# ---- design 1 ----
### config.mk
export PLATFORM = sky130hd
export DESIGN_NAME = dac_spi_chain_flat
export DESIGN_NICKNAME = d
export VERILOG_FILES = /design/src/rtl/dac_spi_chain_if.sv /design/src/rtl/dac_spi_chain.sv /design/src/flat_wrapper.sv
export SDC_FILE = /design/constraint.sdc
export NUM_CORES = 1
export LEC_CHECK = 0
export CORE_MARGIN = 2
export CORE_UTILIZATION = 45
export CTS_CLUSTER_SIZE = 16
export DETAILED_ROUTE_END_ITERATION = 8
export PLACE_DENSITY = 0.69
export SYNTH_ARGS = -nofsm -noshare
export SYNTH_HDL_FRONTEND = slang
export SYNTH_SLANG_ARGS = --single-unit
### constraint.sdc
create_clock -name mclk -period 3.1 [get_ports mclk]
set_input_delay 0.62 -clock mclk [delete_from_list [all_inputs] [get_ports mclk]]
set_output_delay 0.62 -clock mclk [all_outputs]
set_load 0.05 [all_outputs]
### src/rtl/dac_spi_chain_if.sv
// Command / readback bus of the daisy-chained DAC serial controller.
// Ports: cmd_valid/cmd_ready handshake with cmd_rw, cmd_code, cmd_data (device k at [k*DATA_NBIT +: DATA_NBIT]);
//        rd_valid one-cycle strobe with rd_data (same packing). master = command source, slave = controller.
interface dac_spi_chain_if #(
  parameter int DATA_NBIT = 20,
  parameter int CMD_NBIT  = 3,
  parameter int NCH       = 1
);
  logic                     cmd_valid;
  logic                     cmd_ready;
  logic                     cmd_rw;
  logic [CMD_NBIT-1:0]      cmd_code;
  logic [NCH*DATA_NBIT-1:0] cmd_data;
  logic                     rd_valid;
  logic [NCH*DATA_NBIT-1:0] rd_data;

  modport master (
    output cmd_valid, cmd_rw, cmd_code, cmd_data,
    input  cmd_ready, rd_valid, rd_data
  );

  modport slave (
    input  cmd_valid, cmd_rw, cmd_code, cmd_data,
    output cmd_ready, rd_valid, rd_data
  );
endinterface

### src/rtl/dac_spi_chain.sv
// Serial controller for NCH daisy-chained AD5791-class DACs: one frame per command, optional NOP readback frame, optional LDAC pulse.
// Ports: mclk/rst (sync, active high); bus = command/readback (slave modport); sclk/sdo/sync_n/ldac_n to the DAC pins, sdin from the last device; busy.
// Latency: frame starts the cycle after accept; cmd_ready only in IDLE, commands offered while busy are not queued.
module dac_spi_chain #(
  parameter int DATA_NBIT = 20,
  parameter int CMD_NBIT  = 3,
  parameter int NCH       = 1,
  parameter int SCLK_DIV  = 4,
  parameter int LDAC_AUTO = 1
) (
  input  logic            mclk,
  input  logic            rst,
  dac_spi_chain_if.slave  bus,
  output logic            sclk,
  output logic            sdo,
  input  logic            sdin,
  output logic            sync_n,
  output logic            ldac_n,
  output logic            busy
);

  localparam int FW = 1 + CMD_NBIT + DATA_NBIT;  // one device word
  localparam int FL = NCH * FW;                  // whole frame
  localparam int DW = $clog2(SCLK_DIV);
  localparam int BW = $clog2(FL + 1);

  localparam logic [DW-1:0] DIV_LAST      = DW'(SCLK_DIV - 1);
  localparam logic [DW-1:0] DIV_HALF      = DW'(SCLK_DIV / 2);
  localparam logic [DW-1:0] DIV_LEAD_LAST = DW'(SCLK_DIV / 2 - 1);
  localparam logic [BW-1:0] BIT_LAST      = BW'(FL - 1);
  localparam logic [CMD_NBIT-1:0] CODE_UPDATE = CMD_NBIT'(1);

  typedef enum logic [2:0] {
    ST_IDLE, ST_LEAD, ST_SHIFT, ST_GAP, ST_RDLEAD, ST_RDSHIFT, ST_RDGAP, ST_LOAD
  } state_t;

  state_t                   state, state_nxt;
  logic [DW-1:0]            div, div_nxt;
  logic [BW-1:0]            bitcnt, bit_nxt;
  logic [FL-1:0]            sreg, sreg_nxt;
  logic [FL-1:0]            cap;
  logic [FL-1:0]            frame_in;
  logic [NCH*DATA_NBIT-1:0] rd_unpack;
  logic [NCH*DATA_NBIT-1:0] rd_data_q;
  logic                     rd_valid_q;
  logic                     rw_q;
  logic [CMD_NBIT-1:0]      code_q;
  logic                     accept;
  logic                     div_wrap;
  logic                     shifting;
  logic                     frame_nxt;
  logic                     shift_nxt;
  logic                     rd_done_nxt;

  assign bus.cmd_ready = (state == ST_IDLE) && !rst;
  assign accept        = bus.cmd_valid && bus.cmd_ready;
  assign busy          = (state != ST_IDLE);
  assign bus.rd_valid  = rd_valid_q;
  assign bus.rd_data   = rd_data_q;

  assign div_wrap  = (div == DIV_LAST);
  assign shifting  = (state == ST_SHIFT) || (state == ST_RDSHIFT);
  assign frame_nxt = (state_nxt == ST_LEAD) || (state_nxt == ST_SHIFT) ||
                     (state_nxt == ST_RDLEAD) || (state_nxt == ST_RDSHIFT);
  assign shift_nxt = (state_nxt == ST_SHIFT) || (state_nxt == ST_RDSHIFT);
  // Readback results are presented in the final RDGAP cycle.
  assign rd_done_nxt = (state_nxt == ST_RDGAP) && (div_nxt == DIV_LAST);

  // Device NCH-1 occupies the top word so it is shifted out first.
  always_comb begin
    frame_in = '0;
    for (int k = 0; k < NCH; k++) begin
      frame_in[k*FW +: FW] = {bus.cmd_rw, bus.cmd_code, bus.cmd_data[k*DATA_NBIT +: DATA_NBIT]};
    end
  end

  // The chain returns the far device first, so captured words land with the same packing.
  always_comb begin
    rd_unpack = '0;
    for (int k = 0; k < NCH; k++) begin
      rd_unpack[k*DATA_NBIT +: DATA_NBIT] = cap[k*FW +: DATA_NBIT];
    end
  end

  always_comb begin
    state_nxt = state;
    div_nxt   = div + DW'(1);
    bit_nxt   = bitcnt;
    sreg_nxt  = sreg;
    case (state)
      ST_IDLE: begin
        if (accept) begin
          state_nxt = ST_LEAD;
          sreg_nxt  = frame_in;
        end
      end
      ST_LEAD, ST_RDLEAD: begin
        if (div == DIV_LEAD_LAST) begin
          state_nxt = (state == ST_LEAD) ? ST_SHIFT : ST_RDSHIFT;
        end
      end
      ST_SHIFT, ST_RDSHIFT: begin
        if (div_wrap) begin
          sreg_nxt = {sreg[FL-2:0], 1'b0};
          bit_nxt  = bitcnt + BW'(1);
          if (bitcnt == BIT_LAST) begin
            state_nxt = (state == ST_SHIFT) ? ST_GAP : ST_RDGAP;
          end
        end
      end
      ST_GAP: begin
        if (div_wrap) begin
          if (rw_q) begin
            state_nxt = ST_RDLEAD;
            sreg_nxt  = '0;  // NOP frame
          end else if ((LDAC_AUTO != 0) && (code_q == CODE_UPDATE)) begin
            state_nxt = ST_LOAD;
          end else begin
            state_nxt = ST_IDLE;
          end
        end
      end
      ST_RDGAP, ST_LOAD: begin
        if (div_wrap) begin
          state_nxt = ST_IDLE;
        end
      end
      default: state_nxt = ST_IDLE;
    endcase
    // Divider and bit count restart on every state entry: no runt sclk pulses.
    if (state_nxt != state) begin
      div_nxt = '0;
      bit_nxt = '0;
    end else if (div_wrap) begin
      div_nxt = '0;
    end
  end

  always_ff @(posedge mclk) begin
    if (rst) begin
      state      <= ST_IDLE;
      div        <= '0;
      bitcnt     <= '0;
      sreg       <= '0;
      cap        <= '0;
      rw_q       <= 1'b0;
      code_q     <= '0;
      rd_valid_q <= 1'b0;
      rd_data_q  <= '0;
      sclk       <= 1'b1;
      sdo        <= 1'b0;
      sync_n     <= 1'b1;
      ldac_n     <= 1'b1;
    end else begin
      state  <= state_nxt;
      div    <= div_nxt;
      bitcnt <= bit_nxt;
      sreg   <= sreg_nxt;
      if (accept) begin
        rw_q   <= bus.cmd_rw;
        code_q <= bus.cmd_code;
      end
      // First low-half cycle of each bit is the sclk falling edge.
      if (shifting && (div == DIV_HALF)) begin
        cap <= {cap[FL-2:0], sdin};
      end
      rd_valid_q <= rd_done_nxt;
      if (rd_done_nxt) begin
        rd_data_q <= rd_unpack;
      end
      // Pin outputs are registered from next-state values so they line up with the state.
      sync_n <= !frame_nxt;
      sclk   <= !(shift_nxt && (div_nxt >= DIV_HALF));
      sdo    <= frame_nxt && sreg_nxt[FL-1];
      ldac_n <= (state_nxt != ST_LOAD);
    end
  end

endmodule

### src/flat_wrapper.sv
// flat-port wrapper written by rule: the top's interface ports become plain ports
module dac_spi_chain_flat 
#(
  parameter int DATA_NBIT = 20,
  parameter int CMD_NBIT  = 3,
  parameter int NCH       = 1,
  parameter int SCLK_DIV  = 4,
  parameter int LDAC_AUTO = 1
)
  (mclk, rst, sclk, sdo, sdin, sync_n, ldac_n, busy, bus_cmd_valid, bus_cmd_rw, bus_cmd_code, bus_cmd_data, bus_cmd_ready, bus_rd_valid, bus_rd_data);
  dac_spi_chain_if #(.DATA_NBIT(DATA_NBIT), .CMD_NBIT(CMD_NBIT), .NCH(NCH)) bus_i ();
  input  logic mclk;
  input  logic rst;
  output logic sclk;
  output logic sdo;
  input  logic sdin;
  output logic sync_n;
  output logic ldac_n;
  output logic busy;
  input wire logic [$bits(bus_i.cmd_valid)-1:0] bus_cmd_valid;
  input wire logic [$bits(bus_i.cmd_rw)-1:0] bus_cmd_rw;
  input wire logic [$bits(bus_i.cmd_code)-1:0] bus_cmd_code;
  input wire logic [$bits(bus_i.cmd_data)-1:0] bus_cmd_data;
  output wire logic [$bits(bus_i.cmd_ready)-1:0] bus_cmd_ready;
  output wire logic [$bits(bus_i.rd_valid)-1:0] bus_rd_valid;
  output wire logic [$bits(bus_i.rd_data)-1:0] bus_rd_data;
  assign bus_i.cmd_valid = bus_cmd_valid;
  assign bus_i.cmd_rw = bus_cmd_rw;
  assign bus_i.cmd_code = bus_cmd_code;
  assign bus_i.cmd_data = bus_cmd_data;
  assign bus_cmd_ready = bus_i.cmd_ready;
  assign bus_rd_valid = bus_i.rd_valid;
  assign bus_rd_data = bus_i.rd_data;
  dac_spi_chain #(.DATA_NBIT(DATA_NBIT), .CMD_NBIT(CMD_NBIT), .NCH(NCH), .SCLK_DIV(SCLK_DIV), .LDAC_AUTO(LDAC_AUTO)) u_core (.mclk(mclk), .rst(rst), .bus(bus_i), .sclk(sclk), .sdo(sdo), .sdin(sdin), .sync_n(sync_n), .ldac_n(ldac_n), .busy(busy));
endmodule
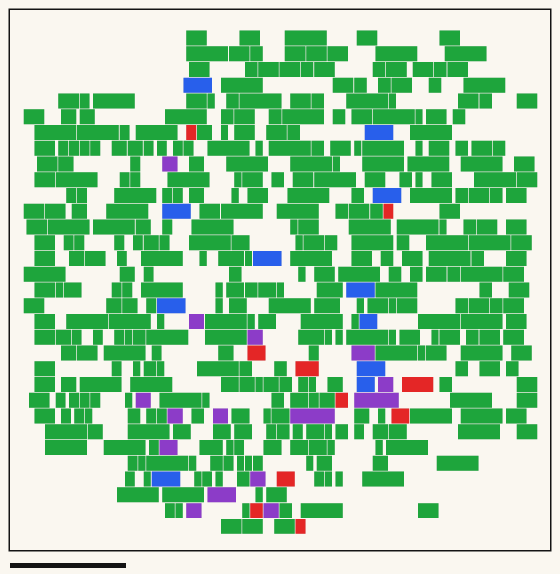
(design_1/sizes.png)
Scale bar: 20 um.
[green] _0 and _1 cells | cells: 398 | share: 92%
[blue] _6 and larger | cells: 11 | share: 2.5%
[red] _2 cells | cells: 10 | share: 2.3%
[purple] _3 and _4 cells | cells: 15 | share: 3.5%
design area: 0.00438 mm^2
relative area change from synthesis to final layout: 22.3%

==> Table 3: Implementation characteristics <==
Table: implementation figures

Parameter                              Value

Finish
  Ant. Diodes    0
  Clkbuf count    9
  Non-filler cells in the finished layout    about 540
  Top logic cells by instance count in the layout    dfxtp_1, clkdlybuf4s50_1, nand2b_1, mux2i_1, nor2_1
  Proportion of final cell area spent on non-clock buffers    roughly 14%

Timing
  Unrepaired setup endpoints after global routing    no
  Setup Skew    approximately 0.015 ns
  Transition at the pin with the smallest max-transition slack    about 0.66 ns
  Total count of hold-check failures in the final report    0

Synthesis
  Synth Seq Share    46.4%
  Top cells by area, synth    dfxtp_1, mux2i_1, nand2b_1
  Yosys Instances    around 380
  Post-synth tally of flip-flops with integrated enable    0
  Xor and xnor fraction of the mapped netlist area    0.978%
  Leading post-synthesis cells by instance count    dfxtp_1, nand2b_1, mux2i_1

Route
  Total wirelength of the detailed-routed design    ~7000 um
  Total vias in the final route    approximately 2800

Setup path
  Delay of the slowest critical-path stage    about 0.8 ns

Power
  Maximum VDD drop    just under 0.2 mV
  Combinational group power    roughly 0.27 mW
  Cell-internal power    1.51 mW

Clock network
  Clock-pin slew reported for the worst setup and hold paths after clock tree synthesis    approximately 0.090 ns

Job
  Count of warning messages emitted by the tools    28

Run status
  Run status    completed

Floorplan
  DIE AREA    0.00869 mm^2
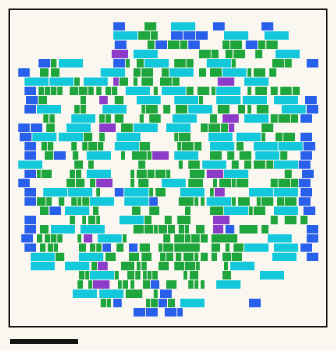
(design_1/placement_by_type.png)
Scale bar: 20 um.
[green] combinational and other logic | cells: 273 | share of their area: 43%
[blue] other buffers and delay cells | cells: 62 | share of their area: 14%
[cyan] flops | cells: 83 | share of their area: 39%
[purple] clock drivers and dummy loads | cells: 16 | share of their area: 4.1%
register fraction of the total cell area: 37.9%
core region area: 0.00773 mm^2
row count: 32
Finished Core Util: 56.7%


# ---- design 2 ----
<file path="config.mk">
export PLATFORM = sky130hd
export DESIGN_NAME = rdptr_gray
export DESIGN_NICKNAME = d
export VERILOG_FILES = /design/src/rtl/rdptr_gray.sv
export SDC_FILE = /design/constraint.sdc
export NUM_CORES = 1
export LEC_CHECK = 0
export CORE_UTILIZATION = 42
export DETAILED_ROUTE_END_ITERATION = 10
export GPL_TIMING_DRIVEN = 0
export PLACE_DENSITY = 0.74
export SLEW_MARGIN = 20
export SYNTH_ARGS = -nofsm -noshare
export SYNTH_HDL_FRONTEND = slang
export SYNTH_SLANG_ARGS = --single-unit
</file>
<file path="constraint.sdc">
create_clock -name rd_clk -period 1.9 [get_ports rd_clk]
set_input_delay 0.19 -clock rd_clk [delete_from_list [all_inputs] [get_ports rd_clk]]
set_output_delay 0.19 -clock rd_clk [all_outputs]
set_load 0.02 [all_outputs]
</file>
<file path="src/rtl/rdptr_gray.sv">
// rtl/rdptr_gray.sv - read-side Gray/binary FIFO pointer with synchronised write pointer and status flags
// Level counter and almost_empty are built only when RDPTR_LEVEL_EN is defined.
module rdptr_gray #(
  parameter int ADDR_W      = 4,
  parameter int SYNC_STAGES = 2,
  parameter int AE_THRESH   = 2
) (
  input  logic              rd_clk,
  input  logic              rd_rst,
  input  logic              rd_en,
  input  logic [ADDR_W:0]   wr_ptr_gray,
  output logic [ADDR_W-1:0] rd_addr,
  output logic [ADDR_W:0]   rd_ptr_gray,
  output logic              fifo_Empty,
  output logic              almost_empty,
  output logic [ADDR_W:0]   rd_level,
  output logic              underflow
);

  logic [SYNC_STAGES-1:0][ADDR_W:0] sync_q;
  logic [ADDR_W:0]                  wr_sync;
  logic [ADDR_W:0]                  rd_bin;
  logic [ADDR_W:0]                  rd_bin_next;
  logic [ADDR_W:0]                  rd_gray_next;
  logic                             rd_do;

  // Flop chain only; wr_ptr_gray is Gray so at most one bit is in flight.
  always_ff @(posedge rd_clk or posedge rd_rst) begin
    if (rd_rst) begin
      sync_q <= '0;
    end else begin
      sync_q[0] <= wr_ptr_gray;
      for (int i = 1; i < SYNC_STAGES; i++) begin
        sync_q[i] <= sync_q[i-1];
      end
    end
  end

  assign wr_sync = sync_q[SYNC_STAGES-1];

  assign rd_do        = rd_en & ~fifo_Empty;
  assign rd_bin_next  = rd_bin + {{ADDR_W{1'b0}}, rd_do};
  assign rd_gray_next = rd_bin_next ^ (rd_bin_next >> 1);

  always_ff @(posedge rd_clk or posedge rd_rst) begin
    if (rd_rst) begin
      rd_bin      <= '0;
      rd_ptr_gray <= '0;
      fifo_Empty  <= 1'b1;
      underflow   <= 1'b0;
    end else begin
      rd_bin      <= rd_bin_next;
      rd_ptr_gray <= rd_gray_next;
      fifo_Empty  <= (rd_gray_next == wr_sync);
      underflow   <= rd_en & fifo_Empty;
    end
  end

  assign rd_addr = rd_bin[ADDR_W-1:0];

`ifdef RDPTR_LEVEL_EN
  localparam logic [ADDR_W:0] AE_LIM = AE_THRESH[ADDR_W:0];

  logic [ADDR_W:0] wr_bin;
  logic [ADDR_W:0] level_next;

  // Binary bit i is the XOR of all Gray bits at or above i.
  always_comb begin
    wr_bin = '0;
    for (int i = 0; i <= ADDR_W; i++) begin
      wr_bin[i] = ^(wr_sync >> i);
    end
  end

  assign level_next = wr_bin - rd_bin_next;

  always_ff @(posedge rd_clk or posedge rd_rst) begin
    if (rd_rst) begin
      rd_level     <= '0;
      almost_empty <= 1'b1;
    end else begin
      rd_level     <= level_next;
      almost_empty <= (level_next <= AE_LIM);
    end
  end
`else
  assign rd_level     = '0;
  assign almost_empty = 1'b0;
`endif

endmodule

</file>
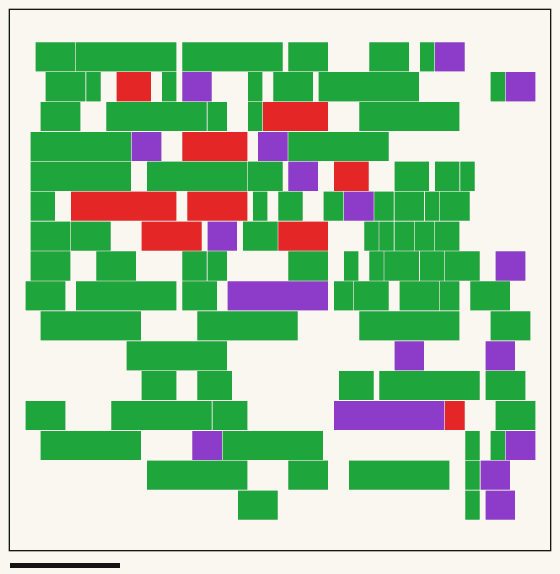
(design_2/sizes.png)
Scale bar: 10 um.
[green] _0 and _1 cells | cells: 84 | share: 76%
[red] _2 cells | cells: 9 | share: 8.2%
[purple] _3 and _4 cells | cells: 17 | share: 15%

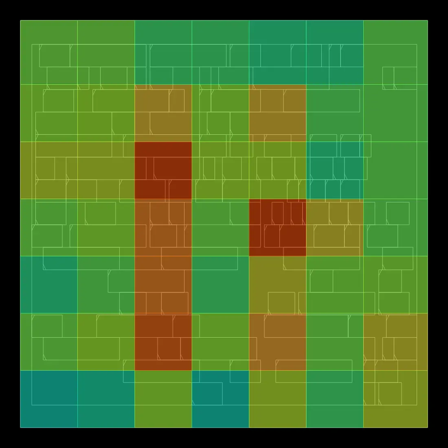
(design_2/congestion.png)
WL per Instance: 11.0 um
Top Usage Layer GRT: met2
met2 track demand over resource: 21.7%
GR met1 Demand/Resource: 17.2%
GRT Total Usage: 13.7%

==> Table 3: Implementation characteristics <==
Table: implementation figures

Parameter                              Value

Setup path
  Required time of the critical path    2.10 ns

Timing
  Setup violators final    1
  PnR worst setup slack    -0.0843 ns
  Final Max Tran Viols    0

Finish
  Proportion of final cell area spent on non-clock buffers    21.6%
  Non-filler cells in the finished layout    roughly 140
  Number of non-clock inverters in the layout    5
  Finished Core Util    63.1%
  Area used by sequential logic in the layout    approximately 530 um^2
  Clkbuf count    4
  Clock-cell share of area    2.06%
  Design area    approximately 0.0013 mm^2

Clock network
  Number of buffers inserted by post-CTS setup repair    6
  Maximum buffer depth of the clock tree    2

Synthesis
  Syn Std Cell Area    933 um^2
  Async set-or-reset flop fraction in the synthesized netlist    100%
  Synth Area in Simple Gates    approximately a tenth
  Top cells by area, synth    dfrtp_1, buf_4, xnor2_1
  AND-OR/OR-AND Cells, Area Fraction    between 9 and 10%
  Area figure in the yosys stat output    approximately 930 um^2

Placement
  Total placed instance area    between 0.001 and 0.0015 mm^2
  Half-perimeter wire length after detailed placement    between 1000 and 1500 um

Power
  Sequential fraction of design power    31.9%

Job
  Count of warning messages emitted by the tools    29

Route
  Wire length on met1    ~690 um
  Total vias in the final route    about 650
  Count of unresolved DRC violations after routing    0

Floorplan
  Floorplan core density    between 40% and 50%
  Row count    16

Run status
  Run status    complete, but fails checks
  Violated checks    setup timing

GRT
  Met3 capacity usage during global routing    2.18%
  Wire length of the first global-routing pass    roughly 2400 um

# ---- design 3 ----
==> src/rtl/y86_mem_pkg.sv <==
// Shared constants for the Y86 unified memory port.
// Select encodings are common to the request mux and response demux.
package y86_mem_pkg;

  localparam logic SEL_FETCH = 1'b0;
  localparam logic SEL_DATA  = 1'b1;

  localparam int MEM_W           = 32;
  localparam int MEM_OUTSTANDING = 4;

endpackage

==> src/rtl/sel_fifo.sv <==
// Small circular FIFO with explicit count.
// Push is ignored when full and pop when empty; there is no full bypass.
module sel_fifo
  import y86_mem_pkg::*;
#(
  parameter int W     = 1,
  parameter int DEPTH = MEM_OUTSTANDING,
  localparam int AW   = $clog2(DEPTH),
  localparam int CW   = AW + 1
) (
  input  logic          clk,
  input  logic          reset,
  input  logic          push,
  input  logic [W-1:0]  din,
  input  logic          pop,
  output logic [W-1:0]  dout,
  output logic          full,
  output logic          empty,
  output logic [CW-1:0] count
);

  logic [W-1:0]  r_mem [DEPTH];
  logic [AW-1:0] r_wr;
  logic [AW-1:0] r_rd;
  logic [CW-1:0] r_cnt;
  logic          w_push;
  logic          w_pop;

  assign full   = (r_cnt == CW'(DEPTH));
  assign empty  = (r_cnt == '0);
  assign count  = r_cnt;
  assign dout   = r_mem[r_rd];
  assign w_push = push & ~full;
  assign w_pop  = pop & ~empty;

  // Pointers wrap for free since DEPTH is a power of two
  always_ff @(posedge clk) begin
    if (reset) begin
      r_wr  <= '0;
      r_rd  <= '0;
      r_cnt <= '0;
    end else begin
      if (w_push) r_wr <= r_wr + AW'(1);
      if (w_pop)  r_rd <= r_rd + AW'(1);
      unique case ({w_push, w_pop})
        2'b10:   r_cnt <= r_cnt + CW'(1);
        2'b01:   r_cnt <= r_cnt - CW'(1);
        default: r_cnt <= r_cnt;
      endcase
    end
  end

  always_ff @(posedge clk) begin
    if (w_push) r_mem[r_wr] <= din;
  end

endmodule

==> src/rtl/mem_resp_demux2.sv <==
// Steers in-order memory responses back to the fetch or data port.
// Optional protocol checker: define MEM_RESP_DEMUX_CHECK_EN.
module mem_resp_demux2
  import y86_mem_pkg::*;
#(
  parameter int N     = MEM_W,
  parameter int DEPTH = MEM_OUTSTANDING,
  localparam int PW   = $clog2(DEPTH) + 1
) (
  input  logic          clk,
  input  logic          reset,
  input  logic          req_fire,
  input  logic          req_sel,
  output logic          req_ok,
  input  logic          resp_valid,
  input  logic [N-1:0]  resp_data,
  output logic          resp_ready,
  output logic          out0_valid,
  output logic [N-1:0]  out0_data,
  input  logic          out0_ready,
  output logic          out1_valid,
  output logic [N-1:0]  out1_data,
  input  logic          out1_ready,
  output logic [PW-1:0] pending,
  output logic          err
);

  logic         w_head;
  logic         w_full;
  logic         w_empty;
  logic         w_push;
  logic         w_acc;
  logic         w_busy;
  logic         w_ld0;
  logic         w_ld1;
  logic         r_v0;
  logic         r_v1;
  logic [N-1:0] r_d0;
  logic [N-1:0] r_d1;

  assign w_push = req_fire & ~w_full;

  sel_fifo #(
    .W     (1),
    .DEPTH (DEPTH)
  ) u_sel_fifo (
    .clk   (clk),
    .reset (reset),
    .push  (w_push),
    .din   (req_sel),
    .pop   (w_acc),
    .dout  (w_head),
    .full  (w_full),
    .empty (w_empty),
    .count (pending)
  );

  // Head-of-line blocking: a stalled head port stalls everything behind it
  always_comb begin
    w_busy = 1'b0;
    unique case (1'b1)
      (w_head == SEL_DATA):  w_busy = r_v1 & ~out1_ready;
      default:               w_busy = r_v0 & ~out0_ready;
    endcase
  end

  assign req_ok     = ~w_full;
  assign resp_ready = ~w_empty & ~w_busy;
  assign w_acc      = resp_valid & resp_ready;
  assign w_ld0      = w_acc & (w_head == SEL_FETCH);
  assign w_ld1      = w_acc & (w_head == SEL_DATA);

  always_ff @(posedge clk) begin
    if (reset) begin
      r_v0 <= 1'b0;
      r_v1 <= 1'b0;
      r_d0 <= '0;
      r_d1 <= '0;
    end else begin
      if (w_ld0) begin
        r_v0 <= 1'b1;
        r_d0 <= resp_data;
      end else if (out0_ready) begin
        r_v0 <= 1'b0;
      end
      if (w_ld1) begin
        r_v1 <= 1'b1;
        r_d1 <= resp_data;
      end else if (out1_ready) begin
        r_v1 <= 1'b0;
      end
    end
  end

  assign out0_valid = r_v0;
  assign out0_data  = r_d0;
  assign out1_valid = r_v1;
  assign out1_data  = r_d1;

`ifdef MEM_RESP_DEMUX_CHECK_EN
  logic w_viol;
  logic r_err;

  assign w_viol = (resp_valid & w_empty) | (req_fire & w_full);

  always_ff @(posedge clk) begin
    if (reset) begin
      r_err <= 1'b0;
    end else if (w_viol) begin
      r_err <= 1'b1;
    end
  end

`ifndef SYNTHESIS
  always_ff @(posedge clk) begin
    if (!reset && w_viol) begin
      $error("mem_resp_demux2: protocol violation");
    end
  end
`endif

  assign err = r_err;
`else
  assign err = 1'b0;
`endif

endmodule

==> config.mk <==
export PLATFORM = sky130hd
export DESIGN_NAME = mem_resp_demux2
export DESIGN_NICKNAME = d
export VERILOG_FILES = /design/src/rtl/y86_mem_pkg.sv /design/src/rtl/sel_fifo.sv /design/src/rtl/mem_resp_demux2.sv
export SDC_FILE = /design/constraint.sdc
export NUM_CORES = 1
export LEC_CHECK = 0
export CAP_MARGIN = 0
export CELL_PAD_IN_SITES_DETAIL_PLACEMENT = 0
export CELL_PAD_IN_SITES_GLOBAL_PLACEMENT = 1
export CORE_ASPECT_RATIO = 0.5
export CORE_MARGIN = 2
export CORE_UTILIZATION = 31
export CTS_CLUSTER_DIAMETER = 80
export DETAILED_ROUTE_END_ITERATION = 7
export PLACE_DENSITY = 0.77
export SYNTH_ARGS = -nofsm -noshare
export SYNTH_HDL_FRONTEND = slang
export SYNTH_SLANG_ARGS = --single-unit
==> constraint.sdc <==
create_clock -name clk -period 2.8 [get_ports clk]
set_input_delay 0.28 -clock clk [delete_from_list [all_inputs] [get_ports clk]]
set_output_delay 0.28 -clock clk [all_outputs]
set_load 0.005 [all_outputs]
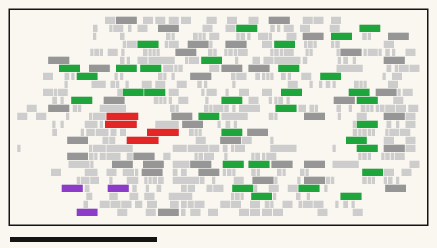
(design_3/flops_by_reg.png)
Scale bar: 50 um.
[green] out0_data | flops: 32
[purple] u_sel_fifo.count | flops: 3
[red] u_sel_fifo.r_mem | flops: 4
not colored: 40
Finished Core Util: 47.4%
register fraction of the total cell area: 36.7%
area used by sequential logic in the layout: 0.00162 mm^2
power drawn by the sequential cells: 1.44 mW

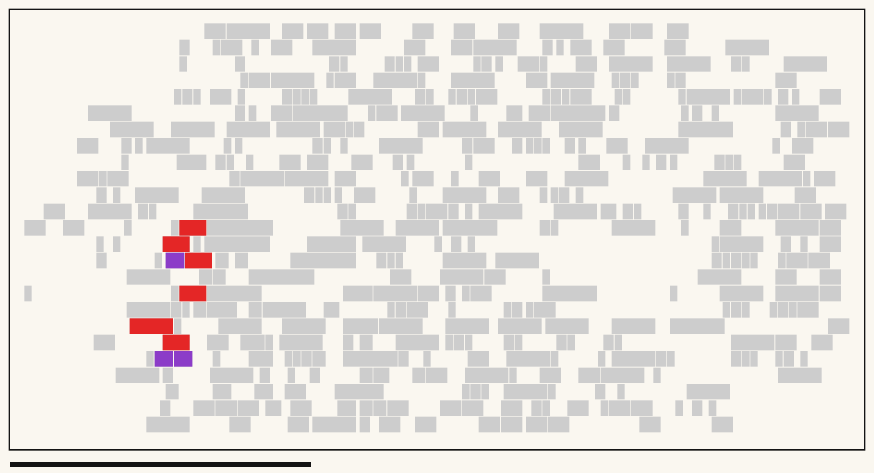
(design_3/logic_types.png)
Scale bar: 50 um.
[red] adder and majority cells | cells: 6 | most used: ha_1 | where: west
[purple] XOR/XNOR gates | cells: 3 | most used: xnor2_1
leading cell type in the layout, fill and taps excluded: nand2_1
multi-input logic portion of the cell area: 27.1%

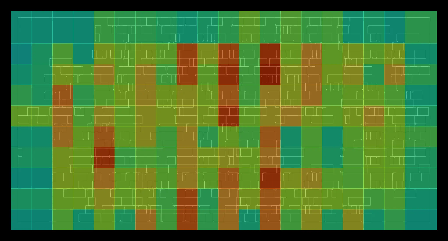
(design_3/congestion.png)
Top Usage Layer GRT: met2
WL per Instance: 13.3 um
met2 track demand over resource: 24.6%
GRT Total Usage: 15.4%
met3 capacity usage during global routing: 5.64%

==> Table 3: Implementation characteristics <==
Table: implementation figures

Parameter                              Value

Timing
  PnR worst setup slack    0.205 ns
  Transition at the pin with the smallest max-transition slack    0.647 ns
  Setup TNS after final layout    0 ns
  Total count of hold-check failures in the final report    0
  Setup Skew    ~0.0024 ns
  Unrepaired setup endpoints after global routing    no

Placement
  Half-perimeter wire length after detailed placement    between 5000 and 6000 um
  Number of placed cells counting well taps    roughly 560
  Port bufs    around 110
  Placement-stage worst setup slack    0.130 ns

Clock network
  Clock H-tree levels    3
  Clock-pin slew reported for the worst setup and hold paths after clock tree synthesis    ~0.06 ns

Floorplan
  Die height    about 73 um
  # Taps    ~120

Synthesis
  Area share of the largest cell type after synthesis    between 50 and 60%
  Area figure in the yosys stat output    around 0.003 mm^2
  Yosys Instances    approximately 350
  Async set-or-reset flop fraction in the synthesized netlist    0%
  Xor and xnor fraction of the mapped netlist area    0.893%
  Number of different library cells in the post-synthesis netlist    31
  Synth Area in Simple Gates    about a fifth
  AND-OR/OR-AND Cells, Area Fraction    about 13%
  Top cells by area, synth    dfxtp_1, nand2_1, a21oi_1

Setup path
  Top delay family on crit path    multiplexers
  Reg2reg path depth    8
  Bufs and invs on worst path    0
  Worst setup endpoint    u_sel_fifo.count[2]$_SDFFE_PP0P_
  Critical Path Sink Type    flip-flop
  Total stage count of the critical path    8

Finish
  Proportion of final cell area spent on non-clock buffers    a little over a quarter
  Clkbuf count    15
  Seq cells    approximately 80
  Ant. Diodes    0
  Number of nets in the layout    approximately 500

Power
  Combinational group power    roughly 1.1 mW
  Top Consumer    sequential cells
  Cell-internal power    roughly 2.6 mW
  Clock network fraction of design power    30.4%

Job
  Count of warning messages emitted by the tools    29

Route
  Antenna Violating Nets Remaining    0
  Number of iterations in the first detailed-routing pass    4
  Met2 Routed Length    roughly 3700 um

GRT
  Global-route congestion overflow total    0

Run status
  Run status    completed

# ---- design 4 ----
==> design_4/flops_by_reg.png <==
Scale bar: 50 um.
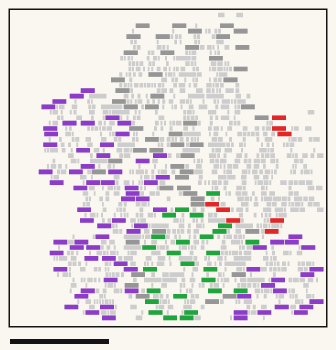
==> design_4/placement_by_type.png <==
Scale bar: 50 um.
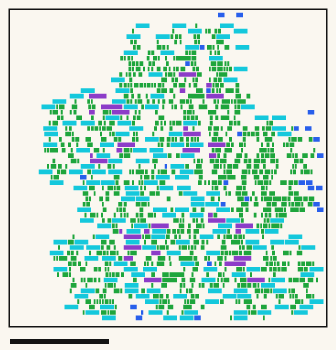
<file path="config.mk">
export PLATFORM = sky130hd
export DESIGN_NAME = vending_ctrl
export DESIGN_NICKNAME = d
export VERILOG_FILES = /design/src/rtl/vending_pkg.sv /design/src/rtl/switch_debounce.sv /design/src/rtl/vending_ctrl.sv
export SDC_FILE = /design/constraint.sdc
export NUM_CORES = 1
export LEC_CHECK = 0
export CAP_MARGIN = 20
export CORE_UTILIZATION = 35
export DETAILED_ROUTE_END_ITERATION = 10
export RECOVER_POWER = 50
export SETUP_SLACK_MARGIN = 0.1
export SLEW_MARGIN = 20
export SYNTH_ARGS = -nofsm -noshare
export SYNTH_HDL_FRONTEND = slang
export SYNTH_SLANG_ARGS = --single-unit
export TNS_END_PERCENT = 50
</file>
<file path="constraint.sdc">
create_clock -name clk_50 -period 4 [get_ports clk_50]
set_input_delay 0.8 -clock clk_50 [delete_from_list [all_inputs] [get_ports clk_50]]
set_output_delay 0.8 -clock clk_50 [all_outputs]
set_load 0.03 [all_outputs]
</file>
<file path="src/rtl/vending_pkg.sv">
// Shared types and constants for the vending machine controller.
package vending_pkg;

   // Controller phases
   typedef enum logic [1:0] {
      IDLE,
      DISPENSE,
      CHANGE
   } vend_state_t;

   // Width of the credit register and the credit display bus
   localparam int CREDIT_W = 8;

   // Bit positions in the event vector; a higher index wins over a lower one
   localparam int EV_COIN1  = 0;
   localparam int EV_COIN2  = 1;
   localparam int EV_SELECT = 2;
   localparam int EV_CANCEL = 3;
   localparam int EV_N      = 4;

   // Keep only the highest-priority event of a cycle, as a one-hot vector
   function automatic logic [EV_N-1:0] pick_event(input logic [EV_N-1:0] ev);
      logic [EV_N-1:0] win;
      win = '0;
      if (ev[EV_CANCEL])
         win[EV_CANCEL] = 1'b1;
      else if (ev[EV_SELECT])
         win[EV_SELECT] = 1'b1;
      else if (ev[EV_COIN2])
         win[EV_COIN2] = 1'b1;
      else if (ev[EV_COIN1])
         win[EV_COIN1] = 1'b1;
      return win;
   endfunction

endpackage

</file>
<file path="src/rtl/switch_debounce.sv">
// Synchronizes one raw panel switch, debounces it and flags press events.
module switch_debounce #(
   parameter int DEBOUNCE_CYCLES = 500000
) (
   input  logic clk_50,
   input  logic rst,
   input  logic raw,
   output logic level,
   output logic rise
);

   localparam int CNT_W = $clog2(DEBOUNCE_CYCLES + 1);
   localparam logic [CNT_W-1:0] CNT_LAST = CNT_W'(DEBOUNCE_CYCLES - 1);

   logic             sync_a;
   logic             sync_b;
   logic             stable;
   logic [CNT_W-1:0] cnt;

   // Two-flop synchronizer, since the raw switch is asynchronous to clk_50
   always_ff @(posedge clk_50) begin
      if (rst) begin
         sync_a <= 1'b0;
         sync_b <= 1'b0;
      end else begin
         sync_a <= raw;
         sync_b <= sync_a;
      end
   end

   // Flip the stable level only after the input has disagreed with it for a full run of cycles
   always_ff @(posedge clk_50) begin
      if (rst) begin
         cnt    <= '0;
         stable <= 1'b0;
      end else if (sync_b == stable) begin
         cnt <= '0;
      end else if (cnt == CNT_LAST) begin
         cnt    <= '0;
         stable <= ~stable;
      end else begin
         cnt <= cnt + CNT_W'(1);
      end
   end

   // Register the level one more stage so rise and level change together on a press
   always_ff @(posedge clk_50) begin
      if (rst) begin
         level <= 1'b0;
         rise  <= 1'b0;
      end else begin
         level <= stable;
         rise  <= stable & ~level;
      end
   end

endmodule

</file>
<file path="src/rtl/vending_ctrl.sv">
// Vending machine controller: debounced panel inputs, credit keeping, dispense/change sequencing and LEDs.
module vending_ctrl
   import vending_pkg::*;
#(
   parameter int DEBOUNCE_CYCLES = 500000,
   parameter int HOLD_CYCLES     = 50000000,
   parameter int PRICE           = 100,
   parameter int COIN1_VAL       = 25,
   parameter int COIN2_VAL       = 50,
   parameter int MAX_CREDIT      = 200
) (
   input  logic                clk_50,
   input  logic                rst,
   input  logic                sw1,
   input  logic                sw2,
   input  logic                sw3,
   input  logic                sw4,
   output logic                led1,
   output logic                led2,
   output logic                led3,
   output logic                led4,
   output logic [CREDIT_W-1:0] credit
);

   localparam int HOLD_W = $clog2(HOLD_CYCLES + 1);
   localparam logic [HOLD_W-1:0]   HOLD_LAST = HOLD_W'(HOLD_CYCLES - 1);
   localparam logic [HOLD_W-1:0]   HOLD_FULL = HOLD_W'(HOLD_CYCLES);
   localparam logic [CREDIT_W:0]   COIN1_9   = (CREDIT_W+1)'(COIN1_VAL);
   localparam logic [CREDIT_W:0]   COIN2_9   = (CREDIT_W+1)'(COIN2_VAL);
   localparam logic [CREDIT_W:0]   MAX_9     = (CREDIT_W+1)'(MAX_CREDIT);
   localparam logic [CREDIT_W-1:0] PRICE_8   = CREDIT_W'(PRICE);

   logic [EV_N-1:0]     sw_raw;
   logic [EV_N-1:0]     sw_level;
   logic [EV_N-1:0]     sw_rise;
   logic [EV_N-1:0]     ev;

   vend_state_t         state;
   vend_state_t         state_next;
   logic [CREDIT_W-1:0] credit_next;
   logic [CREDIT_W:0]   sum1;
   logic [CREDIT_W:0]   sum2;
   logic [HOLD_W-1:0]   hold;
   logic [HOLD_W-1:0]   hold_next;
   logic [HOLD_W-1:0]   reject;
   logic [HOLD_W-1:0]   reject_next;

   assign sw_raw[EV_COIN1]  = sw1;
   assign sw_raw[EV_COIN2]  = sw2;
   assign sw_raw[EV_SELECT] = sw3;
   assign sw_raw[EV_CANCEL] = sw4;

   genvar i;
   generate
      for (i = 0; i < EV_N; i++) begin : g_sw
         switch_debounce #(
            .DEBOUNCE_CYCLES(DEBOUNCE_CYCLES)
         ) u_debounce (
            .clk_50 (clk_50),
            .rst    (rst),
            .raw    (sw_raw[i]),
            .level  (sw_level[i]),
            .rise   (sw_rise[i])
         );
      end
   endgenerate

   // Next-state logic: one prioritized event acted on in IDLE, fixed-length DISPENSE and CHANGE phases
   always_comb begin
      state_next  = state;
      credit_next = credit;
      hold_next   = hold;
      reject_next = (reject != '0) ? reject - HOLD_W'(1) : '0;
      ev          = pick_event(sw_rise & sw_level);
      sum1        = {1'b0, credit} + COIN1_9;
      sum2        = {1'b0, credit} + COIN2_9;

      case (state)
         IDLE: begin
            if (ev[EV_CANCEL]) begin
               if (credit != '0) begin
                  state_next = CHANGE;
                  hold_next  = HOLD_LAST;
               end
            end else if (ev[EV_SELECT]) begin
               if (credit >= PRICE_8) begin
                  credit_next = credit - PRICE_8;
                  state_next  = DISPENSE;
                  hold_next   = HOLD_LAST;
               end
            end else if (ev[EV_COIN2]) begin
               if (sum2 <= MAX_9)
                  credit_next = sum2[CREDIT_W-1:0];
               else
                  reject_next = HOLD_FULL;
            end else if (ev[EV_COIN1]) begin
               if (sum1 <= MAX_9)
                  credit_next = sum1[CREDIT_W-1:0];
               else
                  reject_next = HOLD_FULL;
            end
         end
         DISPENSE: begin
            if (hold == '0) begin
               if (credit != '0) begin
                  state_next = CHANGE;
                  hold_next  = HOLD_LAST;
               end else begin
                  state_next = IDLE;
               end
            end else begin
               hold_next = hold - HOLD_W'(1);
            end
         end
         CHANGE: begin
            if (hold == '0) begin
               state_next  = IDLE;
               credit_next = '0;
            end else begin
               hold_next = hold - HOLD_W'(1);
            end
         end
         default: begin
            state_next = IDLE;
         end
      endcase
   end

   // State, credit, timers and LEDs; LEDs come from next values so they move with the state
   always_ff @(posedge clk_50) begin
      if (rst) begin
         state  <= IDLE;
         credit <= '0;
         hold   <= '0;
         reject <= '0;
         led1   <= 1'b0;
         led2   <= 1'b0;
         led3   <= 1'b0;
         led4   <= 1'b0;
      end else begin
         state  <= state_next;
         credit <= credit_next;
         hold   <= hold_next;
         reject <= reject_next;
         led1   <= (state_next == IDLE) && (credit_next >= PRICE_8);
         led2   <= (state_next == DISPENSE);
         led3   <= (state_next == CHANGE);
         led4   <= (reject_next != '0);
      end
   end

endmodule

</file>
==> Table 3: Implementation characteristics <==
Table: implementation figures

Parameter                              Value

Setup path
  Critical-path maximum fanout    37
  Critical Path Sink Type    flip-flop
  CP Cell Sequence    clkbuf_1 -> clkbuf_1 -> nor2b_1 -> nor2b_1
  Bufs and invs on worst path    2
  Reg2reg path depth    9

Power
  Switching power total    ~1.3 mW
  Top Consumer    sequential cells
  Sw Ratio    29.8%
  Power in the clock group    1.65 mW

Synthesis
  Leading post-synthesis cells by instance count    nor2_1, dfxtp_1, nand2_1
  Cells after synthesis    around 1100

GRT
  GR met1 Demand/Resource    approximately 21%

Run status
  Run status    complete, but fails checks
  Violated checks    capacitance limit, slew limit

Timing
  Final Max Tran Viols    around 76
  PnR worst setup slack    just under 0.6 ns
  Total count of hold-check failures in the final report    0

Finish
  Design area    ~0.0096 mm^2
  Non-Clock Buffer Count    27
  Ant. Diodes    0
  Multi-input logic portion of the cell area    52.1%
  Non-filler cells in the finished layout    ~1400
  Register with the most flip-flops    g_sw.u_debounce.cnt

Job
  Maximum capacitance violations    2
## Picture notes: design_4/flops_by_reg.png
[green] reject | flops: 26 | where: south
[red] credit | flops: 8
[purple] g_sw.u_debounce.cnt | flops: 76
register fraction of the total cell area: 33.7%
Finished Core Util: 39.7%
area used by sequential logic in the layout: 0.00324 mm^2
power drawn by the sequential cells: 1.87 mW

## Picture notes: design_4/placement_by_type.png
[blue] other buffers and delay cells | cells: 27 | share of their area: 2.5%
[purple] clock drivers and dummy loads | cells: 32 | share of their area: 6.5%
[cyan] flops | cells: 162 | share of their area: 35%
[green] combinational and other logic | cells: 866 | share of their area: 56%


# ---- design 5 ----
==> design_5/logic_types.png <==
Scale bar: 20 um.
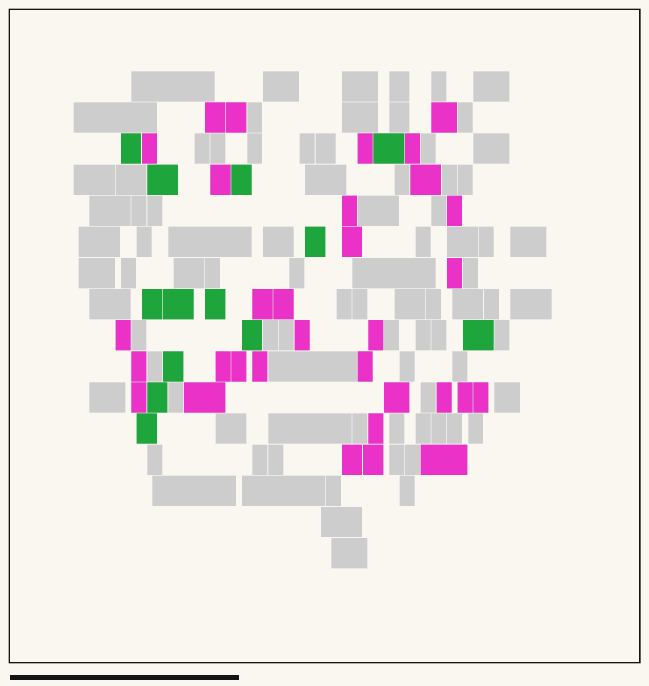
--- config.mk ---
export PLATFORM = sky130hd
export DESIGN_NAME = bus_sequencer
export DESIGN_NICKNAME = d
export VERILOG_FILES = /design/src/rtl/bus_sequencer_pkg.sv /design/src/rtl/bus_seq_decode.sv /design/src/rtl/bus_sequencer.sv
export SDC_FILE = /design/constraint.sdc
export NUM_CORES = 1
export LEC_CHECK = 0
export ABC_AREA = 1
export CORE_AREA = 5 5 50 52
export CTS_CLUSTER_SIZE = 8
export DETAILED_ROUTE_END_ITERATION = 8
export DIE_AREA = 0 0 55 57
export PLACE_DENSITY = 0.58
export RECOVER_POWER = 100
export SETUP_SLACK_MARGIN = 0.1
export SLEW_MARGIN = 0
export SYNTH_ARGS = -nofsm -noshare
export SYNTH_HDL_FRONTEND = slang
export SYNTH_SLANG_ARGS = --single-unit
export TNS_END_PERCENT = 100
--- constraint.sdc ---
create_clock -name clk -period 2.15 [get_ports clk]
set_clock_uncertainty 0.05 [all_clocks]
set_input_delay 0.43 -clock clk [delete_from_list [all_inputs] [get_ports clk]]
set_output_delay 0.43 -clock clk [all_outputs]
set_load 0.02 [all_outputs]
--- src/rtl/bus_sequencer_pkg.sv ---
// bus_sequencer_pkg: shared bus codes, opcodes, ALU codes, states and control vector
package bus_sequencer_pkg;
    localparam logic [2:0] BUS_X   = 3'd0;
    localparam logic [2:0] BUS_AR  = 3'd1;
    localparam logic [2:0] BUS_PC  = 3'd2;
    localparam logic [2:0] BUS_DR  = 3'd3;
    localparam logic [2:0] BUS_AC  = 3'd4;
    localparam logic [2:0] BUS_IR  = 3'd5;
    localparam logic [2:0] BUS_TR  = 3'd6;
    localparam logic [2:0] BUS_MEM = 3'd7;
    localparam logic [2:0] OP_AND = 3'd0;
    localparam logic [2:0] OP_ADD = 3'd1;
    localparam logic [2:0] OP_LDA = 3'd2;
    localparam logic [2:0] OP_STA = 3'd3;
    localparam logic [2:0] OP_BUN = 3'd4;
    localparam logic [2:0] OP_ISZ = 3'd5;
    localparam logic [2:0] OP_NOP = 3'd6;
    localparam logic [2:0] OP_HLT = 3'd7;
    localparam logic [1:0] ALU_AND  = 2'd0;
    localparam logic [1:0] ALU_ADD  = 2'd1;
    localparam logic [1:0] ALU_PASS = 2'd2;
    typedef enum logic [3:0] {
        S_IDLE, S_FETCH0, S_FETCH1, S_DECODE, S_MEMRD,
        S_EXEC, S_INCDR, S_WRITE, S_JUMP, S_HALT
    } state_t;
    typedef struct packed {
        logic [2:0] bus_sel;
        logic       ld_ar;
        logic       ld_ar_adr;
        logic       ld_pc;
        logic       inc_pc;
        logic       ld_ir;
        logic       ld_dr;
        logic       inc_dr;
        logic       ld_ac;
        logic [1:0] alu_op;
        logic       mem_req;
        logic       mem_we;
        logic       halted;
    } ctrl_t;
    function automatic state_t dispatch(input logic [2:0] op);
        case (op)
            OP_AND, OP_ADD, OP_LDA, OP_ISZ: return S_MEMRD;
            OP_STA:                         return S_WRITE;
            OP_BUN:                         return S_JUMP;
            OP_HLT:                         return S_HALT;
            default:                        return S_FETCH0;
        endcase
    endfunction
endpackage

--- src/rtl/bus_seq_decode.sv ---
// bus_seq_decode: combinational state/opcode/mem_ready to control-vector decoder
module bus_seq_decode
    import bus_sequencer_pkg::*;
(
    input  state_t     state,
    input  logic [2:0] op,
    input  logic       mem_ready,
    input  logic       dr_zero,
    output ctrl_t      ctrl
);
    always_comb begin
        ctrl = '0;
        ctrl.bus_sel = BUS_X;
        case (state)
            S_FETCH0: begin
                ctrl.bus_sel = BUS_PC;
                ctrl.ld_ar   = 1'b1;
            end
            S_FETCH1: begin
                ctrl.bus_sel = BUS_MEM;
                ctrl.mem_req = 1'b1;
                ctrl.ld_ir   = mem_ready;
                ctrl.inc_pc  = mem_ready;
            end
            S_DECODE: begin
                ctrl.bus_sel   = BUS_IR;
                ctrl.ld_ar_adr = 1'b1;
            end
            S_MEMRD: begin
                ctrl.bus_sel = BUS_MEM;
                ctrl.mem_req = 1'b1;
                ctrl.ld_dr   = mem_ready;
            end
            S_EXEC: begin
                ctrl.bus_sel = BUS_DR;
                ctrl.ld_ac   = 1'b1;
                ctrl.alu_op  = op == OP_AND ? ALU_AND : op == OP_ADD ? ALU_ADD : ALU_PASS;
            end
            S_INCDR: ctrl.inc_dr = 1'b1;
            S_WRITE: begin
                ctrl.bus_sel = op == OP_STA ? BUS_AC : BUS_DR;
                ctrl.mem_req = 1'b1;
                ctrl.mem_we  = 1'b1;
                ctrl.inc_pc  = mem_ready && op == OP_ISZ && dr_zero;
            end
            S_JUMP: begin
                ctrl.bus_sel = BUS_AR;
                ctrl.ld_pc   = 1'b1;
            end
            S_HALT: ctrl.halted = 1'b1;
            default: ;
        endcase
    end
endmodule

--- src/rtl/bus_sequencer.sv ---
// bus_sequencer: hardwired fetch/decode/execute controller for the 8-bit single-bus datapath
module bus_sequencer
    import bus_sequencer_pkg::*;
#(
    parameter int OPC_W = 3,
    parameter int ADR_W = 5
) (
    input  logic                   clk,
    input  logic                   rst,
    input  logic                   start,
    input  logic [OPC_W+ADR_W-1:0] ir,
    input  logic                   dr_zero,
    input  logic                   mem_ready,
    output logic [2:0]             bus_sel,
    output logic                   ld_ar,
    output logic                   ld_ar_adr,
    output logic                   ld_pc,
    output logic                   inc_pc,
    output logic                   ld_ir,
    output logic                   ld_dr,
    output logic                   inc_dr,
    output logic                   ld_ac,
    output logic [1:0]             alu_op,
    output logic                   mem_req,
    output logic                   mem_we,
    output logic                   halted
);
    state_t state, state_nxt;
    logic [OPC_W-1:0] op_q;
    logic [OPC_W-1:0] ir_op;
    logic unused_adr;
    ctrl_t ctrl;
    assign ir_op      = ir[OPC_W+ADR_W-1 -: OPC_W];
    assign unused_adr = ^ir[ADR_W-1:0];
    always_ff @(posedge clk) begin
        if (rst) begin
            state <= S_IDLE;
            op_q  <= '0;
        end else begin
            state <= state_nxt;
            if (state == S_DECODE) op_q <= ir_op;
        end
    end
    // IR is only trusted in DECODE; later states look at op_q
    always_comb begin
        state_nxt = state;
        case (state)
            S_IDLE:   state_nxt = start ? S_FETCH0 : S_IDLE;
            S_FETCH0: state_nxt = S_FETCH1;
            S_FETCH1: state_nxt = mem_ready ? S_DECODE : S_FETCH1;
            S_DECODE: state_nxt = dispatch(ir_op);
            S_MEMRD:  state_nxt = !mem_ready ? S_MEMRD : op_q == OP_ISZ ? S_INCDR : S_EXEC;
            S_EXEC:   state_nxt = S_FETCH0;
            S_INCDR:  state_nxt = S_WRITE;
            S_WRITE:  state_nxt = mem_ready ? S_FETCH0 : S_WRITE;
            S_JUMP:   state_nxt = S_FETCH0;
            S_HALT:   state_nxt = S_HALT;
            default:  state_nxt = S_IDLE;
        endcase
    end
    bus_seq_decode u_decode (
        .state     (state),
        .op        (op_q),
        .mem_ready (mem_ready),
        .dr_zero   (dr_zero),
        .ctrl      (ctrl)
    );
    assign {bus_sel, ld_ar, ld_ar_adr, ld_pc, inc_pc, ld_ir, ld_dr, inc_dr, ld_ac,
            alu_op, mem_req, mem_we, halted} = ctrl;
endmodule
==> Table 3: Implementation characteristics <==
Table: implementation figures

Parameter                              Value

Power
  Switching power total    approximately 0.14 mW
  Power in the clock group    between 0.1 and 0.15 mW
  Fraction of power consumed by combinational cells    34.5%

GRT
  GR met1 Demand/Resource    between 10% and 20%
  Global-route congestion overflow total    0
  Met3 capacity usage during global routing    around 2.3%

Synthesis
  Number of warning messages in the yosys log    0
  Xor and xnor fraction of the mapped netlist area    0%
  Top cells by area, synth    dfxtp_1, inv_1, nor2_1
  Synthesized area per cell    between 5 and 6 um^2
  Syn Std Cell Area    between 500 and 600 um^2
  Area share of the largest cell type after synthesis    approximately a quarter
  Post-synthesis net count    about 110
  Async set-or-reset flop fraction in the synthesized netlist    0%
  Number of synthesized register bits    7

Finish
  Design area    845 um^2
  Number of nets in the layout    approximately 150
  Area-dominant class    logic gates
  Number of non-clock inverters in the layout    22

Floorplan
  Die outline width    ~55 um
  # Taps    28

Run status
  Run status    completed

Setup path
  Reg2reg path depth    8
  CP Cell Sequence    dlygate4sd3_1 -> nand2_1 -> inv_1 -> dlygate4sd2_1
  Bufs and invs on worst path    3
  Worst reg2reg endpoint    state[1]$_SDFF_PP0_
  Worst R2R Setup Slack    around 0.73 ns

Min path
  Worst hold path cell count    2
  Worst Hold Endpoint    op_q[1]$_SDFFE_PP0P_

Timing
  Setup violators final    0
  Period utilisation layout    93.6%
  Final Max Tran Viols    0

Placement
  Half-perimeter wire length after detailed placement    1360 um
## Picture notes: design_5/logic_types.png
[magenta] NAND gates | cells: 32 | most used: nand2_1
[green] inverting AOI/OAI gates | cells: 13 | most used: a21oi_1
non-filler cells in the finished layout: 159
multi-input logic portion of the cell area: 39.9%
leading cell type in the layout, fill and taps excluded: nor2_1


# ---- design 6 ----
`src/rtl/gpu_net_if.sv`:
```
// gpu_net_if -- network interface stage between a GPU tile and its NoC link.
//
// TX path : GPU flits {dest[5:0], payload[9:0]} are queued in a show-ahead
//           circular FIFO. A head addressed elsewhere goes out on the link.
//           A head addressed to this node loops back into the RX slot.
// RX path : inbound link flits for other nodes are accepted and dropped.
//           Local link flits and loopback flits share one registered RX slot
//           through a round-robin arbiter.
//
// Ports
//   ACLK, ARESET                     clock, synchronous active-high reset
//   gpu_data_in/valid_in/ready_out   TX flits from the GPU
//   link_data_out/valid_out/ready_in flits to the NoC
//   link_data_in/valid_in/ready_out  flits from the NoC
//   gpu_data_out/valid_out/ready_in  RX flits to the GPU
//   tx_cnt, rx_cnt, loop_cnt, drop_cnt  saturating statistics
module gpu_net_if #(
   parameter logic [5:0] NODE_ID    = 6'd12,
   parameter int          FIFO_DEPTH = 4
) (
   input  logic        ACLK,
   input  logic        ARESET,
   input  logic [15:0] gpu_data_in,
   input  logic        gpu_valid_in,
   output logic        gpu_ready_out,
   output logic [15:0] link_data_out,
   output logic        link_valid_out,
   input  logic        link_ready_in,
   input  logic [15:0] link_data_in,
   input  logic        link_valid_in,
   output logic        link_ready_out,
   output logic [15:0] gpu_data_out,
   output logic        gpu_valid_out,
   input  logic        gpu_ready_in,
   output logic [15:0] tx_cnt,
   output logic [15:0] rx_cnt,
   output logic [15:0] loop_cnt,
   output logic [15:0] drop_cnt
);

   localparam int             PW      = $clog2(FIFO_DEPTH);
   localparam logic [PW:0]    DEPTH_C = (PW+1)'(FIFO_DEPTH);

   // Counters stick at all-ones instead of wrapping.
   function automatic logic [15:0] sat_inc(input logic [15:0] v);
      sat_inc = (v == 16'hFFFF) ? v : (v + 16'd1);
   endfunction

   logic [15:0]   mem_r [FIFO_DEPTH];
   logic [PW-1:0] wr_ptr_r;
   logic [PW-1:0] rd_ptr_r;
   logic [PW:0]   count_r;
   logic          last_grant_r;   // 1: link won the last load, 0: loopback did

   logic          empty_s;
   logic          full_s;
   logic [15:0]   head_s;
   logic          head_loop_s;
   logic          head_remote_s;
   logic          push_s;
   logic          pop_s;
   logic          link_local_s;
   logic          link_foreign_s;
   logic          rx_free_s;
   logic          grant_link_s;
   logic          grant_loop_s;

   // FIFO status, head routing and RX arbitration.
   always_comb begin
      empty_s       = (count_r == '0);
      full_s        = (count_r == DEPTH_C);
      head_s        = mem_r[rd_ptr_r];
      head_loop_s   = !empty_s && (head_s[15:10] == NODE_ID);
      head_remote_s = !empty_s && (head_s[15:10] != NODE_ID);

      link_local_s   = link_valid_in && (link_data_in[15:10] == NODE_ID);
      link_foreign_s = link_valid_in && (link_data_in[15:10] != NODE_ID);
      rx_free_s      = !gpu_valid_out || gpu_ready_in;

      // On contention the requester that did not win the last load goes first.
      grant_link_s = rx_free_s && link_local_s && (!head_loop_s || !last_grant_r);
      grant_loop_s = rx_free_s && head_loop_s && (!link_local_s || last_grant_r);

      // A pop freeing a slot in the same cycle never lets a full FIFO take a push.
      gpu_ready_out = !ARESET && !full_s;
      push_s        = gpu_valid_in && gpu_ready_out;
      pop_s         = (head_remote_s && link_ready_in) || grant_loop_s;

      link_valid_out = head_remote_s;
      link_data_out  = head_s;

      // Foreign flits are always swallowed; local ones wait for the RX slot.
      if (ARESET) begin
         link_ready_out = 1'b0;
      end else if (link_data_in[15:10] != NODE_ID) begin
         link_ready_out = 1'b1;
      end else begin
         link_ready_out = grant_link_s;
      end
   end

   // FIFO storage; contents are don't-care after reset so no reset here.
   always_ff @(posedge ACLK) begin
      if (push_s) begin
         mem_r[wr_ptr_r] <= gpu_data_in;
      end else begin
         mem_r[wr_ptr_r] <= mem_r[wr_ptr_r];
      end
   end

   // FIFO pointers and occupancy.
   always_ff @(posedge ACLK) begin
      if (ARESET) begin
         wr_ptr_r <= '0;
         rd_ptr_r <= '0;
         count_r  <= '0;
      end else begin
         if (push_s) wr_ptr_r <= wr_ptr_r + 1'b1;
         if (pop_s)  rd_ptr_r <= rd_ptr_r + 1'b1;
         case ({push_s, pop_s})
            2'b10:   count_r <= count_r + 1'b1;
            2'b01:   count_r <= count_r - 1'b1;
            default: count_r <= count_r;
         endcase
      end
   end

   // RX slot and arbiter history.
   always_ff @(posedge ACLK) begin
      if (ARESET) begin
         gpu_valid_out <= 1'b0;
         gpu_data_out  <= 16'h0000;
         last_grant_r  <= 1'b0;
      end else if (grant_link_s) begin
         gpu_valid_out <= 1'b1;
         gpu_data_out  <= link_data_in;
         last_grant_r  <= 1'b1;
      end else if (grant_loop_s) begin
         gpu_valid_out <= 1'b1;
         gpu_data_out  <= head_s;
         last_grant_r  <= 1'b0;
      end else if (gpu_valid_out && gpu_ready_in) begin
         gpu_valid_out <= 1'b0;
      end
   end

   // Statistics.
   always_ff @(posedge ACLK) begin
      if (ARESET) begin
         tx_cnt   <= 16'h0000;
         rx_cnt   <= 16'h0000;
         loop_cnt <= 16'h0000;
         drop_cnt <= 16'h0000;
      end else begin
         if (head_remote_s && link_ready_in) tx_cnt <= sat_inc(tx_cnt);
         if (grant_link_s)                   rx_cnt <= sat_inc(rx_cnt);
         if (grant_loop_s)                   loop_cnt <= sat_inc(loop_cnt);
         if (link_foreign_s)                 drop_cnt <= sat_inc(drop_cnt);
      end
   end

endmodule
```
`config.mk`:
```
export PLATFORM = sky130hd
export DESIGN_NAME = gpu_net_if
export DESIGN_NICKNAME = d
export VERILOG_FILES = /design/src/rtl/gpu_net_if.sv
export SDC_FILE = /design/constraint.sdc
export NUM_CORES = 1
export LEC_CHECK = 0
export CORE_ASPECT_RATIO = 0.8
export CORE_MARGIN = 1.5
export CORE_UTILIZATION = 40
export CTS_BUF_LIST = sky130_fd_sc_hd__clkbuf_8
export CTS_CLUSTER_DIAMETER = 30
export DETAILED_ROUTE_END_ITERATION = 6
export SETUP_SLACK_MARGIN = 0.3
export SYNTH_ARGS = -nofsm -noshare
export SYNTH_HDL_FRONTEND = slang
export SYNTH_SLANG_ARGS = --single-unit
```
`constraint.sdc`:
```
create_clock -name ACLK -period 4.1 [get_ports ACLK]
set_clock_uncertainty 0.1 [all_clocks]
set_input_delay 0.82 -clock ACLK [delete_from_list [all_inputs] [get_ports ACLK]]
set_output_delay 0.82 -clock ACLK [all_outputs]
set_load 0.01 [all_outputs]
```
==> Table 3: Implementation characteristics <==
Table: implementation figures

Parameter                              Value

Finish
  Multi-input logic portion of the cell area    32.3%
  Finished Core Util    a little over half
  Design area    0.00878 mm^2
  Area-dominant class    sequential cells

Setup path
  Critical path origin    link_data_in[12]
  Worst Setup Start Kind    primary input
  Worst reg2reg endpoint    count_r[2]$_SDFFE_PP0P_

Placement
  Placement-stage worst setup slack    0.367 ns
  Port bufs    roughly 140

Run status
  Run status    completed

Synthesis
  Number of synthesized register bits    between 150 and 200
  Multiplexer share of the synthesized area    under 10%

Clock network
  Maximum buffer depth of the clock tree    2

Floorplan
  # Taps    approximately 220
  Row count    around 42
  Core region area    approximately 0.017 mm^2

Min path
  Worst Hold Endpoint    last_grant_r$_SDFFE_PP0P_
  Worst hold path cell count    2

Route
  Count of unresolved DRC violations after routing    0

GRT
  Met2 track demand over resource    between 30% and 40%
  Wire length of the first global-routing pass    approximately 27000 um

Power
  Maximum VDD drop    about 0.25 mV
  Top Consumer    sequential cells

Timing
  Maximum frequency from static timing analysis    around 270 MHz
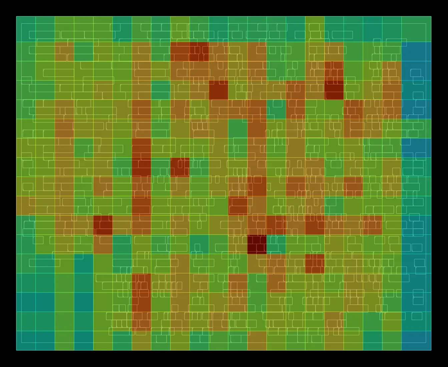
(design_6/congestion.png)
WL per Instance: 17.2 um
met3 capacity usage during global routing: 6.54%


# ---- design 7 ----
--- config.mk ---
export PLATFORM = sky130hd
export DESIGN_NAME = nunchuk_poll_ctrl_flat
export DESIGN_NICKNAME = d
export VERILOG_FILES = /design/src/rtl/nunchuk_poll_ctrl_if.sv /design/src/rtl/nunchuk_poll_ctrl.sv /design/src/flat_wrapper.sv
export SDC_FILE = /design/constraint.sdc
export NUM_CORES = 1
export LEC_CHECK = 0
export CAP_MARGIN = 20
export CORE_MARGIN = 3
export CORE_UTILIZATION = 49
export DETAILED_ROUTE_END_ITERATION = 7
export PLACE_DENSITY = 0.82
export SKIP_LAST_GASP = 1
export SYNTH_ARGS = -nofsm -noshare
export SYNTH_HDL_FRONTEND = slang
export SYNTH_SLANG_ARGS = --single-unit
--- constraint.sdc ---
create_clock -name i2c_clock -period 8.92 [get_ports i2c_clock]
set_clock_uncertainty 0.15 [all_clocks]
set_input_delay 1.338 -clock i2c_clock [delete_from_list [all_inputs] [get_ports i2c_clock]]
set_output_delay 1.338 -clock i2c_clock [all_outputs]
set_load 0.05 [all_outputs]
--- src/rtl/nunchuk_poll_ctrl_if.sv ---
// Command/response bundle between the Nunchuk poll sequencer and the I2C master.
// The "master" modport is the command issuer (sequencer); "slave" is the I2C engine.
interface nunchuk_poll_ctrl_if;
  localparam int unsigned DATA_W = 48;

  logic [6:0]        i2c_dev_addr;
  logic [7:0]        i2c_reg_addr;
  logic [2:0]        i2c_num_bytes;
  logic [DATA_W-1:0] i2c_data_in;
  logic              i2c_write;
  logic              i2c_start;
  logic              i2c_done;
  logic [DATA_W-1:0] i2c_data_out;

  modport master (
    output i2c_dev_addr, i2c_reg_addr, i2c_num_bytes, i2c_data_in, i2c_write, i2c_start,
    input  i2c_done, i2c_data_out
  );

  modport slave (
    input  i2c_dev_addr, i2c_reg_addr, i2c_num_bytes, i2c_data_in, i2c_write, i2c_start,
    output i2c_done, i2c_data_out
  );
endinterface

--- src/rtl/nunchuk_poll_ctrl.sv ---
// Nunchuk sequencer: runs the two-write init handshake, then periodically polls the
// 6-byte sample through the I2C master, with timeout/retry and joystick/button decode.
module nunchuk_poll_ctrl #(
  parameter logic [6:0]  DEV_ADDR  = 7'h52,
  parameter int unsigned POLL_DIV  = 20000,
  parameter int unsigned TIMEOUT   = 50000,
  parameter int unsigned MAX_RETRY = 3
) (
  input  logic                 i2c_clock,
  input  logic                 reset,
  input  logic                 enable_i,
  nunchuk_poll_ctrl_if.master  i2c,
  output logic [47:0]          sample_o,
  output logic                 sample_valid_o,
  output logic [7:0]           joy_x_o,
  output logic [7:0]           joy_y_o,
  output logic                 btn_z_o,
  output logic                 btn_c_o,
  output logic                 init_done_o,
  output logic                 error_o
);

  localparam int unsigned DATA_W = 48;
  localparam int unsigned TMR_W  = $clog2(TIMEOUT + 1);
  localparam int unsigned POLL_W = $clog2(POLL_DIV + 1);
  localparam int unsigned FAIL_W = 3;

  typedef enum logic [3:0] {
    IDLE, HS1, W_HS1, HS2, W_HS2, POLL_WAIT, PTR, W_PTR, READ, W_READ, ERR
  } state_e;

  state_e              state_q;
  logic [6:0]          dev_q;
  logic [7:0]          reg_q;
  logic [2:0]          num_q;
  logic [DATA_W-1:0]   data_q;
  logic                wr_q;
  logic                start_q;
  logic [TMR_W-1:0]    timer_q;
  logic [POLL_W-1:0]   poll_q;
  logic [FAIL_W-1:0]   fail_q;
  logic                abort_q;
  logic [DATA_W-1:0]   sample_q;
  logic                valid_q;
  logic [7:0]          joy_x_q;
  logic [7:0]          joy_y_q;
  logic                btn_z_q;
  logic                btn_c_q;
  logic                init_q;
  logic                err_q;

  logic                issue_c;
  logic [7:0]          cmd_reg_c;
  logic [2:0]          cmd_num_c;
  logic [DATA_W-1:0]   cmd_data_c;
  logic                cmd_wr_c;
  state_e              cmd_wait_c;
  logic                in_wait_c;
  logic                done_hit_c;
  logic                tmo_hit_c;
  logic                quit_c;

  // Command table for the four issuing states; a start is only issued while enabled.
  always_comb begin
    issue_c    = 1'b0;
    cmd_reg_c  = 8'h00;
    cmd_num_c  = 3'd0;
    cmd_data_c = '0;
    cmd_wr_c   = 1'b0;
    cmd_wait_c = IDLE;
    case (state_q)
      HS1: begin
        issue_c    = enable_i;
        cmd_reg_c  = 8'hF0;
        cmd_num_c  = 3'd1;
        cmd_data_c = DATA_W'(8'h55);
        cmd_wait_c = W_HS1;
      end
      HS2: begin
        issue_c    = enable_i;
        cmd_reg_c  = 8'hFB;
        cmd_num_c  = 3'd1;
        cmd_wait_c = W_HS2;
      end
      PTR: begin
        issue_c    = enable_i;
        cmd_wait_c = W_PTR;
      end
      READ: begin
        issue_c    = enable_i;
        cmd_num_c  = 3'd6;
        cmd_wr_c   = 1'b1;
        cmd_wait_c = W_READ;
      end
      default: ;
    endcase
  end

  // The start cycle itself never accepts done and never times out (TIMEOUT >= 2).
  assign in_wait_c  = (state_q == W_HS1) || (state_q == W_HS2) ||
                      (state_q == W_PTR) || (state_q == W_READ);
  assign done_hit_c = in_wait_c && !start_q && i2c.i2c_done;
  assign tmo_hit_c  = in_wait_c && !done_hit_c && (timer_q == TMR_W'(TIMEOUT - 1));
  assign quit_c     = abort_q || !enable_i;

  always_ff @(posedge i2c_clock or posedge reset) begin
    if (reset) begin
      state_q  <= IDLE;
      dev_q    <= '0;
      reg_q    <= '0;
      num_q    <= '0;
      data_q   <= '0;
      wr_q     <= 1'b0;
      start_q  <= 1'b0;
      timer_q  <= '0;
      poll_q   <= '0;
      fail_q   <= '0;
      abort_q  <= 1'b0;
      sample_q <= '0;
      valid_q  <= 1'b0;
      joy_x_q  <= '0;
      joy_y_q  <= '0;
      btn_z_q  <= 1'b1;
      btn_c_q  <= 1'b1;
      init_q   <= 1'b0;
      err_q    <= 1'b0;
    end else begin
      start_q <= 1'b0;
      valid_q <= 1'b0;
      if (!enable_i) init_q <= 1'b0;

      if (issue_c) begin
        dev_q   <= DEV_ADDR;
        reg_q   <= cmd_reg_c;
        num_q   <= cmd_num_c;
        data_q  <= cmd_data_c;
        wr_q    <= cmd_wr_c;
        start_q <= 1'b1;
        timer_q <= '0;
        abort_q <= 1'b0;
        state_q <= cmd_wait_c;
      end else begin
        case (state_q)
          IDLE: if (enable_i) state_q <= HS1;

          HS1, HS2, PTR, READ: state_q <= IDLE;

          POLL_WAIT: begin
            if (!enable_i)                            state_q <= IDLE;
            else if (poll_q == POLL_W'(POLL_DIV - 1)) state_q <= PTR;
            else                                      poll_q  <= poll_q + POLL_W'(1);
          end

          W_HS1, W_HS2, W_PTR, W_READ: begin
            timer_q <= timer_q + TMR_W'(1);
            if (!enable_i) abort_q <= 1'b1;
            if (done_hit_c) begin
              fail_q <= '0;
              if (quit_c) begin
                state_q <= IDLE;
              end else begin
                case (state_q)
                  W_HS1: state_q <= HS2;
                  W_HS2: begin
                    state_q <= POLL_WAIT;
                    poll_q  <= '0;
                    init_q  <= 1'b1;
                  end
                  W_PTR: state_q <= READ;
                  default: begin
                    sample_q <= i2c.i2c_data_out;
                    valid_q  <= 1'b1;
                    joy_x_q  <= i2c.i2c_data_out[7:0];
                    joy_y_q  <= i2c.i2c_data_out[15:8];
                    btn_z_q  <= ~i2c.i2c_data_out[40];
                    btn_c_q  <= ~i2c.i2c_data_out[41];
                    state_q  <= POLL_WAIT;
                    poll_q   <= '0;
                  end
                endcase
              end
            end else if (tmo_hit_c) begin
              // A timeout abandoned by enable=0 is not counted as a failure.
              init_q <= 1'b0;
              if (quit_c) begin
                state_q <= IDLE;
              end else if (fail_q == FAIL_W'(MAX_RETRY - 1)) begin
                fail_q  <= fail_q + FAIL_W'(1);
                err_q   <= 1'b1;
                state_q <= ERR;
              end else begin
                fail_q  <= fail_q + FAIL_W'(1);
                state_q <= HS1;
              end
            end
          end

          ERR: begin
            if (!enable_i) begin
              err_q   <= 1'b0;
              fail_q  <= '0;
              state_q <= IDLE;
            end
          end

          default: state_q <= IDLE;
        endcase
      end
    end
  end

  assign i2c.i2c_dev_addr  = dev_q;
  assign i2c.i2c_reg_addr  = reg_q;
  assign i2c.i2c_num_bytes = num_q;
  assign i2c.i2c_data_in   = data_q;
  assign i2c.i2c_write     = wr_q;
  assign i2c.i2c_start     = start_q;

  assign sample_o       = sample_q;
  assign sample_valid_o = valid_q;
  assign joy_x_o        = joy_x_q;
  assign joy_y_o        = joy_y_q;
  assign btn_z_o        = btn_z_q;
  assign btn_c_o        = btn_c_q;
  assign init_done_o    = init_q;
  assign error_o        = err_q;

endmodule

--- src/flat_wrapper.sv ---
// flat-port wrapper written by rule: the top's interface ports become plain ports
module nunchuk_poll_ctrl_flat 
#(
  parameter logic [6:0]  DEV_ADDR  = 7'h52,
  parameter int unsigned POLL_DIV  = 20000,
  parameter int unsigned TIMEOUT   = 50000,
  parameter int unsigned MAX_RETRY = 3
)
  (i2c_clock, reset, enable_i, sample_o, sample_valid_o, joy_x_o, joy_y_o, btn_z_o, btn_c_o, init_done_o, error_o, i2c_i2c_dev_addr, i2c_i2c_reg_addr, i2c_i2c_num_bytes, i2c_i2c_data_in, i2c_i2c_write, i2c_i2c_start, i2c_i2c_done, i2c_i2c_data_out);
  nunchuk_poll_ctrl_if i2c_i ();
  input  logic i2c_clock;
  input  logic reset;
  input  logic enable_i;
  output logic [47:0] sample_o;
  output logic sample_valid_o;
  output logic [7:0] joy_x_o;
  output logic [7:0] joy_y_o;
  output logic btn_z_o;
  output logic btn_c_o;
  output logic init_done_o;
  output logic error_o;
  output wire logic [$bits(i2c_i.i2c_dev_addr)-1:0] i2c_i2c_dev_addr;
  output wire logic [$bits(i2c_i.i2c_reg_addr)-1:0] i2c_i2c_reg_addr;
  output wire logic [$bits(i2c_i.i2c_num_bytes)-1:0] i2c_i2c_num_bytes;
  output wire logic [$bits(i2c_i.i2c_data_in)-1:0] i2c_i2c_data_in;
  output wire logic [$bits(i2c_i.i2c_write)-1:0] i2c_i2c_write;
  output wire logic [$bits(i2c_i.i2c_start)-1:0] i2c_i2c_start;
  input wire logic [$bits(i2c_i.i2c_done)-1:0] i2c_i2c_done;
  input wire logic [$bits(i2c_i.i2c_data_out)-1:0] i2c_i2c_data_out;
  assign i2c_i2c_dev_addr = i2c_i.i2c_dev_addr;
  assign i2c_i2c_reg_addr = i2c_i.i2c_reg_addr;
  assign i2c_i2c_num_bytes = i2c_i.i2c_num_bytes;
  assign i2c_i2c_data_in = i2c_i.i2c_data_in;
  assign i2c_i2c_write = i2c_i.i2c_write;
  assign i2c_i2c_start = i2c_i.i2c_start;
  assign i2c_i.i2c_done = i2c_i2c_done;
  assign i2c_i.i2c_data_out = i2c_i2c_data_out;
  nunchuk_poll_ctrl #(.DEV_ADDR(DEV_ADDR), .POLL_DIV(POLL_DIV), .TIMEOUT(TIMEOUT), .MAX_RETRY(MAX_RETRY)) u_core (.i2c_clock(i2c_clock), .reset(reset), .enable_i(enable_i), .i2c(i2c_i), .sample_o(sample_o), .sample_valid_o(sample_valid_o), .joy_x_o(joy_x_o), .joy_y_o(joy_y_o), .btn_z_o(btn_z_o), .btn_c_o(btn_c_o), .init_done_o(init_done_o), .error_o(error_o));
endmodule
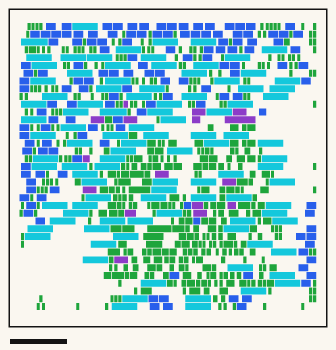
(design_7/placement_by_type.png)
Scale bar: 20 um.
[purple] clock drivers and dummy loads | cells: 16 | share of their area: 3.2%
[cyan] flops | cells: 100 | share of their area: 39%
[blue] other buffers and delay cells | cells: 142 | share of their area: 22%
[green] combinational and other logic | cells: 452 | share of their area: 36%
Finished Core Util: 63.5%
design area: 0.00664 mm^2

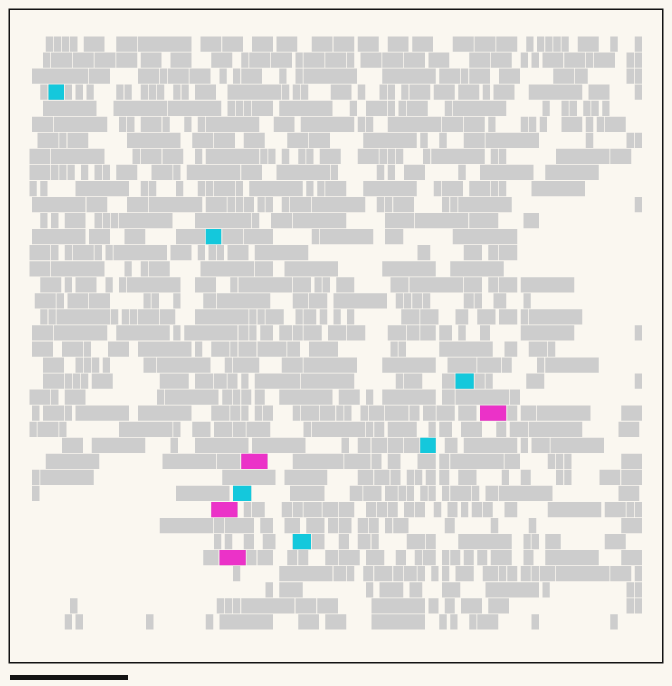
(design_7/logic_types.png)
Scale bar: 20 um.
[cyan] AND-OR and OR-AND gates | cells: 6 | most used: o21a_1
[magenta] adder and majority cells | cells: 4 | most used: ha_1

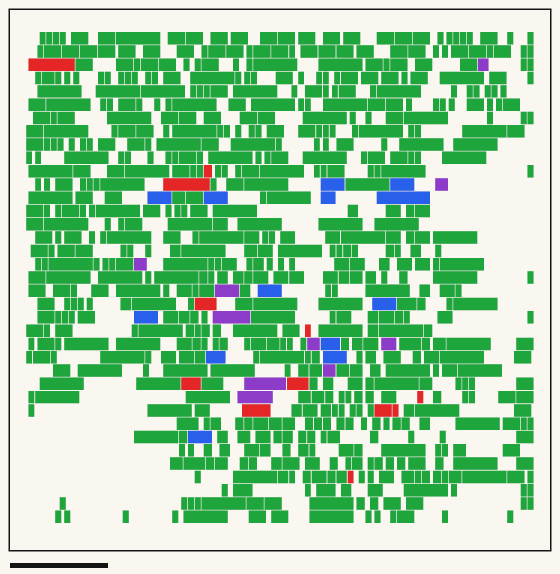
(design_7/sizes.png)
Scale bar: 20 um.
[purple] _3 and _4 cells | cells: 10 | share: 1.4%
[blue] _6 and larger | cells: 13 | share: 1.8%
[red] _2 cells | cells: 12 | share: 1.7%
[green] _0 and _1 cells | cells: 675 | share: 95%

==> Table 3: Implementation characteristics <==
Table: implementation figures

Parameter                              Value

Run status
  Run status    completed

Clock network
  Clock Sink Count    ~100

Finish
  Non-Clock Buffer Count    about 140
  Proportion of final cell area spent on non-clock buffers    21.3%

Route
  Wire length on met1    roughly 5000 um
  Mean number of vias per cell    between 5 and 6

Setup path
  Worst EP arrival    around 4.3 ns
  Worst Setup Start Kind    primary input

Floorplan
  I/O pins    roughly 190

Synthesis
  Number of warning messages in the yosys log    0
  Multiplexer share of the synthesized area    less than 1%
  Post-synth tally of flip-flops with integrated enable    0
  Async set-or-reset flop fraction in the synthesized netlist    100%

GRT
  Global-route congestion overflow total    0
  Top Usage Layer GRT    met2
  Vias in the first global route    roughly 4300

Timing
  Hold slack final    approximately 0.33 ns
  Unrepaired setup endpoints after global routing    no

Job
  Maximum capacitance violations    0

# ---- design 8 ----
[config.mk]
export PLATFORM = sky130hd
export DESIGN_NAME = inst_fetch_queue_flat
export DESIGN_NICKNAME = d
export VERILOG_FILES = /design/src/rtl/inst_fetch_queue_pkg.sv /design/src/rtl/inst_fetch_queue_if.sv /design/src/rtl/fetch_fifo.sv /design/src/rtl/inst_fetch_queue.sv /design/src/flat_wrapper.sv
export SDC_FILE = /design/constraint.sdc
export NUM_CORES = 1
export LEC_CHECK = 0
export ABC_AREA = 0
export CAP_MARGIN = 30
export CELL_PAD_IN_SITES_DETAIL_PLACEMENT = 0
export CELL_PAD_IN_SITES_GLOBAL_PLACEMENT = 2
export CORE_AREA = 2 2 212 151
export CTS_CLUSTER_DIAMETER = 150
export DETAILED_ROUTE_END_ITERATION = 12
export DIE_AREA = 0 0 214 153
export GPL_TIMING_DRIVEN = 0
export PLACE_DENSITY_LB_ADDON = 0.05
export SLEW_MARGIN = 20
export SYNTH_ARGS = -nofsm -noshare
export SYNTH_HDL_FRONTEND = slang
export SYNTH_SLANG_ARGS = --single-unit
[constraint.sdc]
create_clock -name clk -period 10.34 [get_ports clk]
set_clock_uncertainty 0.05 [all_clocks]
set_input_delay 2.585 -clock clk [delete_from_list [all_inputs] [get_ports clk]]
set_output_delay 2.585 -clock clk [all_outputs]
set_load 0.01 [all_outputs]
[src/rtl/inst_fetch_queue_pkg.sv]
`default_nettype none
//==============================================================================
// Package  : inst_fetch_queue_pkg
// Brief    : Shared widths, default depth and fetch FSM encoding.
// Revision : 1.0 - initial release
//==============================================================================
package inst_fetch_queue_pkg;

    localparam int c_xlen          = 32;
    localparam int c_depth_default = 4;

    typedef enum logic [1:0] {
        ST_IDLE      = 2'd0,
        ST_WAIT_GNT  = 2'd1,
        ST_WAIT_RESP = 2'd2,
        ST_DROP      = 2'd3
    } fetch_state_e;

endpackage : inst_fetch_queue_pkg
`default_nettype wire

[src/rtl/inst_fetch_queue_if.sv]
`default_nettype none
//==============================================================================
// Interface: inst_fetch_queue_if
// Brief    : PC-stage, instruction-memory and decode handshakes of the queue.
// Revision : 1.0 - initial release
//==============================================================================
interface inst_fetch_queue_if
    import inst_fetch_queue_pkg::*;
#(
    parameter int XLEN = c_xlen
);

    logic [XLEN-1:0] pc;
    logic            inst_ce;
    logic            pc_ready;
    logic            imem_req;
    logic [XLEN-1:0] imem_addr;
    logic            imem_gnt;
    logic            imem_rvalid;
    logic [XLEN-1:0] imem_rdata;
    logic            flush;
    logic            id_valid;
    logic            id_ready;
    logic [XLEN-1:0] id_inst;
    logic [XLEN-1:0] id_pc;

    // The fetch queue itself
    modport master (
        input  pc, inst_ce, imem_gnt, imem_rvalid, imem_rdata, flush, id_ready,
        output pc_ready, imem_req, imem_addr, id_valid, id_inst, id_pc
    );

    // PC stage, memory and decode seen from the outside
    modport slave (
        output pc, inst_ce, imem_gnt, imem_rvalid, imem_rdata, flush, id_ready,
        input  pc_ready, imem_req, imem_addr, id_valid, id_inst, id_pc
    );

endinterface : inst_fetch_queue_if
`default_nettype wire

[src/rtl/fetch_fifo.sv]
`default_nettype none
//==============================================================================
// Module   : fetch_fifo
// Brief    : Circular {pc, instruction} queue with flush; head read is direct.
// Revision : 1.0 - initial release
//==============================================================================
module fetch_fifo #(
    parameter int DEPTH = 4,
    parameter int XLEN  = 32
) (
    input  wire             clk,
    input  wire             rst,
    input  wire             flush,
    input  wire             push,
    input  wire [XLEN-1:0]  push_pc,
    input  wire [XLEN-1:0]  push_inst,
    input  wire             ready,
    output logic            valid,
    output logic            full,
    output logic [XLEN-1:0] head_pc,
    output logic [XLEN-1:0] head_inst
);

    localparam int c_ptr_w = $clog2(DEPTH);
    localparam int c_cnt_w = c_ptr_w + 1;

    logic [XLEN-1:0]    r_mem_pc   [DEPTH];
    logic [XLEN-1:0]    r_mem_inst [DEPTH];
    logic [c_ptr_w-1:0] r_wr_ptr;
    logic [c_ptr_w-1:0] r_rd_ptr;
    logic [c_cnt_w-1:0] r_count;
    logic               w_pop;

    assign valid     = (r_count != '0);
    assign full      = (r_count == c_cnt_w'(DEPTH));
    assign w_pop     = valid & ready;
    assign head_pc   = r_mem_pc[r_rd_ptr];
    assign head_inst = r_mem_inst[r_rd_ptr];

    // Storage is cleared on reset so the head outputs read zero afterwards
    always_ff @(posedge clk) begin
        if (rst) begin
            for (int i = 0; i < DEPTH; i++) begin
                r_mem_pc[i]   <= '0;
                r_mem_inst[i] <= '0;
            end
        end else if (push && !flush) begin
            r_mem_pc[r_wr_ptr]   <= push_pc;
            r_mem_inst[r_wr_ptr] <= push_inst;
        end
    end

    // Flush wins over any same-cycle push or pop
    always_ff @(posedge clk) begin
        if (rst || flush) begin
            r_wr_ptr <= '0;
            r_rd_ptr <= '0;
            r_count  <= '0;
        end else begin
            if (push) begin
                r_wr_ptr <= r_wr_ptr + c_ptr_w'(1);
            end
            if (w_pop) begin
                r_rd_ptr <= r_rd_ptr + c_ptr_w'(1);
            end
            case ({push, w_pop})
                2'b10:   r_count <= r_count + c_cnt_w'(1);
                2'b01:   r_count <= r_count - c_cnt_w'(1);
                default: r_count <= r_count;
            endcase
        end
    end

endmodule : fetch_fifo
`default_nettype wire

[src/rtl/inst_fetch_queue.sv]
`default_nettype none
//==============================================================================
// Module   : inst_fetch_queue
// Brief    : Single-outstanding instruction fetcher feeding a decode queue.
// Revision : 1.0 - initial release
//==============================================================================
module inst_fetch_queue
    import inst_fetch_queue_pkg::*;
#(
    parameter int DEPTH = c_depth_default,
    parameter int XLEN  = c_xlen
) (
    input  wire                 clk,
    input  wire                 rst,
    inst_fetch_queue_if.master  bus
);

    fetch_state_e    r_state;
    fetch_state_e    w_state_nxt;
    logic [XLEN-1:0] r_pc;
    logic            w_latch_pc;
    logic            w_push;
    logic            w_req;
    logic            w_pc_ready;
    logic            w_full;
    logic            w_id_valid;
    logic [XLEN-1:0] w_id_pc;
    logic [XLEN-1:0] w_id_inst;

    always_ff @(posedge clk) begin
        if (rst) begin
            r_state <= ST_IDLE;
            r_pc    <= '0;
        end else begin
            r_state <= w_state_nxt;
            if (w_latch_pc) begin
                r_pc <= bus.pc;
            end
        end
    end

    // Only IDLE may start a fetch, so checking full there keeps a slot free
    // for the single outstanding response.
    always_comb begin
        w_state_nxt = r_state;
        w_latch_pc  = 1'b0;
        w_push      = 1'b0;
        w_req       = 1'b0;
        w_pc_ready  = 1'b0;
        case (r_state)
            ST_IDLE: begin
                if (bus.inst_ce && !w_full && !bus.flush) begin
                    w_latch_pc  = 1'b1;
                    w_state_nxt = ST_WAIT_GNT;
                end
            end
            ST_WAIT_GNT: begin
                w_req = 1'b1;
                if (bus.flush) begin
                    w_state_nxt = bus.imem_gnt ? ST_DROP : ST_IDLE;
                end else if (bus.imem_gnt) begin
                    w_pc_ready  = 1'b1;
                    w_state_nxt = ST_WAIT_RESP;
                end
            end
            ST_WAIT_RESP: begin
                if (bus.flush) begin
                    w_state_nxt = bus.imem_rvalid ? ST_IDLE : ST_DROP;
                end else if (bus.imem_rvalid) begin
                    w_push      = 1'b1;
                    w_state_nxt = ST_IDLE;
                end
            end
            ST_DROP: begin
                if (bus.imem_rvalid) begin
                    w_state_nxt = ST_IDLE;
                end
            end
            default: w_state_nxt = ST_IDLE;
        endcase
    end

    fetch_fifo #(
        .DEPTH (DEPTH),
        .XLEN  (XLEN)
    ) u_fetch_fifo (
        .clk       (clk),
        .rst       (rst),
        .flush     (bus.flush),
        .push      (w_push),
        .push_pc   (r_pc),
        .push_inst (bus.imem_rdata),
        .ready     (bus.id_ready),
        .valid     (w_id_valid),
        .full      (w_full),
        .head_pc   (w_id_pc),
        .head_inst (w_id_inst)
    );

    assign bus.pc_ready  = w_pc_ready;
    assign bus.imem_req  = w_req;
    assign bus.imem_addr = {r_pc[XLEN-1:2], 2'b00};
    assign bus.id_valid  = w_id_valid;
    assign bus.id_pc     = w_id_pc;
    assign bus.id_inst   = w_id_inst;

endmodule : inst_fetch_queue
`default_nettype wire
[src/flat_wrapper.sv]
// flat-port wrapper written by rule: the top's interface ports become plain ports
module inst_fetch_queue_flat import inst_fetch_queue_pkg::*;
#(
    parameter int DEPTH = c_depth_default,
    parameter int XLEN  = c_xlen
)
  (clk, rst, bus_pc, bus_inst_ce, bus_imem_gnt, bus_imem_rvalid, bus_imem_rdata, bus_flush, bus_id_ready, bus_pc_ready, bus_imem_req, bus_imem_addr, bus_id_valid, bus_id_inst, bus_id_pc);
  inst_fetch_queue_if #(.XLEN(XLEN)) bus_i ();
  input  wire clk;
  input  wire rst;
  input wire logic [$bits(bus_i.pc)-1:0] bus_pc;
  input wire logic [$bits(bus_i.inst_ce)-1:0] bus_inst_ce;
  input wire logic [$bits(bus_i.imem_gnt)-1:0] bus_imem_gnt;
  input wire logic [$bits(bus_i.imem_rvalid)-1:0] bus_imem_rvalid;
  input wire logic [$bits(bus_i.imem_rdata)-1:0] bus_imem_rdata;
  input wire logic [$bits(bus_i.flush)-1:0] bus_flush;
  input wire logic [$bits(bus_i.id_ready)-1:0] bus_id_ready;
  output wire logic [$bits(bus_i.pc_ready)-1:0] bus_pc_ready;
  output wire logic [$bits(bus_i.imem_req)-1:0] bus_imem_req;
  output wire logic [$bits(bus_i.imem_addr)-1:0] bus_imem_addr;
  output wire logic [$bits(bus_i.id_valid)-1:0] bus_id_valid;
  output wire logic [$bits(bus_i.id_inst)-1:0] bus_id_inst;
  output wire logic [$bits(bus_i.id_pc)-1:0] bus_id_pc;
  assign bus_i.pc = bus_pc;
  assign bus_i.inst_ce = bus_inst_ce;
  assign bus_i.imem_gnt = bus_imem_gnt;
  assign bus_i.imem_rvalid = bus_imem_rvalid;
  assign bus_i.imem_rdata = bus_imem_rdata;
  assign bus_i.flush = bus_flush;
  assign bus_i.id_ready = bus_id_ready;
  assign bus_pc_ready = bus_i.pc_ready;
  assign bus_imem_req = bus_i.imem_req;
  assign bus_imem_addr = bus_i.imem_addr;
  assign bus_id_valid = bus_i.id_valid;
  assign bus_id_inst = bus_i.id_inst;
  assign bus_id_pc = bus_i.id_pc;
  inst_fetch_queue #(.DEPTH(DEPTH), .XLEN(XLEN)) u_core (.clk(clk), .rst(rst), .bus(bus_i));
endmodule
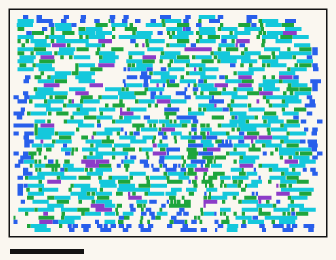
(design_8/placement_by_type.png)
Scale bar: 50 um.
[blue] other buffers and delay cells | cells: 266 | share of their area: 15%
[green] combinational and other logic | cells: 474 | share of their area: 25%
[cyan] flops | cells: 299 | share of their area: 53%
[purple] clock drivers and dummy loads | cells: 60 | share of their area: 6.7%

==> Table 3: Implementation characteristics <==
Table: implementation figures

Parameter                              Value

Route
  Wire length on met1    between 15000 and 20000 um
  Iteration-0 DRC Markers    just over 500
  Met2 Routed Length    around 15000 um

GRT
  Wire length of the first global-routing pass    50000 um
  GR met1 Demand/Resource    a little under a third
  Initial antenna violation count    4
  Global-route congestion overflow total    0
  Vias in the first global route    7949
  Met3 capacity usage during global routing    3.50%

Synthesis
  Dominant combinational family    simple AND/OR/NAND/NOR gates
  Number of different library cells in the post-synthesis netlist    ~41
  Area figure in the yosys stat output    approximately 0.013 mm^2

Floorplan
  Die outline width    around 210 um
  Die height    between 150 and 200 um
  I/O pins    170

Setup path
  CP Class    primary input to primary output
  Total stage count of the critical path    4
  Critical-path maximum fanout    4

Finish
  Non-Clock Buffer Count    roughly 270
  Seq cells    299
  Proportion of final cell area spent on non-clock buffers    roughly 15%
  #MultiIn Comb    between 400 and 500
  Design area    0.0166 mm^2
  Filler Cell Count    between 2000 and 3000
  Area-dominant class    sequential cells

Power
  Power drawn by the sequential cells    roughly 1.4 mW
  Sw Ratio    21.0%
  Power after layout    2.70 mW

Clock network
  Clock Sink Count    299
  Number of clock buffers inserted by TritonCTS    34
  Maximum buffer depth of the clock tree    3

Min path
  Worst Hold Endpoint    u_core.r_pc[0]$_SDFFE_PP0P_

Timing
  Transition at the pin with the smallest max-transition slack    slightly below 0.9 ns
  PnR worst setup slack    slightly below 4 ns
  Period utilisation layout    62.4%
  Setup TNS after final layout    0 ns
  Unrepaired setup endpoints after global routing    no

Run status
  Run status    completed
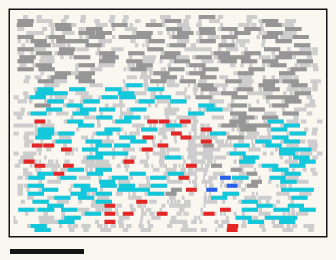
(design_8/flops_by_reg.png)
Scale bar: 50 um.
[blue] u_core.u_fetch_fifo.r_count | flops: 3
[cyan] u_core.u_fetch_fifo.r_mem_pc | flops: 128
[red] u_core.r_pc | flops: 32


# ---- design 9 ----
==> design_9/placement_by_type.png <==
Scale bar: 20 um.
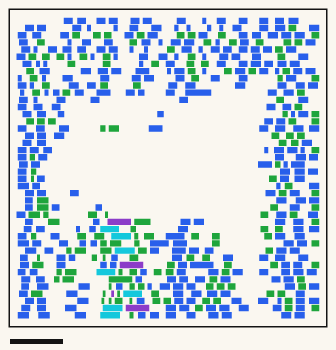
==> design_9/logic_types.png <==
Scale bar: 20 um.
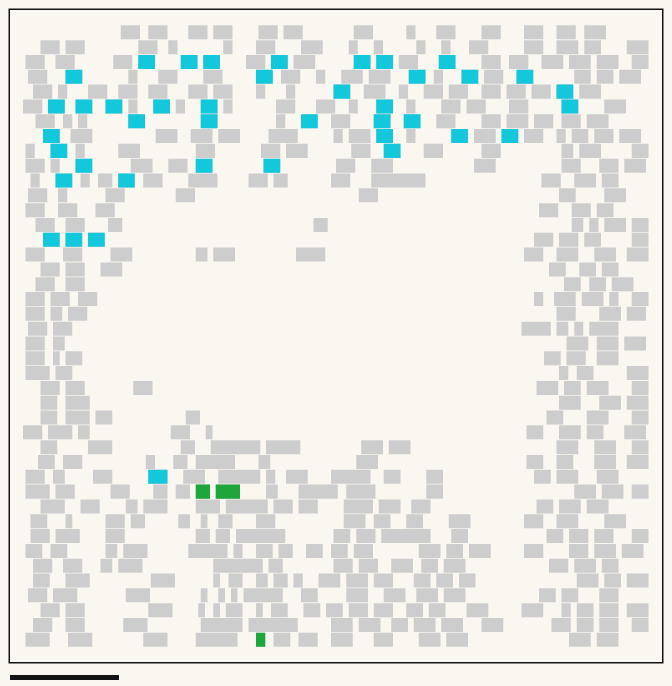
`src/rtl/dmem_arb_pkg.sv`:
```
// Shared types and helpers for the data-RAM arbiter between the MEM stage (P) and the
// program/debug loader (D).
package dmem_arb_pkg;

  localparam int unsigned StarveMaxDefault = 4;
  localparam int unsigned WordAwDefault    = 8;

  // Which requester the read data arriving this cycle belongs to.
  typedef enum logic [1:0] {
    OwnNone = 2'd0,
    OwnP    = 2'd1,
    OwnD    = 2'd2
  } owner_t;

  // Word-aligned and inside the 4*2^aw byte window.
  function automatic logic word_addr_ok(input logic [31:0] addr, input int unsigned aw);
    logic [31:0] hi;
    hi = addr >> (aw + 2);
    return (addr[1:0] == 2'b00) && (hi == 32'd0);
  endfunction

endpackage

```
`src/rtl/dmem_arbiter.sv`:
```
// Fixed-priority arbiter for the single-port data RAM: P wins unless D has been starved for
// STARVE_MAX cycles. Read data returns one cycle later to whichever port issued the read.
module dmem_arbiter
  import dmem_arb_pkg::*;
#(
  parameter int unsigned STARVE_MAX = StarveMaxDefault,
  parameter int unsigned WORD_AW    = WordAwDefault
) (
  input  logic               clk,
  input  logic               rst_n,

  input  logic               p_req,
  input  logic               p_we,
  input  logic [31:0]        p_addr,
  input  logic [31:0]        p_wdata,
  output logic               p_gnt,
  output logic               p_rvalid,
  output logic [31:0]        p_rdata,

  input  logic               d_req,
  input  logic               d_we,
  input  logic [31:0]        d_addr,
  input  logic [31:0]        d_wdata,
  output logic               d_gnt,
  output logic               d_rvalid,
  output logic [31:0]        d_rdata,

  output logic               err,

  output logic [WORD_AW-1:0] mem_addr,
  output logic [31:0]        mem_wdata,
  output logic               mem_we,
  input  logic [31:0]        mem_rdata
);

  localparam logic [3:0] StarveMax = 4'(STARVE_MAX);

  logic [3:0]  starve_q, starve_d;
  owner_t      rd_owner_q, rd_owner_d;
  logic        err_q, err_d;

  logic        any_gnt;
  logic        sel_we;
  logic [31:0] sel_addr;
  logic [31:0] sel_wdata;
  logic        addr_ok;

  // Grant: starved D first, then P, then D. Nothing is granted while reset is held.
  always_comb begin
    p_gnt = 1'b0;
    d_gnt = 1'b0;
    if (rst_n) begin
      if (d_req && (starve_q == StarveMax)) begin
        d_gnt = 1'b1;
      end else if (p_req) begin
        p_gnt = 1'b1;
      end else if (d_req) begin
        d_gnt = 1'b1;
      end
    end
  end

  always_comb begin
    any_gnt   = p_gnt | d_gnt;
    sel_we    = 1'b0;
    sel_addr  = 32'd0;
    sel_wdata = 32'd0;
    if (p_gnt) begin
      sel_we    = p_we;
      sel_addr  = p_addr;
      sel_wdata = p_wdata;
    end else if (d_gnt) begin
      sel_we    = d_we;
      sel_addr  = d_addr;
      sel_wdata = d_wdata;
    end
    addr_ok = word_addr_ok(sel_addr, WORD_AW);
  end

  // A bad address is still granted so the requester never stalls, but it never reaches RAM.
  always_comb begin
    mem_addr  = sel_addr[WORD_AW+1:2];
    mem_wdata = sel_wdata;
    mem_we    = any_gnt && sel_we && addr_ok;
  end

  always_comb begin
    starve_d = starve_q;
    if (!d_req || d_gnt) begin
      starve_d = 4'd0;
    end else if (starve_q != StarveMax) begin
      starve_d = starve_q + 4'd1;
    end
  end

  always_comb begin
    rd_owner_d = OwnNone;
    if (any_gnt && !sel_we && addr_ok) begin
      rd_owner_d = p_gnt ? OwnP : OwnD;
    end
  end

  assign err_d = err_q | (any_gnt & ~addr_ok);

  always_ff @(posedge clk) begin
    if (!rst_n) begin
      starve_q   <= 4'd0;
      rd_owner_q <= OwnNone;
      err_q      <= 1'b0;
    end else begin
      starve_q   <= starve_d;
      rd_owner_q <= rd_owner_d;
      err_q      <= err_d;
    end
  end

  // Gating with rst_n drops a response whose read was issued just before reset asserted.
  always_comb begin
    p_rvalid = rst_n && (rd_owner_q == OwnP);
    d_rvalid = rst_n && (rd_owner_q == OwnD);
    p_rdata  = p_rvalid ? mem_rdata : 32'd0;
    d_rdata  = d_rvalid ? mem_rdata : 32'd0;
  end

  assign err = err_q;

endmodule

```
`config.mk`:
```
export PLATFORM = sky130hd
export DESIGN_NAME = dmem_arbiter
export DESIGN_NICKNAME = d
export VERILOG_FILES = /design/src/rtl/dmem_arb_pkg.sv /design/src/rtl/dmem_arbiter.sv
export SDC_FILE = /design/constraint.sdc
export NUM_CORES = 1
export LEC_CHECK = 0
export ABC_CLOCK_PERIOD_IN_PS = 1600
export CAP_MARGIN = 20
export CELL_PAD_IN_SITES_DETAIL_PLACEMENT = 1
export CELL_PAD_IN_SITES_GLOBAL_PLACEMENT = 1
export CORE_MARGIN = 2
export CORE_UTILIZATION = 10
export DETAILED_ROUTE_END_ITERATION = 8
export GPL_TIMING_DRIVEN = 0
export MAX_ROUTING_LAYER = met4
export PLACE_DENSITY = 0.86
export SYNTH_ARGS = -nofsm -noshare
export SYNTH_HDL_FRONTEND = slang
export SYNTH_SLANG_ARGS = --single-unit
```
`constraint.sdc`:
```
create_clock -name clk -period 1.6 [get_ports clk]
set_input_delay 0.32 -clock clk [delete_from_list [all_inputs] [get_ports clk]]
set_output_delay 0.32 -clock clk [all_outputs]
set_load 0.01 [all_outputs]
```
==> Table 3: Implementation characteristics <==
Table: implementation figures

Parameter                              Value

Timing
  Setup violators final    ~94
  Period utilisation layout    126%
  PnR worst setup slack    -0.421 ns
  Min cycle time layout    2.02 ns

Run status
  Run status    complete, but fails checks
  Violated checks    setup timing

Setup path
  Most common cell on crit path    buf_6
  Worst EP arrival    between 1.5 and 2 ns

Clock network
  Number of clock buffers inserted by TritonCTS    3

Synthesis
  Yosys Instances    about 170
  Synth Seq Share    about a tenth
  Top cells by area, synth    and2_1, a22o_1, dfxtp_1

Finish
  Area-dominant class    non-clock buffers

GRT
  Met3 capacity usage during global routing    between 1 and 1.5%

Placement
  Placement-stage worst setup slack    -1.00 ns

Route
  Iteration-0 DRC Markers    41
## Picture notes: design_9/placement_by_type.png
[green] combinational and other logic | cells: 153 | share of their area: 27%
[purple] clock drivers and dummy loads | cells: 4 | share of their area: 1.6%
[cyan] flops | cells: 7 | share of their area: 3.0%
[blue] other buffers and delay cells | cells: 332 | share of their area: 68%

## Picture notes: design_9/logic_types.png
[cyan] AND-OR and OR-AND gates | cells: 41 | most used: a22o_1 | where: a horizontal strip, top
[green] inverting AOI/OAI gates | cells: 3


# ---- design 10 ----
==> design_10/sizes.png <==
Scale bar: 20 um.
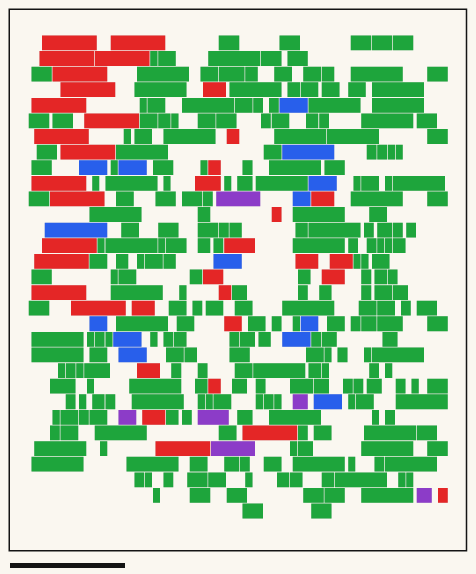
`src/rtl/traffic_light_monitor.sv`:
```
// traffic_light_monitor: passive checker on the active-low intersection LED bus.
// Decodes the lamp pattern to a phase, filters skew glitches, measures dwell in
// slow ticks and flags illegal patterns, illegal transitions and short dwells.
module traffic_light_monitor #(
  parameter int unsigned STABLE_CYC = 16,
  parameter int unsigned G_MIN      = 2,
  parameter int unsigned Y_MIN      = 1,
  parameter int unsigned P_MIN      = 7
) (
  input  logic       clk,
  input  logic       rst_n,
  input  logic [7:0] led_n,
  input  logic       tick,
  input  logic       clr_err,
  output logic [2:0] phase,
  output logic       phase_chg,
  output logic       seq_err,
  output logic [1:0] err_code,
  output logic [7:0] ped_count,
  output logic [7:0] last_dwell
);

  localparam int unsigned CNT_W = $clog2(STABLE_CYC + 1);
  localparam int unsigned DW_W  = 8;

  typedef enum logic [2:0] {
    PH_INVALID = 3'd0,
    PH_C1_Y    = 3'd1,
    PH_C1_G    = 3'd2,
    PH_DARK    = 3'd3,
    PH_C2_Y    = 3'd4,
    PH_C2_G    = 3'd5,
    PH_P_G     = 3'd7
  } phase_e;

  localparam logic [1:0] ERR_NONE  = 2'd0;
  localparam logic [1:0] ERR_PAT   = 2'd1;
  localparam logic [1:0] ERR_TRANS = 2'd2;
  localparam logic [1:0] ERR_DWELL = 2'd3;

  logic [7:0]      r_sync1;
  logic [7:0]      r_sync2;
  logic [7:0]      r_prev;
  logic [CNT_W-1:0] r_cnt;
  phase_e          r_phase;
  phase_e          r_ped_ret;
  logic            r_chg;
  logic            r_seq_err;
  logic [1:0]      r_err_code;
  logic [7:0]      r_ped;
  logic [DW_W-1:0] r_last;
  logic [DW_W-1:0] r_dwell;

  logic [7:0]      w_pat;
  phase_e          w_cand;
  logic            w_accept;
  logic [DW_W-1:0] w_dwell_exit;
  logic            w_legal;
  logic            w_short;
  logic [1:0]      w_err;

  // Pattern to phase code; anything unrecognised is INVALID.
  function automatic phase_e decode(input logic [7:0] p);
    case (p)
      8'b0000_0000: decode = PH_DARK;
      8'b1010_0001: decode = PH_C1_G;
      8'b1010_0010: decode = PH_C1_Y;
      8'b1000_1100: decode = PH_C2_G;
      8'b1001_0100: decode = PH_C2_Y;
      8'b0110_0100: decode = PH_P_G;
      default:      decode = PH_INVALID;
    endcase
  endfunction

  assign w_pat    = ~r_sync2;
  assign w_cand   = decode(r_prev);
  assign w_accept = (r_cnt == CNT_W'(STABLE_CYC)) && (w_cand != r_phase);

  // Dwell of the exiting phase, including a tick that lands on the acceptance clk.
  always_comb begin
    w_dwell_exit = r_dwell;
    if (tick && (r_dwell != {DW_W{1'b1}})) w_dwell_exit = r_dwell + DW_W'(1);
  end

  // Transition legality, short-dwell test and prioritised error code.
  always_comb begin
    w_legal = 1'b0;
    w_short = 1'b0;
    w_err   = ERR_NONE;
    if (w_cand == PH_DARK || r_phase == PH_INVALID) begin
      w_legal = 1'b1;
    end else begin
      case (r_phase)
        PH_DARK: w_legal = (w_cand == PH_C1_G);
        PH_C1_G: w_legal = (w_cand == PH_C1_Y);
        PH_C1_Y: w_legal = (w_cand == PH_C2_G) || (w_cand == PH_P_G);
        PH_C2_G: w_legal = (w_cand == PH_C2_Y);
        PH_C2_Y: w_legal = (w_cand == PH_C1_G) || (w_cand == PH_P_G);
        PH_P_G:  w_legal = (w_cand == r_ped_ret);
        default: w_legal = 1'b0;
      endcase
    end
    case (r_phase)
      PH_C1_G, PH_C2_G: w_short = (w_dwell_exit < DW_W'(G_MIN));
      PH_C1_Y, PH_C2_Y: w_short = (w_dwell_exit < DW_W'(Y_MIN));
      PH_P_G:           w_short = (w_dwell_exit < DW_W'(P_MIN));
      default:          w_short = 1'b0;
    endcase
    if (w_cand == PH_INVALID) w_err = ERR_PAT;
    else if (w_short)         w_err = ERR_DWELL;
    else if (!w_legal)        w_err = ERR_TRANS;
  end

  // Synchronizer and stability counter for the asynchronous LED bus.
  always_ff @(posedge clk or negedge rst_n) begin
    if (!rst_n) begin
      r_sync1 <= 8'hFF;
      r_sync2 <= 8'hFF;
      r_prev  <= 8'h00;
      r_cnt   <= '0;
    end else begin
      r_sync1 <= led_n;
      r_sync2 <= r_sync1;
      r_prev  <= w_pat;
      if (w_pat != r_prev)                r_cnt <= CNT_W'(1);
      else if (r_cnt != CNT_W'(STABLE_CYC)) r_cnt <= r_cnt + CNT_W'(1);
    end
  end

  // Phase state, dwell measurement, pedestrian bookkeeping and error latching.
  always_ff @(posedge clk or negedge rst_n) begin
    if (!rst_n) begin
      r_phase    <= PH_DARK;
      r_ped_ret  <= PH_INVALID;
      r_chg      <= 1'b0;
      r_seq_err  <= 1'b0;
      r_err_code <= ERR_NONE;
      r_ped      <= 8'h00;
      r_last     <= '0;
      r_dwell    <= '0;
    end else begin
      r_chg <= w_accept;
      if (w_accept) begin
        r_phase <= w_cand;
        r_last  <= w_dwell_exit;
        r_dwell <= '0;
        if (w_cand == PH_P_G) begin
          r_ped     <= r_ped + 8'd1;
          r_ped_ret <= r_phase;
        end
      end else if (tick && (r_dwell != {DW_W{1'b1}})) begin
        r_dwell <= r_dwell + DW_W'(1);
      end
      if (w_accept && (w_err != ERR_NONE)) begin
        r_seq_err <= 1'b1;
        if (!r_seq_err || clr_err) r_err_code <= w_err;
      end else if (clr_err) begin
        r_seq_err  <= 1'b0;
        r_err_code <= ERR_NONE;
      end
    end
  end

  assign phase      = r_phase;
  assign phase_chg  = r_chg;
  assign seq_err    = r_seq_err;
  assign err_code   = r_err_code;
  assign ped_count  = r_ped;
  assign last_dwell = r_last;

endmodule

```
`config.mk`:
```
export PLATFORM = sky130hd
export DESIGN_NAME = traffic_light_monitor
export DESIGN_NICKNAME = d
export VERILOG_FILES = /design/src/rtl/traffic_light_monitor.sv
export SDC_FILE = /design/constraint.sdc
export NUM_CORES = 1
export LEC_CHECK = 0
export CELL_PAD_IN_SITES_DETAIL_PLACEMENT = 0
export CELL_PAD_IN_SITES_GLOBAL_PLACEMENT = 1
export CORE_ASPECT_RATIO = 1.2
export CORE_MARGIN = 3
export CORE_UTILIZATION = 48
export DETAILED_ROUTE_END_ITERATION = 8
export PLACE_DENSITY_LB_ADDON = 0.1
export SETUP_SLACK_MARGIN = 0.4
export SYNTH_ARGS = -nofsm -noshare
export SYNTH_HDL_FRONTEND = slang
export SYNTH_SLANG_ARGS = --single-unit
```
`constraint.sdc`:
```
create_clock -name clk -period 8 [get_ports clk]
set_input_delay 2.4 -clock clk [delete_from_list [all_inputs] [get_ports clk]]
set_output_delay 2.4 -clock clk [all_outputs]
set_load 0.01 [all_outputs]
```
==> Table 3: Implementation characteristics <==
Table: implementation figures

Parameter                              Value

Setup path
  Worst reg2reg endpoint    r_ped_ret[2]$_DFFE_PN0P_
  Top delay family on crit path    AND-OR/OR-AND gates
  CP Class    primary input to flip-flop

Clock network
  TritonCTS clock tree    built
  Clock H-tree levels    3
  Number of buffers inserted by post-CTS setup repair    0
  Number of clock buffers inserted by TritonCTS    9

Synthesis
  Top cells by area, synth    dfrtp_1, dfstp_2, xnor2_1
  Number of synthesized register bits    around 63
  Synth Seq Share    51.5%
  Leading post-synthesis cells by instance count    dfrtp_1, xnor2_1, dfstp_2, nand2_1, nor2_1
  Synthesized area per cell    10.7 um^2
  Number of warning messages in the yosys log    0
  Number of different library cells in the post-synthesis netlist    just over 60
  Dominant combinational family    simple AND/OR/NAND/NOR gates

Placement
  Placement-stage worst setup slack    roughly 3.4 ns

Finish
  Design area    0.00371 mm^2
  Clock-cell share of area    about 6.0%
  Top logic cells by instance count in the layout    dfrtp_1, clkdlybuf4s50_1, xnor2_1

Min path
  Worst hold-check path type    flip-flop to flip-flop
  Hold Path Origin    r_sync1[7]$_DFF_PN1_

Floorplan
  Row count    31

Route
  Wire length on met1    roughly 2600 um

Run status
  Run status    completed

Timing
  Setup violators final    0

Job
  Count of warning messages emitted by the tools    27

GRT
  Maximum number of pins on one net before global-route repair    roughly 64
## Picture notes: design_10/sizes.png
[purple] _3 and _4 cells | cells: 6 | share: 1.8%
[green] _0 and _1 cells | cells: 273 | share: 83%
[red] _2 cells | cells: 36 | share: 11%
[blue] _6 and larger | cells: 14 | share: 4.3%


# ---- design 11 ----
==> design_11/flops_by_reg.png <==
Scale bar: 10 um.
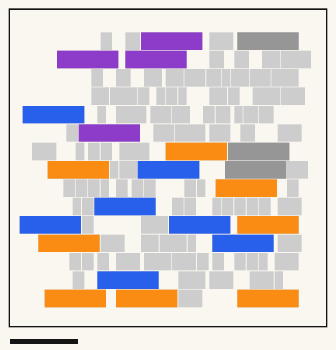
File: src/rtl/serial_word_collector.sv
// Purpose: deserializes a framed serial bit stream into N-bit words on a valid/ready output.
// Latency: word_valid rises 1 clock after the Nth bit of a frame is accepted.
// Backpressure: while a word is held, sin_ready follows word_ready combinationally; errors never stall.
module serial_word_collector #(
  parameter int N         = 8,
  parameter int MSB_FIRST = 1
) (
  input  logic         clk,
  input  logic         rst,
  input  logic         sin_valid,
  input  logic         sin_data,
  input  logic         sin_start,
  output logic         sin_ready,
  output logic [N-1:0] word_out,
  output logic         word_valid,
  input  logic         word_ready,
  output logic         frame_err
);

  localparam int CW = $clog2(N + 1);

  typedef enum logic [1:0] {
    IDLE  = 2'd0,
    SHIFT = 2'd1,
    FULL  = 2'd2
  } state_t;

  state_t         state, state_n;
  logic [CW-1:0]  cnt, cnt_n;
  logic [N-1:0]   sreg, sreg_n;
  logic [N-1:0]   word_n;
  logic           err_n;
  logic           accept;
  logic [N-1:0]   first_word;
  logic [N-1:0]   shifted_word;

  // In FULL the upstream may only advance when the held word leaves this cycle.
  assign sin_ready  = (state == FULL) ? word_ready : 1'b1;
  assign accept     = sin_valid & sin_ready;
  assign word_valid = (state == FULL);

  // A start bit clears any stale bits so the partial frame never leaks into the word.
  assign first_word   = (MSB_FIRST != 0) ? {{(N-1){1'b0}}, sin_data} : {sin_data, {(N-1){1'b0}}};
  assign shifted_word = (MSB_FIRST != 0) ? {sreg[N-2:0], sin_data} : {sin_data, sreg[N-1:1]};

  // Next-state, counter, shift register and error decode.
  always_comb begin
    state_n = state;
    cnt_n   = cnt;
    sreg_n  = sreg;
    word_n  = word_out;
    err_n   = 1'b0;
    case (state)
      IDLE: begin
        if (accept) begin
          if (sin_start) begin
            sreg_n  = first_word;
            cnt_n   = CW'(1);
            state_n = SHIFT;
          end else begin
            err_n = 1'b1;
          end
        end
      end
      SHIFT: begin
        if (accept) begin
          if (sin_start) begin
            // Restart mid-frame: this bit becomes bit 1 of a new frame.
            sreg_n = first_word;
            cnt_n  = CW'(1);
            err_n  = 1'b1;
          end else if (cnt == CW'(N - 1)) begin
            sreg_n  = shifted_word;
            word_n  = shifted_word;
            cnt_n   = '0;
            state_n = FULL;
          end else begin
            sreg_n = shifted_word;
            cnt_n  = cnt + CW'(1);
          end
        end
      end
      FULL: begin
        if (word_ready) begin
          state_n = IDLE;
          if (accept) begin
            if (sin_start) begin
              // Hand-off and next frame start in the same cycle, no bubble.
              sreg_n  = first_word;
              cnt_n   = CW'(1);
              state_n = SHIFT;
            end else begin
              err_n = 1'b1;
            end
          end
        end
      end
      default: begin
        state_n = IDLE;
        cnt_n   = '0;
      end
    endcase
  end

  // State and datapath registers; reset discards any partial or held word.
  always_ff @(posedge clk or posedge rst) begin
    if (rst) begin
      state     <= IDLE;
      cnt       <= '0;
      sreg      <= '0;
      word_out  <= '0;
      frame_err <= 1'b0;
    end else begin
      state     <= state_n;
      cnt       <= cnt_n;
      sreg      <= sreg_n;
      word_out  <= word_n;
      frame_err <= err_n;
    end
  end

endmodule

File: config.mk
export PLATFORM = sky130hd
export DESIGN_NAME = serial_word_collector
export DESIGN_NICKNAME = d
export VERILOG_FILES = /design/src/rtl/serial_word_collector.sv
export SDC_FILE = /design/constraint.sdc
export NUM_CORES = 1
export LEC_CHECK = 0
export CAP_MARGIN = 40
export CORE_UTILIZATION = 51
export DETAILED_ROUTE_END_ITERATION = 12
export GPL_TIMING_DRIVEN = 0
export PLACE_DENSITY = 0.82
export SYNTH_ARGS = -nofsm -noshare
export SYNTH_HDL_FRONTEND = slang
export SYNTH_SLANG_ARGS = --single-unit
File: constraint.sdc
create_clock -name clk -period 1.8 [get_ports clk]
set_input_delay 0.27 -clock clk [delete_from_list [all_inputs] [get_ports clk]]
set_output_delay 0.27 -clock clk [all_outputs]
set_load 0.005 [all_outputs]
==> Table 3: Implementation characteristics <==
Table: implementation figures

Parameter                              Value

Run status
  Run status    completed

Synthesis
  Area figure in the yosys stat output    roughly 0.001 mm^2
  Cell taking the most area after synthesis    dfrtp_1
  Yosys Instances    ~98
  Post-synth tally of flip-flops with integrated enable    0

Power
  Sw Ratio    27.7%
  Sequential fraction of design power    between 50% and 60%
  Power after layout    a little under 1 mW

Route
  WL per Instance    14.3 um
  Iteration-0 DRC Markers    8
  Number of iterations in the first detailed-routing pass    4
  Antenna Violating Nets Remaining    0

Timing
  Maximum frequency from static timing analysis    between 600 and 700 MHz
  Min cycle time layout    1.66 ns
  Relative max-transition margin    45.2%
  Setup TNS after final layout    0 ns
  Setup Skew    between 0.002 and 0.003 ns

Min path
  Worst hold-check path type    primary input to flip-flop
  Hold Path Origin    sin_start

Finish
  Largest register FFs    8
  Non-Clock Buffer Count    21
  Ant. Diodes    0
  Design area    approximately 0.0012 mm^2
  Share of post-route cells with drive strength above 1    roughly 13%
  Number of non-clock inverters in the layout    8
  Footprint of the multi-input gates    402 um^2

Clock network
  TritonCTS clock tree    built
  Clock H-tree levels    1

Setup path
  Bufs and invs on worst path    2

GRT
  Wire length of the first global-routing pass    roughly 3200 um
  GR met1 Demand/Resource    between 20% and 30%

Floorplan
  Row count    15
  Floorplan core density    roughly 57%

Placement
  Placement-stage worst setup slack    -0.183 ns
Notes on design_11/flops_by_reg.png above:
[blue] sreg | flops: 7
[purple] cnt | flops: 4 | where: north
[orange] word_out | flops: 8
not colored: 3


# ---- design 12 ----
==> design_12/placement_by_type.png <==
Scale bar: 20 um.
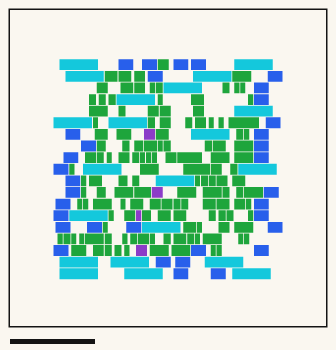
==> design_12/flops_by_reg.png <==
Scale bar: 20 um.
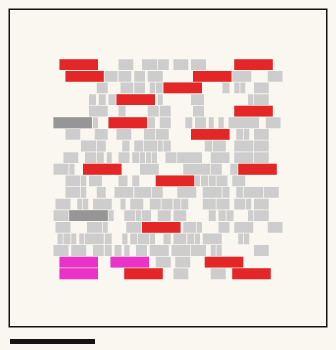
===== src/rtl/mult_pkg.sv =====
// Shared definitions for the 4x4 array multiplier and its downstream stages.
//   PROD_W_DEF   : default product width (8 bits for a 4x4 multiplier)
//   acc_state_e  : accumulator FSM state encoding
//   count_width  : width of a counter that must reach n inclusive
package mult_pkg;

  localparam int PROD_W_DEF = 8;

  typedef enum logic {
    ACCUM = 1'b0,
    HOLD  = 1'b1
  } acc_state_e;

  // Bits needed to hold the values 0..n. The result is never below 1, so a
  // counter port is never zero-width.
  function automatic int count_width(input int n);
    return (n < 1) ? 1 : $clog2(n + 1);
  endfunction

endpackage


===== src/rtl/mult_sat_adder.sv =====
// Unsigned saturating adder: sum = min(a + zext(b), 2^ACC_W - 1).
//   a        in   ACC_W  running value
//   b        in   B_W    addend, zero-extended (B_W <= ACC_W)
//   sum      out  ACC_W  clamped sum
//   overflow out  1      the true sum did not fit in ACC_W bits
module mult_sat_adder #(
  parameter int ACC_W = 16,
  parameter int B_W   = 8
) (
  input  logic [ACC_W-1:0] a,
  input  logic [B_W-1:0]   b,
  output logic [ACC_W-1:0] sum,
  output logic             overflow
);

  // One extra bit catches the carry out. An unsigned add of an ACC_W-bit
  // value and a narrower value can overflow by at most one bit.
  logic [ACC_W:0] full_sum;

  assign full_sum = {1'b0, a} + (ACC_W + 1)'(b);
  assign overflow = full_sum[ACC_W];
  assign sum      = overflow ? '1 : full_sum[ACC_W-1:0];

endmodule


===== src/rtl/mult_product_accumulator.sv =====
// Sums BLOCK_LEN products into a saturating accumulator. The result is
// presented on a valid/ready port and held there until it is accepted.
//   clk, rst_n     clock (rising edge) and asynchronous active-low reset
//   prod_i         product from the multiplier
//   prod_valid_i   prod_i is valid this cycle
//   prod_ready_o   a product can be accepted this cycle (depends on state only)
//   clear_i        synchronous abort; discards the partial sum (highest priority)
//   acc_o          registered running sum, or the final sum while acc_valid_o
//   acc_valid_o    acc_o holds a completed block
//   acc_ready_i    consumer accepts acc_o
//   overflow_o     sticky: the current block saturated
//   count_o        products accepted in the current block
module mult_product_accumulator
  import mult_pkg::*;
#(
  parameter int PROD_W    = PROD_W_DEF,
  parameter int ACC_W     = 16,
  parameter int BLOCK_LEN = 4,
  localparam int CW       = count_width(BLOCK_LEN)
) (
  input  logic              clk,
  input  logic              rst_n,
  input  logic [PROD_W-1:0] prod_i,
  input  logic              prod_valid_i,
  output logic              prod_ready_o,
  input  logic              clear_i,
  output logic [ACC_W-1:0]  acc_o,
  output logic              acc_valid_o,
  input  logic              acc_ready_i,
  output logic              overflow_o,
  output logic [CW-1:0]     count_o
);

  acc_state_e       state_q, state_d;
  logic [ACC_W-1:0] acc_q;
  logic [CW-1:0]    count_q;
  logic             overflow_q;

  logic [ACC_W-1:0] add_sum;
  logic             add_ovf;
  logic             beat;
  logic             last_beat;
  logic             result_taken;

  mult_sat_adder #(
    .ACC_W (ACC_W),
    .B_W   (PROD_W)
  ) u_sat_adder (
    .a        (acc_q),
    .b        (prod_i),
    .sum      (add_sum),
    .overflow (add_ovf)
  );

  assign beat         = prod_valid_i & prod_ready_o;
  assign last_beat    = beat && (count_q == CW'(BLOCK_LEN - 1));
  assign result_taken = (state_q == HOLD) && acc_ready_i;

  // NOTE: state registers use non-blocking assignments so every flop samples
  // the pre-edge values of its inputs regardless of process ordering.
  always_ff @(posedge clk or negedge rst_n) begin
    if (!rst_n) begin
      state_q <= ACCUM;
    end else begin
      state_q <= state_d;
    end
  end

  // NOTE: every signal driven here gets a default first, so no path through
  // the case leaves it unassigned and no latch is inferred.
  always_comb begin
    state_d      = state_q;
    prod_ready_o = 1'b0;
    acc_valid_o  = 1'b0;
    unique case (state_q)
      ACCUM: begin
        prod_ready_o = 1'b1;
        if (last_beat) state_d = HOLD;
      end
      HOLD: begin
        acc_valid_o = 1'b1;
        if (acc_ready_i) state_d = ACCUM;
      end
      default: state_d = ACCUM;
    endcase
    // An abort overrides both a completing beat and a pending result.
    if (clear_i) state_d = ACCUM;
  end

  // Datapath. In HOLD no beat can occur (prod_ready_o is low), so the sum,
  // count and overflow flag stay frozen until the result is taken.
  always_ff @(posedge clk or negedge rst_n) begin
    if (!rst_n) begin
      acc_q      <= '0;
      count_q    <= '0;
      overflow_q <= 1'b0;
    end else if (clear_i || result_taken) begin
      acc_q      <= '0;
      count_q    <= '0;
      overflow_q <= 1'b0;
    end else if (beat) begin
      acc_q      <= add_sum;
      count_q    <= count_q + CW'(1);
      overflow_q <= overflow_q | add_ovf;
    end
  end

  assign acc_o      = acc_q;
  assign count_o    = count_q;
  assign overflow_o = overflow_q;

endmodule


===== config.mk =====
export PLATFORM = sky130hd
export DESIGN_NAME = mult_product_accumulator
export DESIGN_NICKNAME = d
export VERILOG_FILES = /design/src/rtl/mult_pkg.sv /design/src/rtl/mult_sat_adder.sv /design/src/rtl/mult_product_accumulator.sv
export SDC_FILE = /design/constraint.sdc
export NUM_CORES = 1
export LEC_CHECK = 0
export CORE_MARGIN = 10
export CORE_UTILIZATION = 50
export DETAILED_ROUTE_END_ITERATION = 7
export GPL_TIMING_DRIVEN = 0
export PLACE_DENSITY = 0.78
export REMOVE_ABC_BUFFERS = 1
export SYNTH_ARGS = -nofsm -noshare
export SYNTH_HDL_FRONTEND = slang
export SYNTH_SLANG_ARGS = --single-unit

===== constraint.sdc =====
create_clock -name clk -period 3.4 [get_ports clk]
set_input_delay 1.02 -clock clk [delete_from_list [all_inputs] [get_ports clk]]
set_output_delay 1.02 -clock clk [all_outputs]
set_load 0.005 [all_outputs]

==> Table 3: Implementation characteristics <==
Table: implementation figures

Parameter                              Value

Run status
  Run status    completed

Floorplan
  DIE AREA    roughly 0.0055 mm^2
  Row count    19
  Die height    between 70 and 80 um

Setup path
  Worst reg2reg path startpoint    acc_o[0]$_DFFE_PN0P_
  Required time of the critical path    between 3 and 4 ns
  Reg2reg path depth    7
  Worst R2R Setup Slack    ~1.0 ns
  Worst Setup Start Kind    primary input

Job
  Maximum capacitance violations    0

Timing
  Final Max Tran Viols    0
  Hold slack final    around 0.51 ns
  Period utilisation layout    92.1%

Synthesis
  Adder share    9.95%
  Number of synthesized register bits    21
  Yosys Instances    ~160
  Multiplexer share of the synthesized area    0.686%
  Area figure in the yosys stat output    around 0.0015 mm^2
  Top cells by area, synth    dfrtp_1, ha_1, nand2_1
  Xor and xnor fraction of the mapped netlist area    3.00%

Finish
  Design area    between 0.0015 and 0.002 mm^2
  Filler Cell Count    between 200 and 300
  Footprint of the multi-input gates    approximately 900 um^2
  Top logic cells by instance count in the layout    clkdlybuf4s50_1, dfrtp_1, nand2_1, nor2_1, a21oi_1

Clock network
  Cts hold-fix bufs    0

Placement
  Placement-stage worst setup slack    -0.506 ns
  RePlAce Congestion    between 0.8 and 0.9

GRT
  Met2 track demand over resource    25.0%
  Met3 capacity usage during global routing    under 10%
  Top Usage Layer GRT    met2

Min path
  Worst hold path cell count    2

Power
  Sequential fraction of design power    between 40% and 50%
  Maximum VDD drop    between 0.2 and 0.3 mV
  Fraction of power consumed by combinational cells    around a third

Route
  Met3 Routed Length    between 300 and 400 um
## Picture notes: design_12/placement_by_type.png
[green] combinational and other logic | cells: 134 | share of their area: 51%
[purple] clock drivers and dummy loads | cells: 4 | share of their area: 1.4%
[blue] other buffers and delay cells | cells: 34 | share of their area: 19%
[cyan] flops | cells: 21 | share of their area: 29%

## Picture notes: design_12/flops_by_reg.png
[magenta] count_o | flops: 3
[red] acc_o | flops: 16
not colored: 2



## Gallery

Where the registers sit.
picture 1
Scale bar: 20 um.
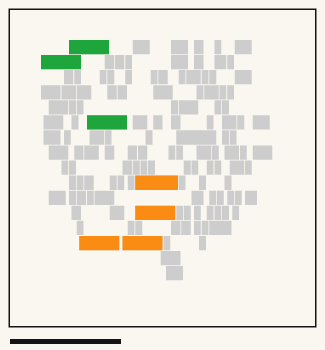
picture 2
Scale bar: 20 um.
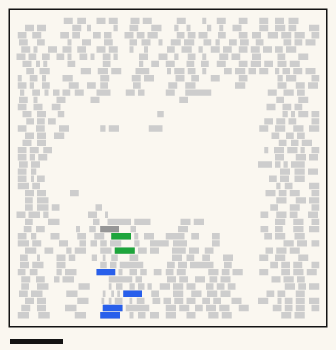
picture 3
Scale bar: 10 um.
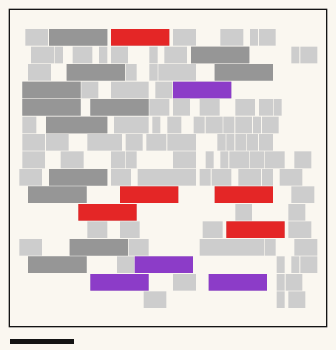
picture 4
Scale bar: 20 um.
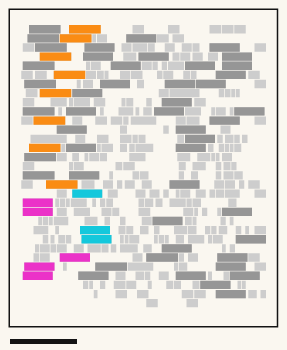
picture 5
Scale bar: 20 um.
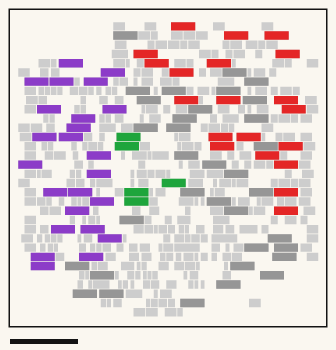
picture 6
Scale bar: 20 um.
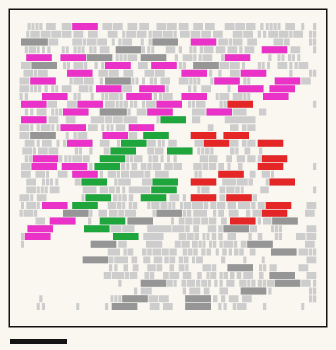
For design 5, see picture 1.
For design 1, see picture 5.
For design 2, see picture 3.
For design 7, see picture 6.
For design 10, see picture 4.
For design 9, see picture 2.
- most cells: picture 6
- fewest cells: picture 3

Key to picture 6:
[green] u_core.timer_q | flops: 16
[red] u_core.poll_q | flops: 15 | where: east
[magenta] u_core.sample_o | flops: 41


## Gallery

Gate-type map.
Plate I
Scale bar: 10 um.
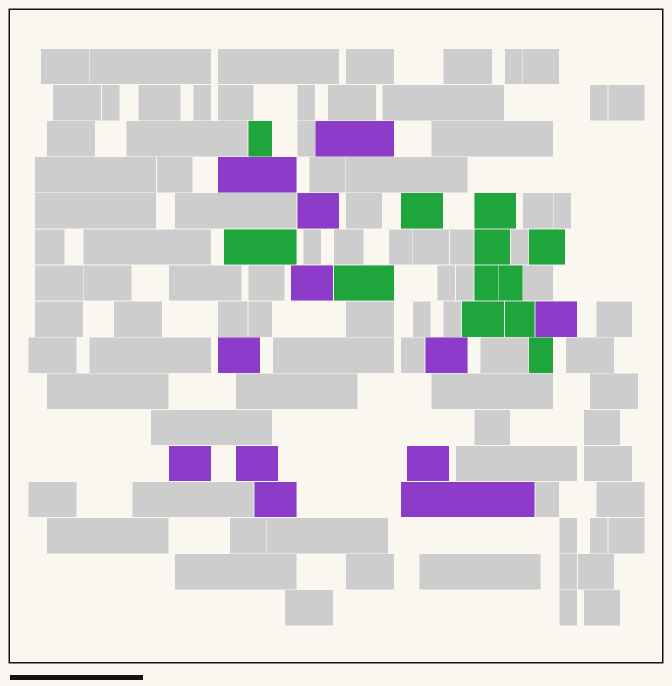
Plate II
Scale bar: 50 um.
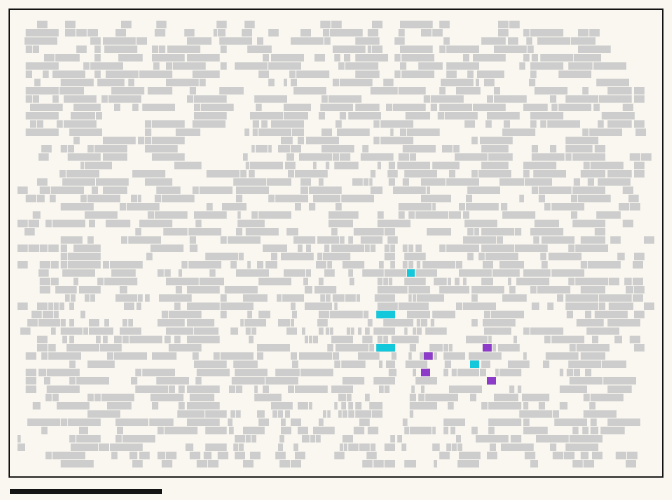
Plate III
Scale bar: 10 um.
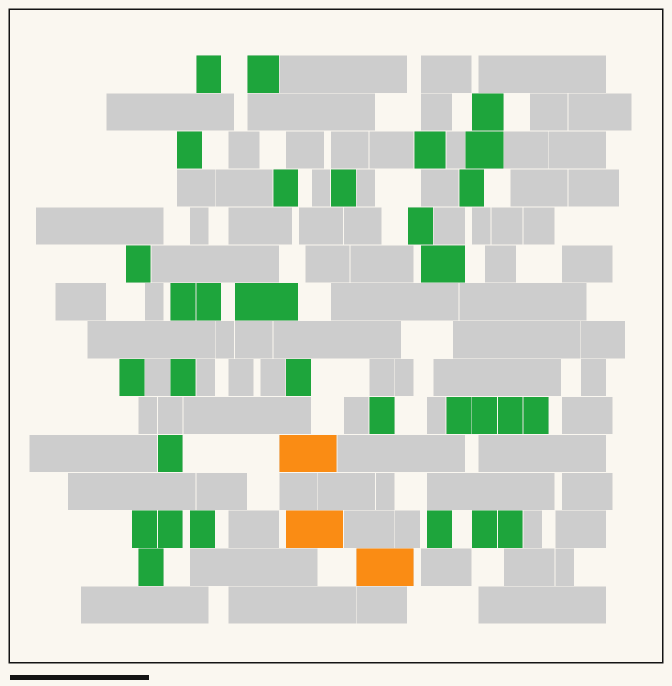
Plate IV
Scale bar: 20 um.
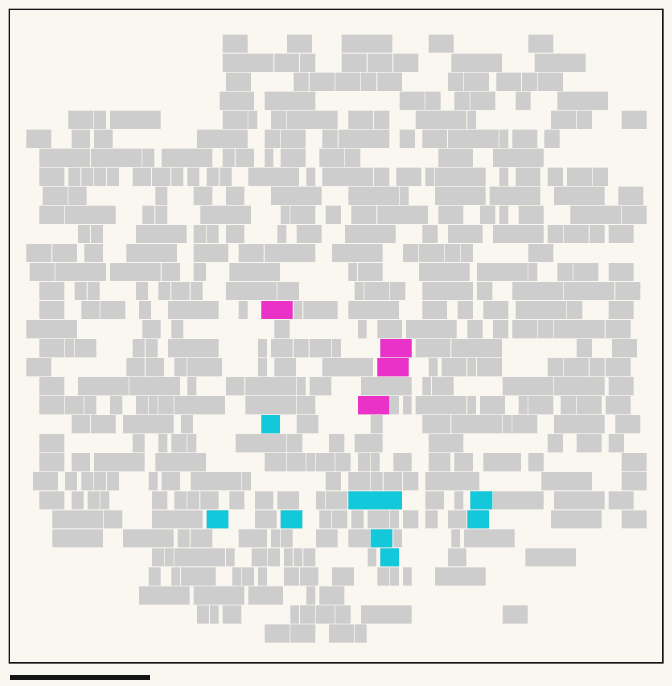
Plate V
Scale bar: 20 um.
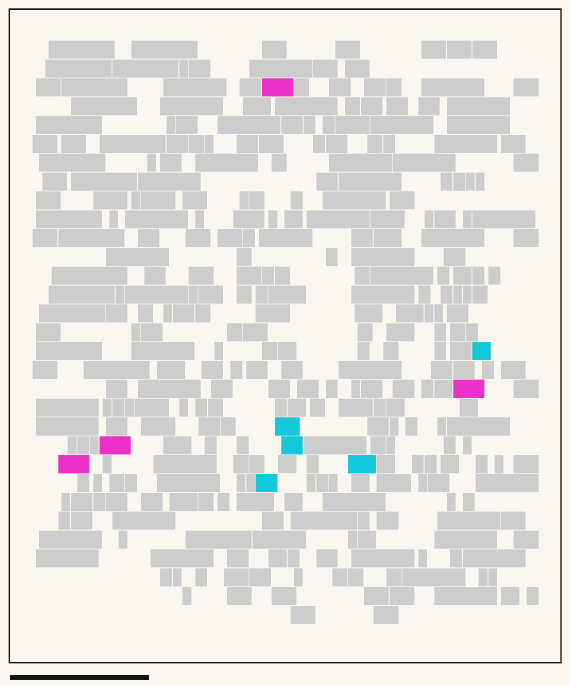
Plate VI
Scale bar: 50 um.
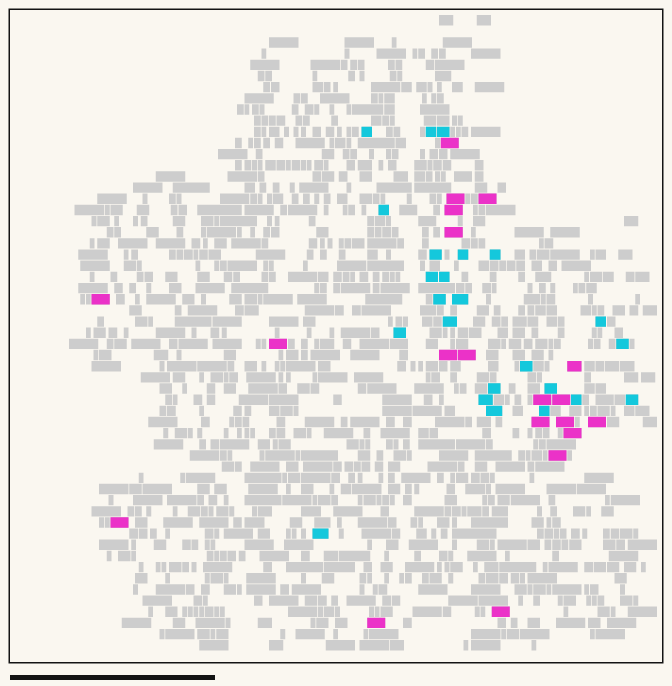
- largest die: Plate II
Design 10 is Plate V.
Design 1 is Plate IV.
Design 4 is Plate VI.
Design 2 is Plate I.
Design 8 is Plate II.
Design 11 is Plate III.

Key to Plate VI:
[cyan] AND-OR and OR-AND gates | cells: 24 | most used: a21o_1
[magenta] adder and majority cells | cells: 20 | most used: ha_1

No activity file was given, so power comes from the tool's default toggle rates.
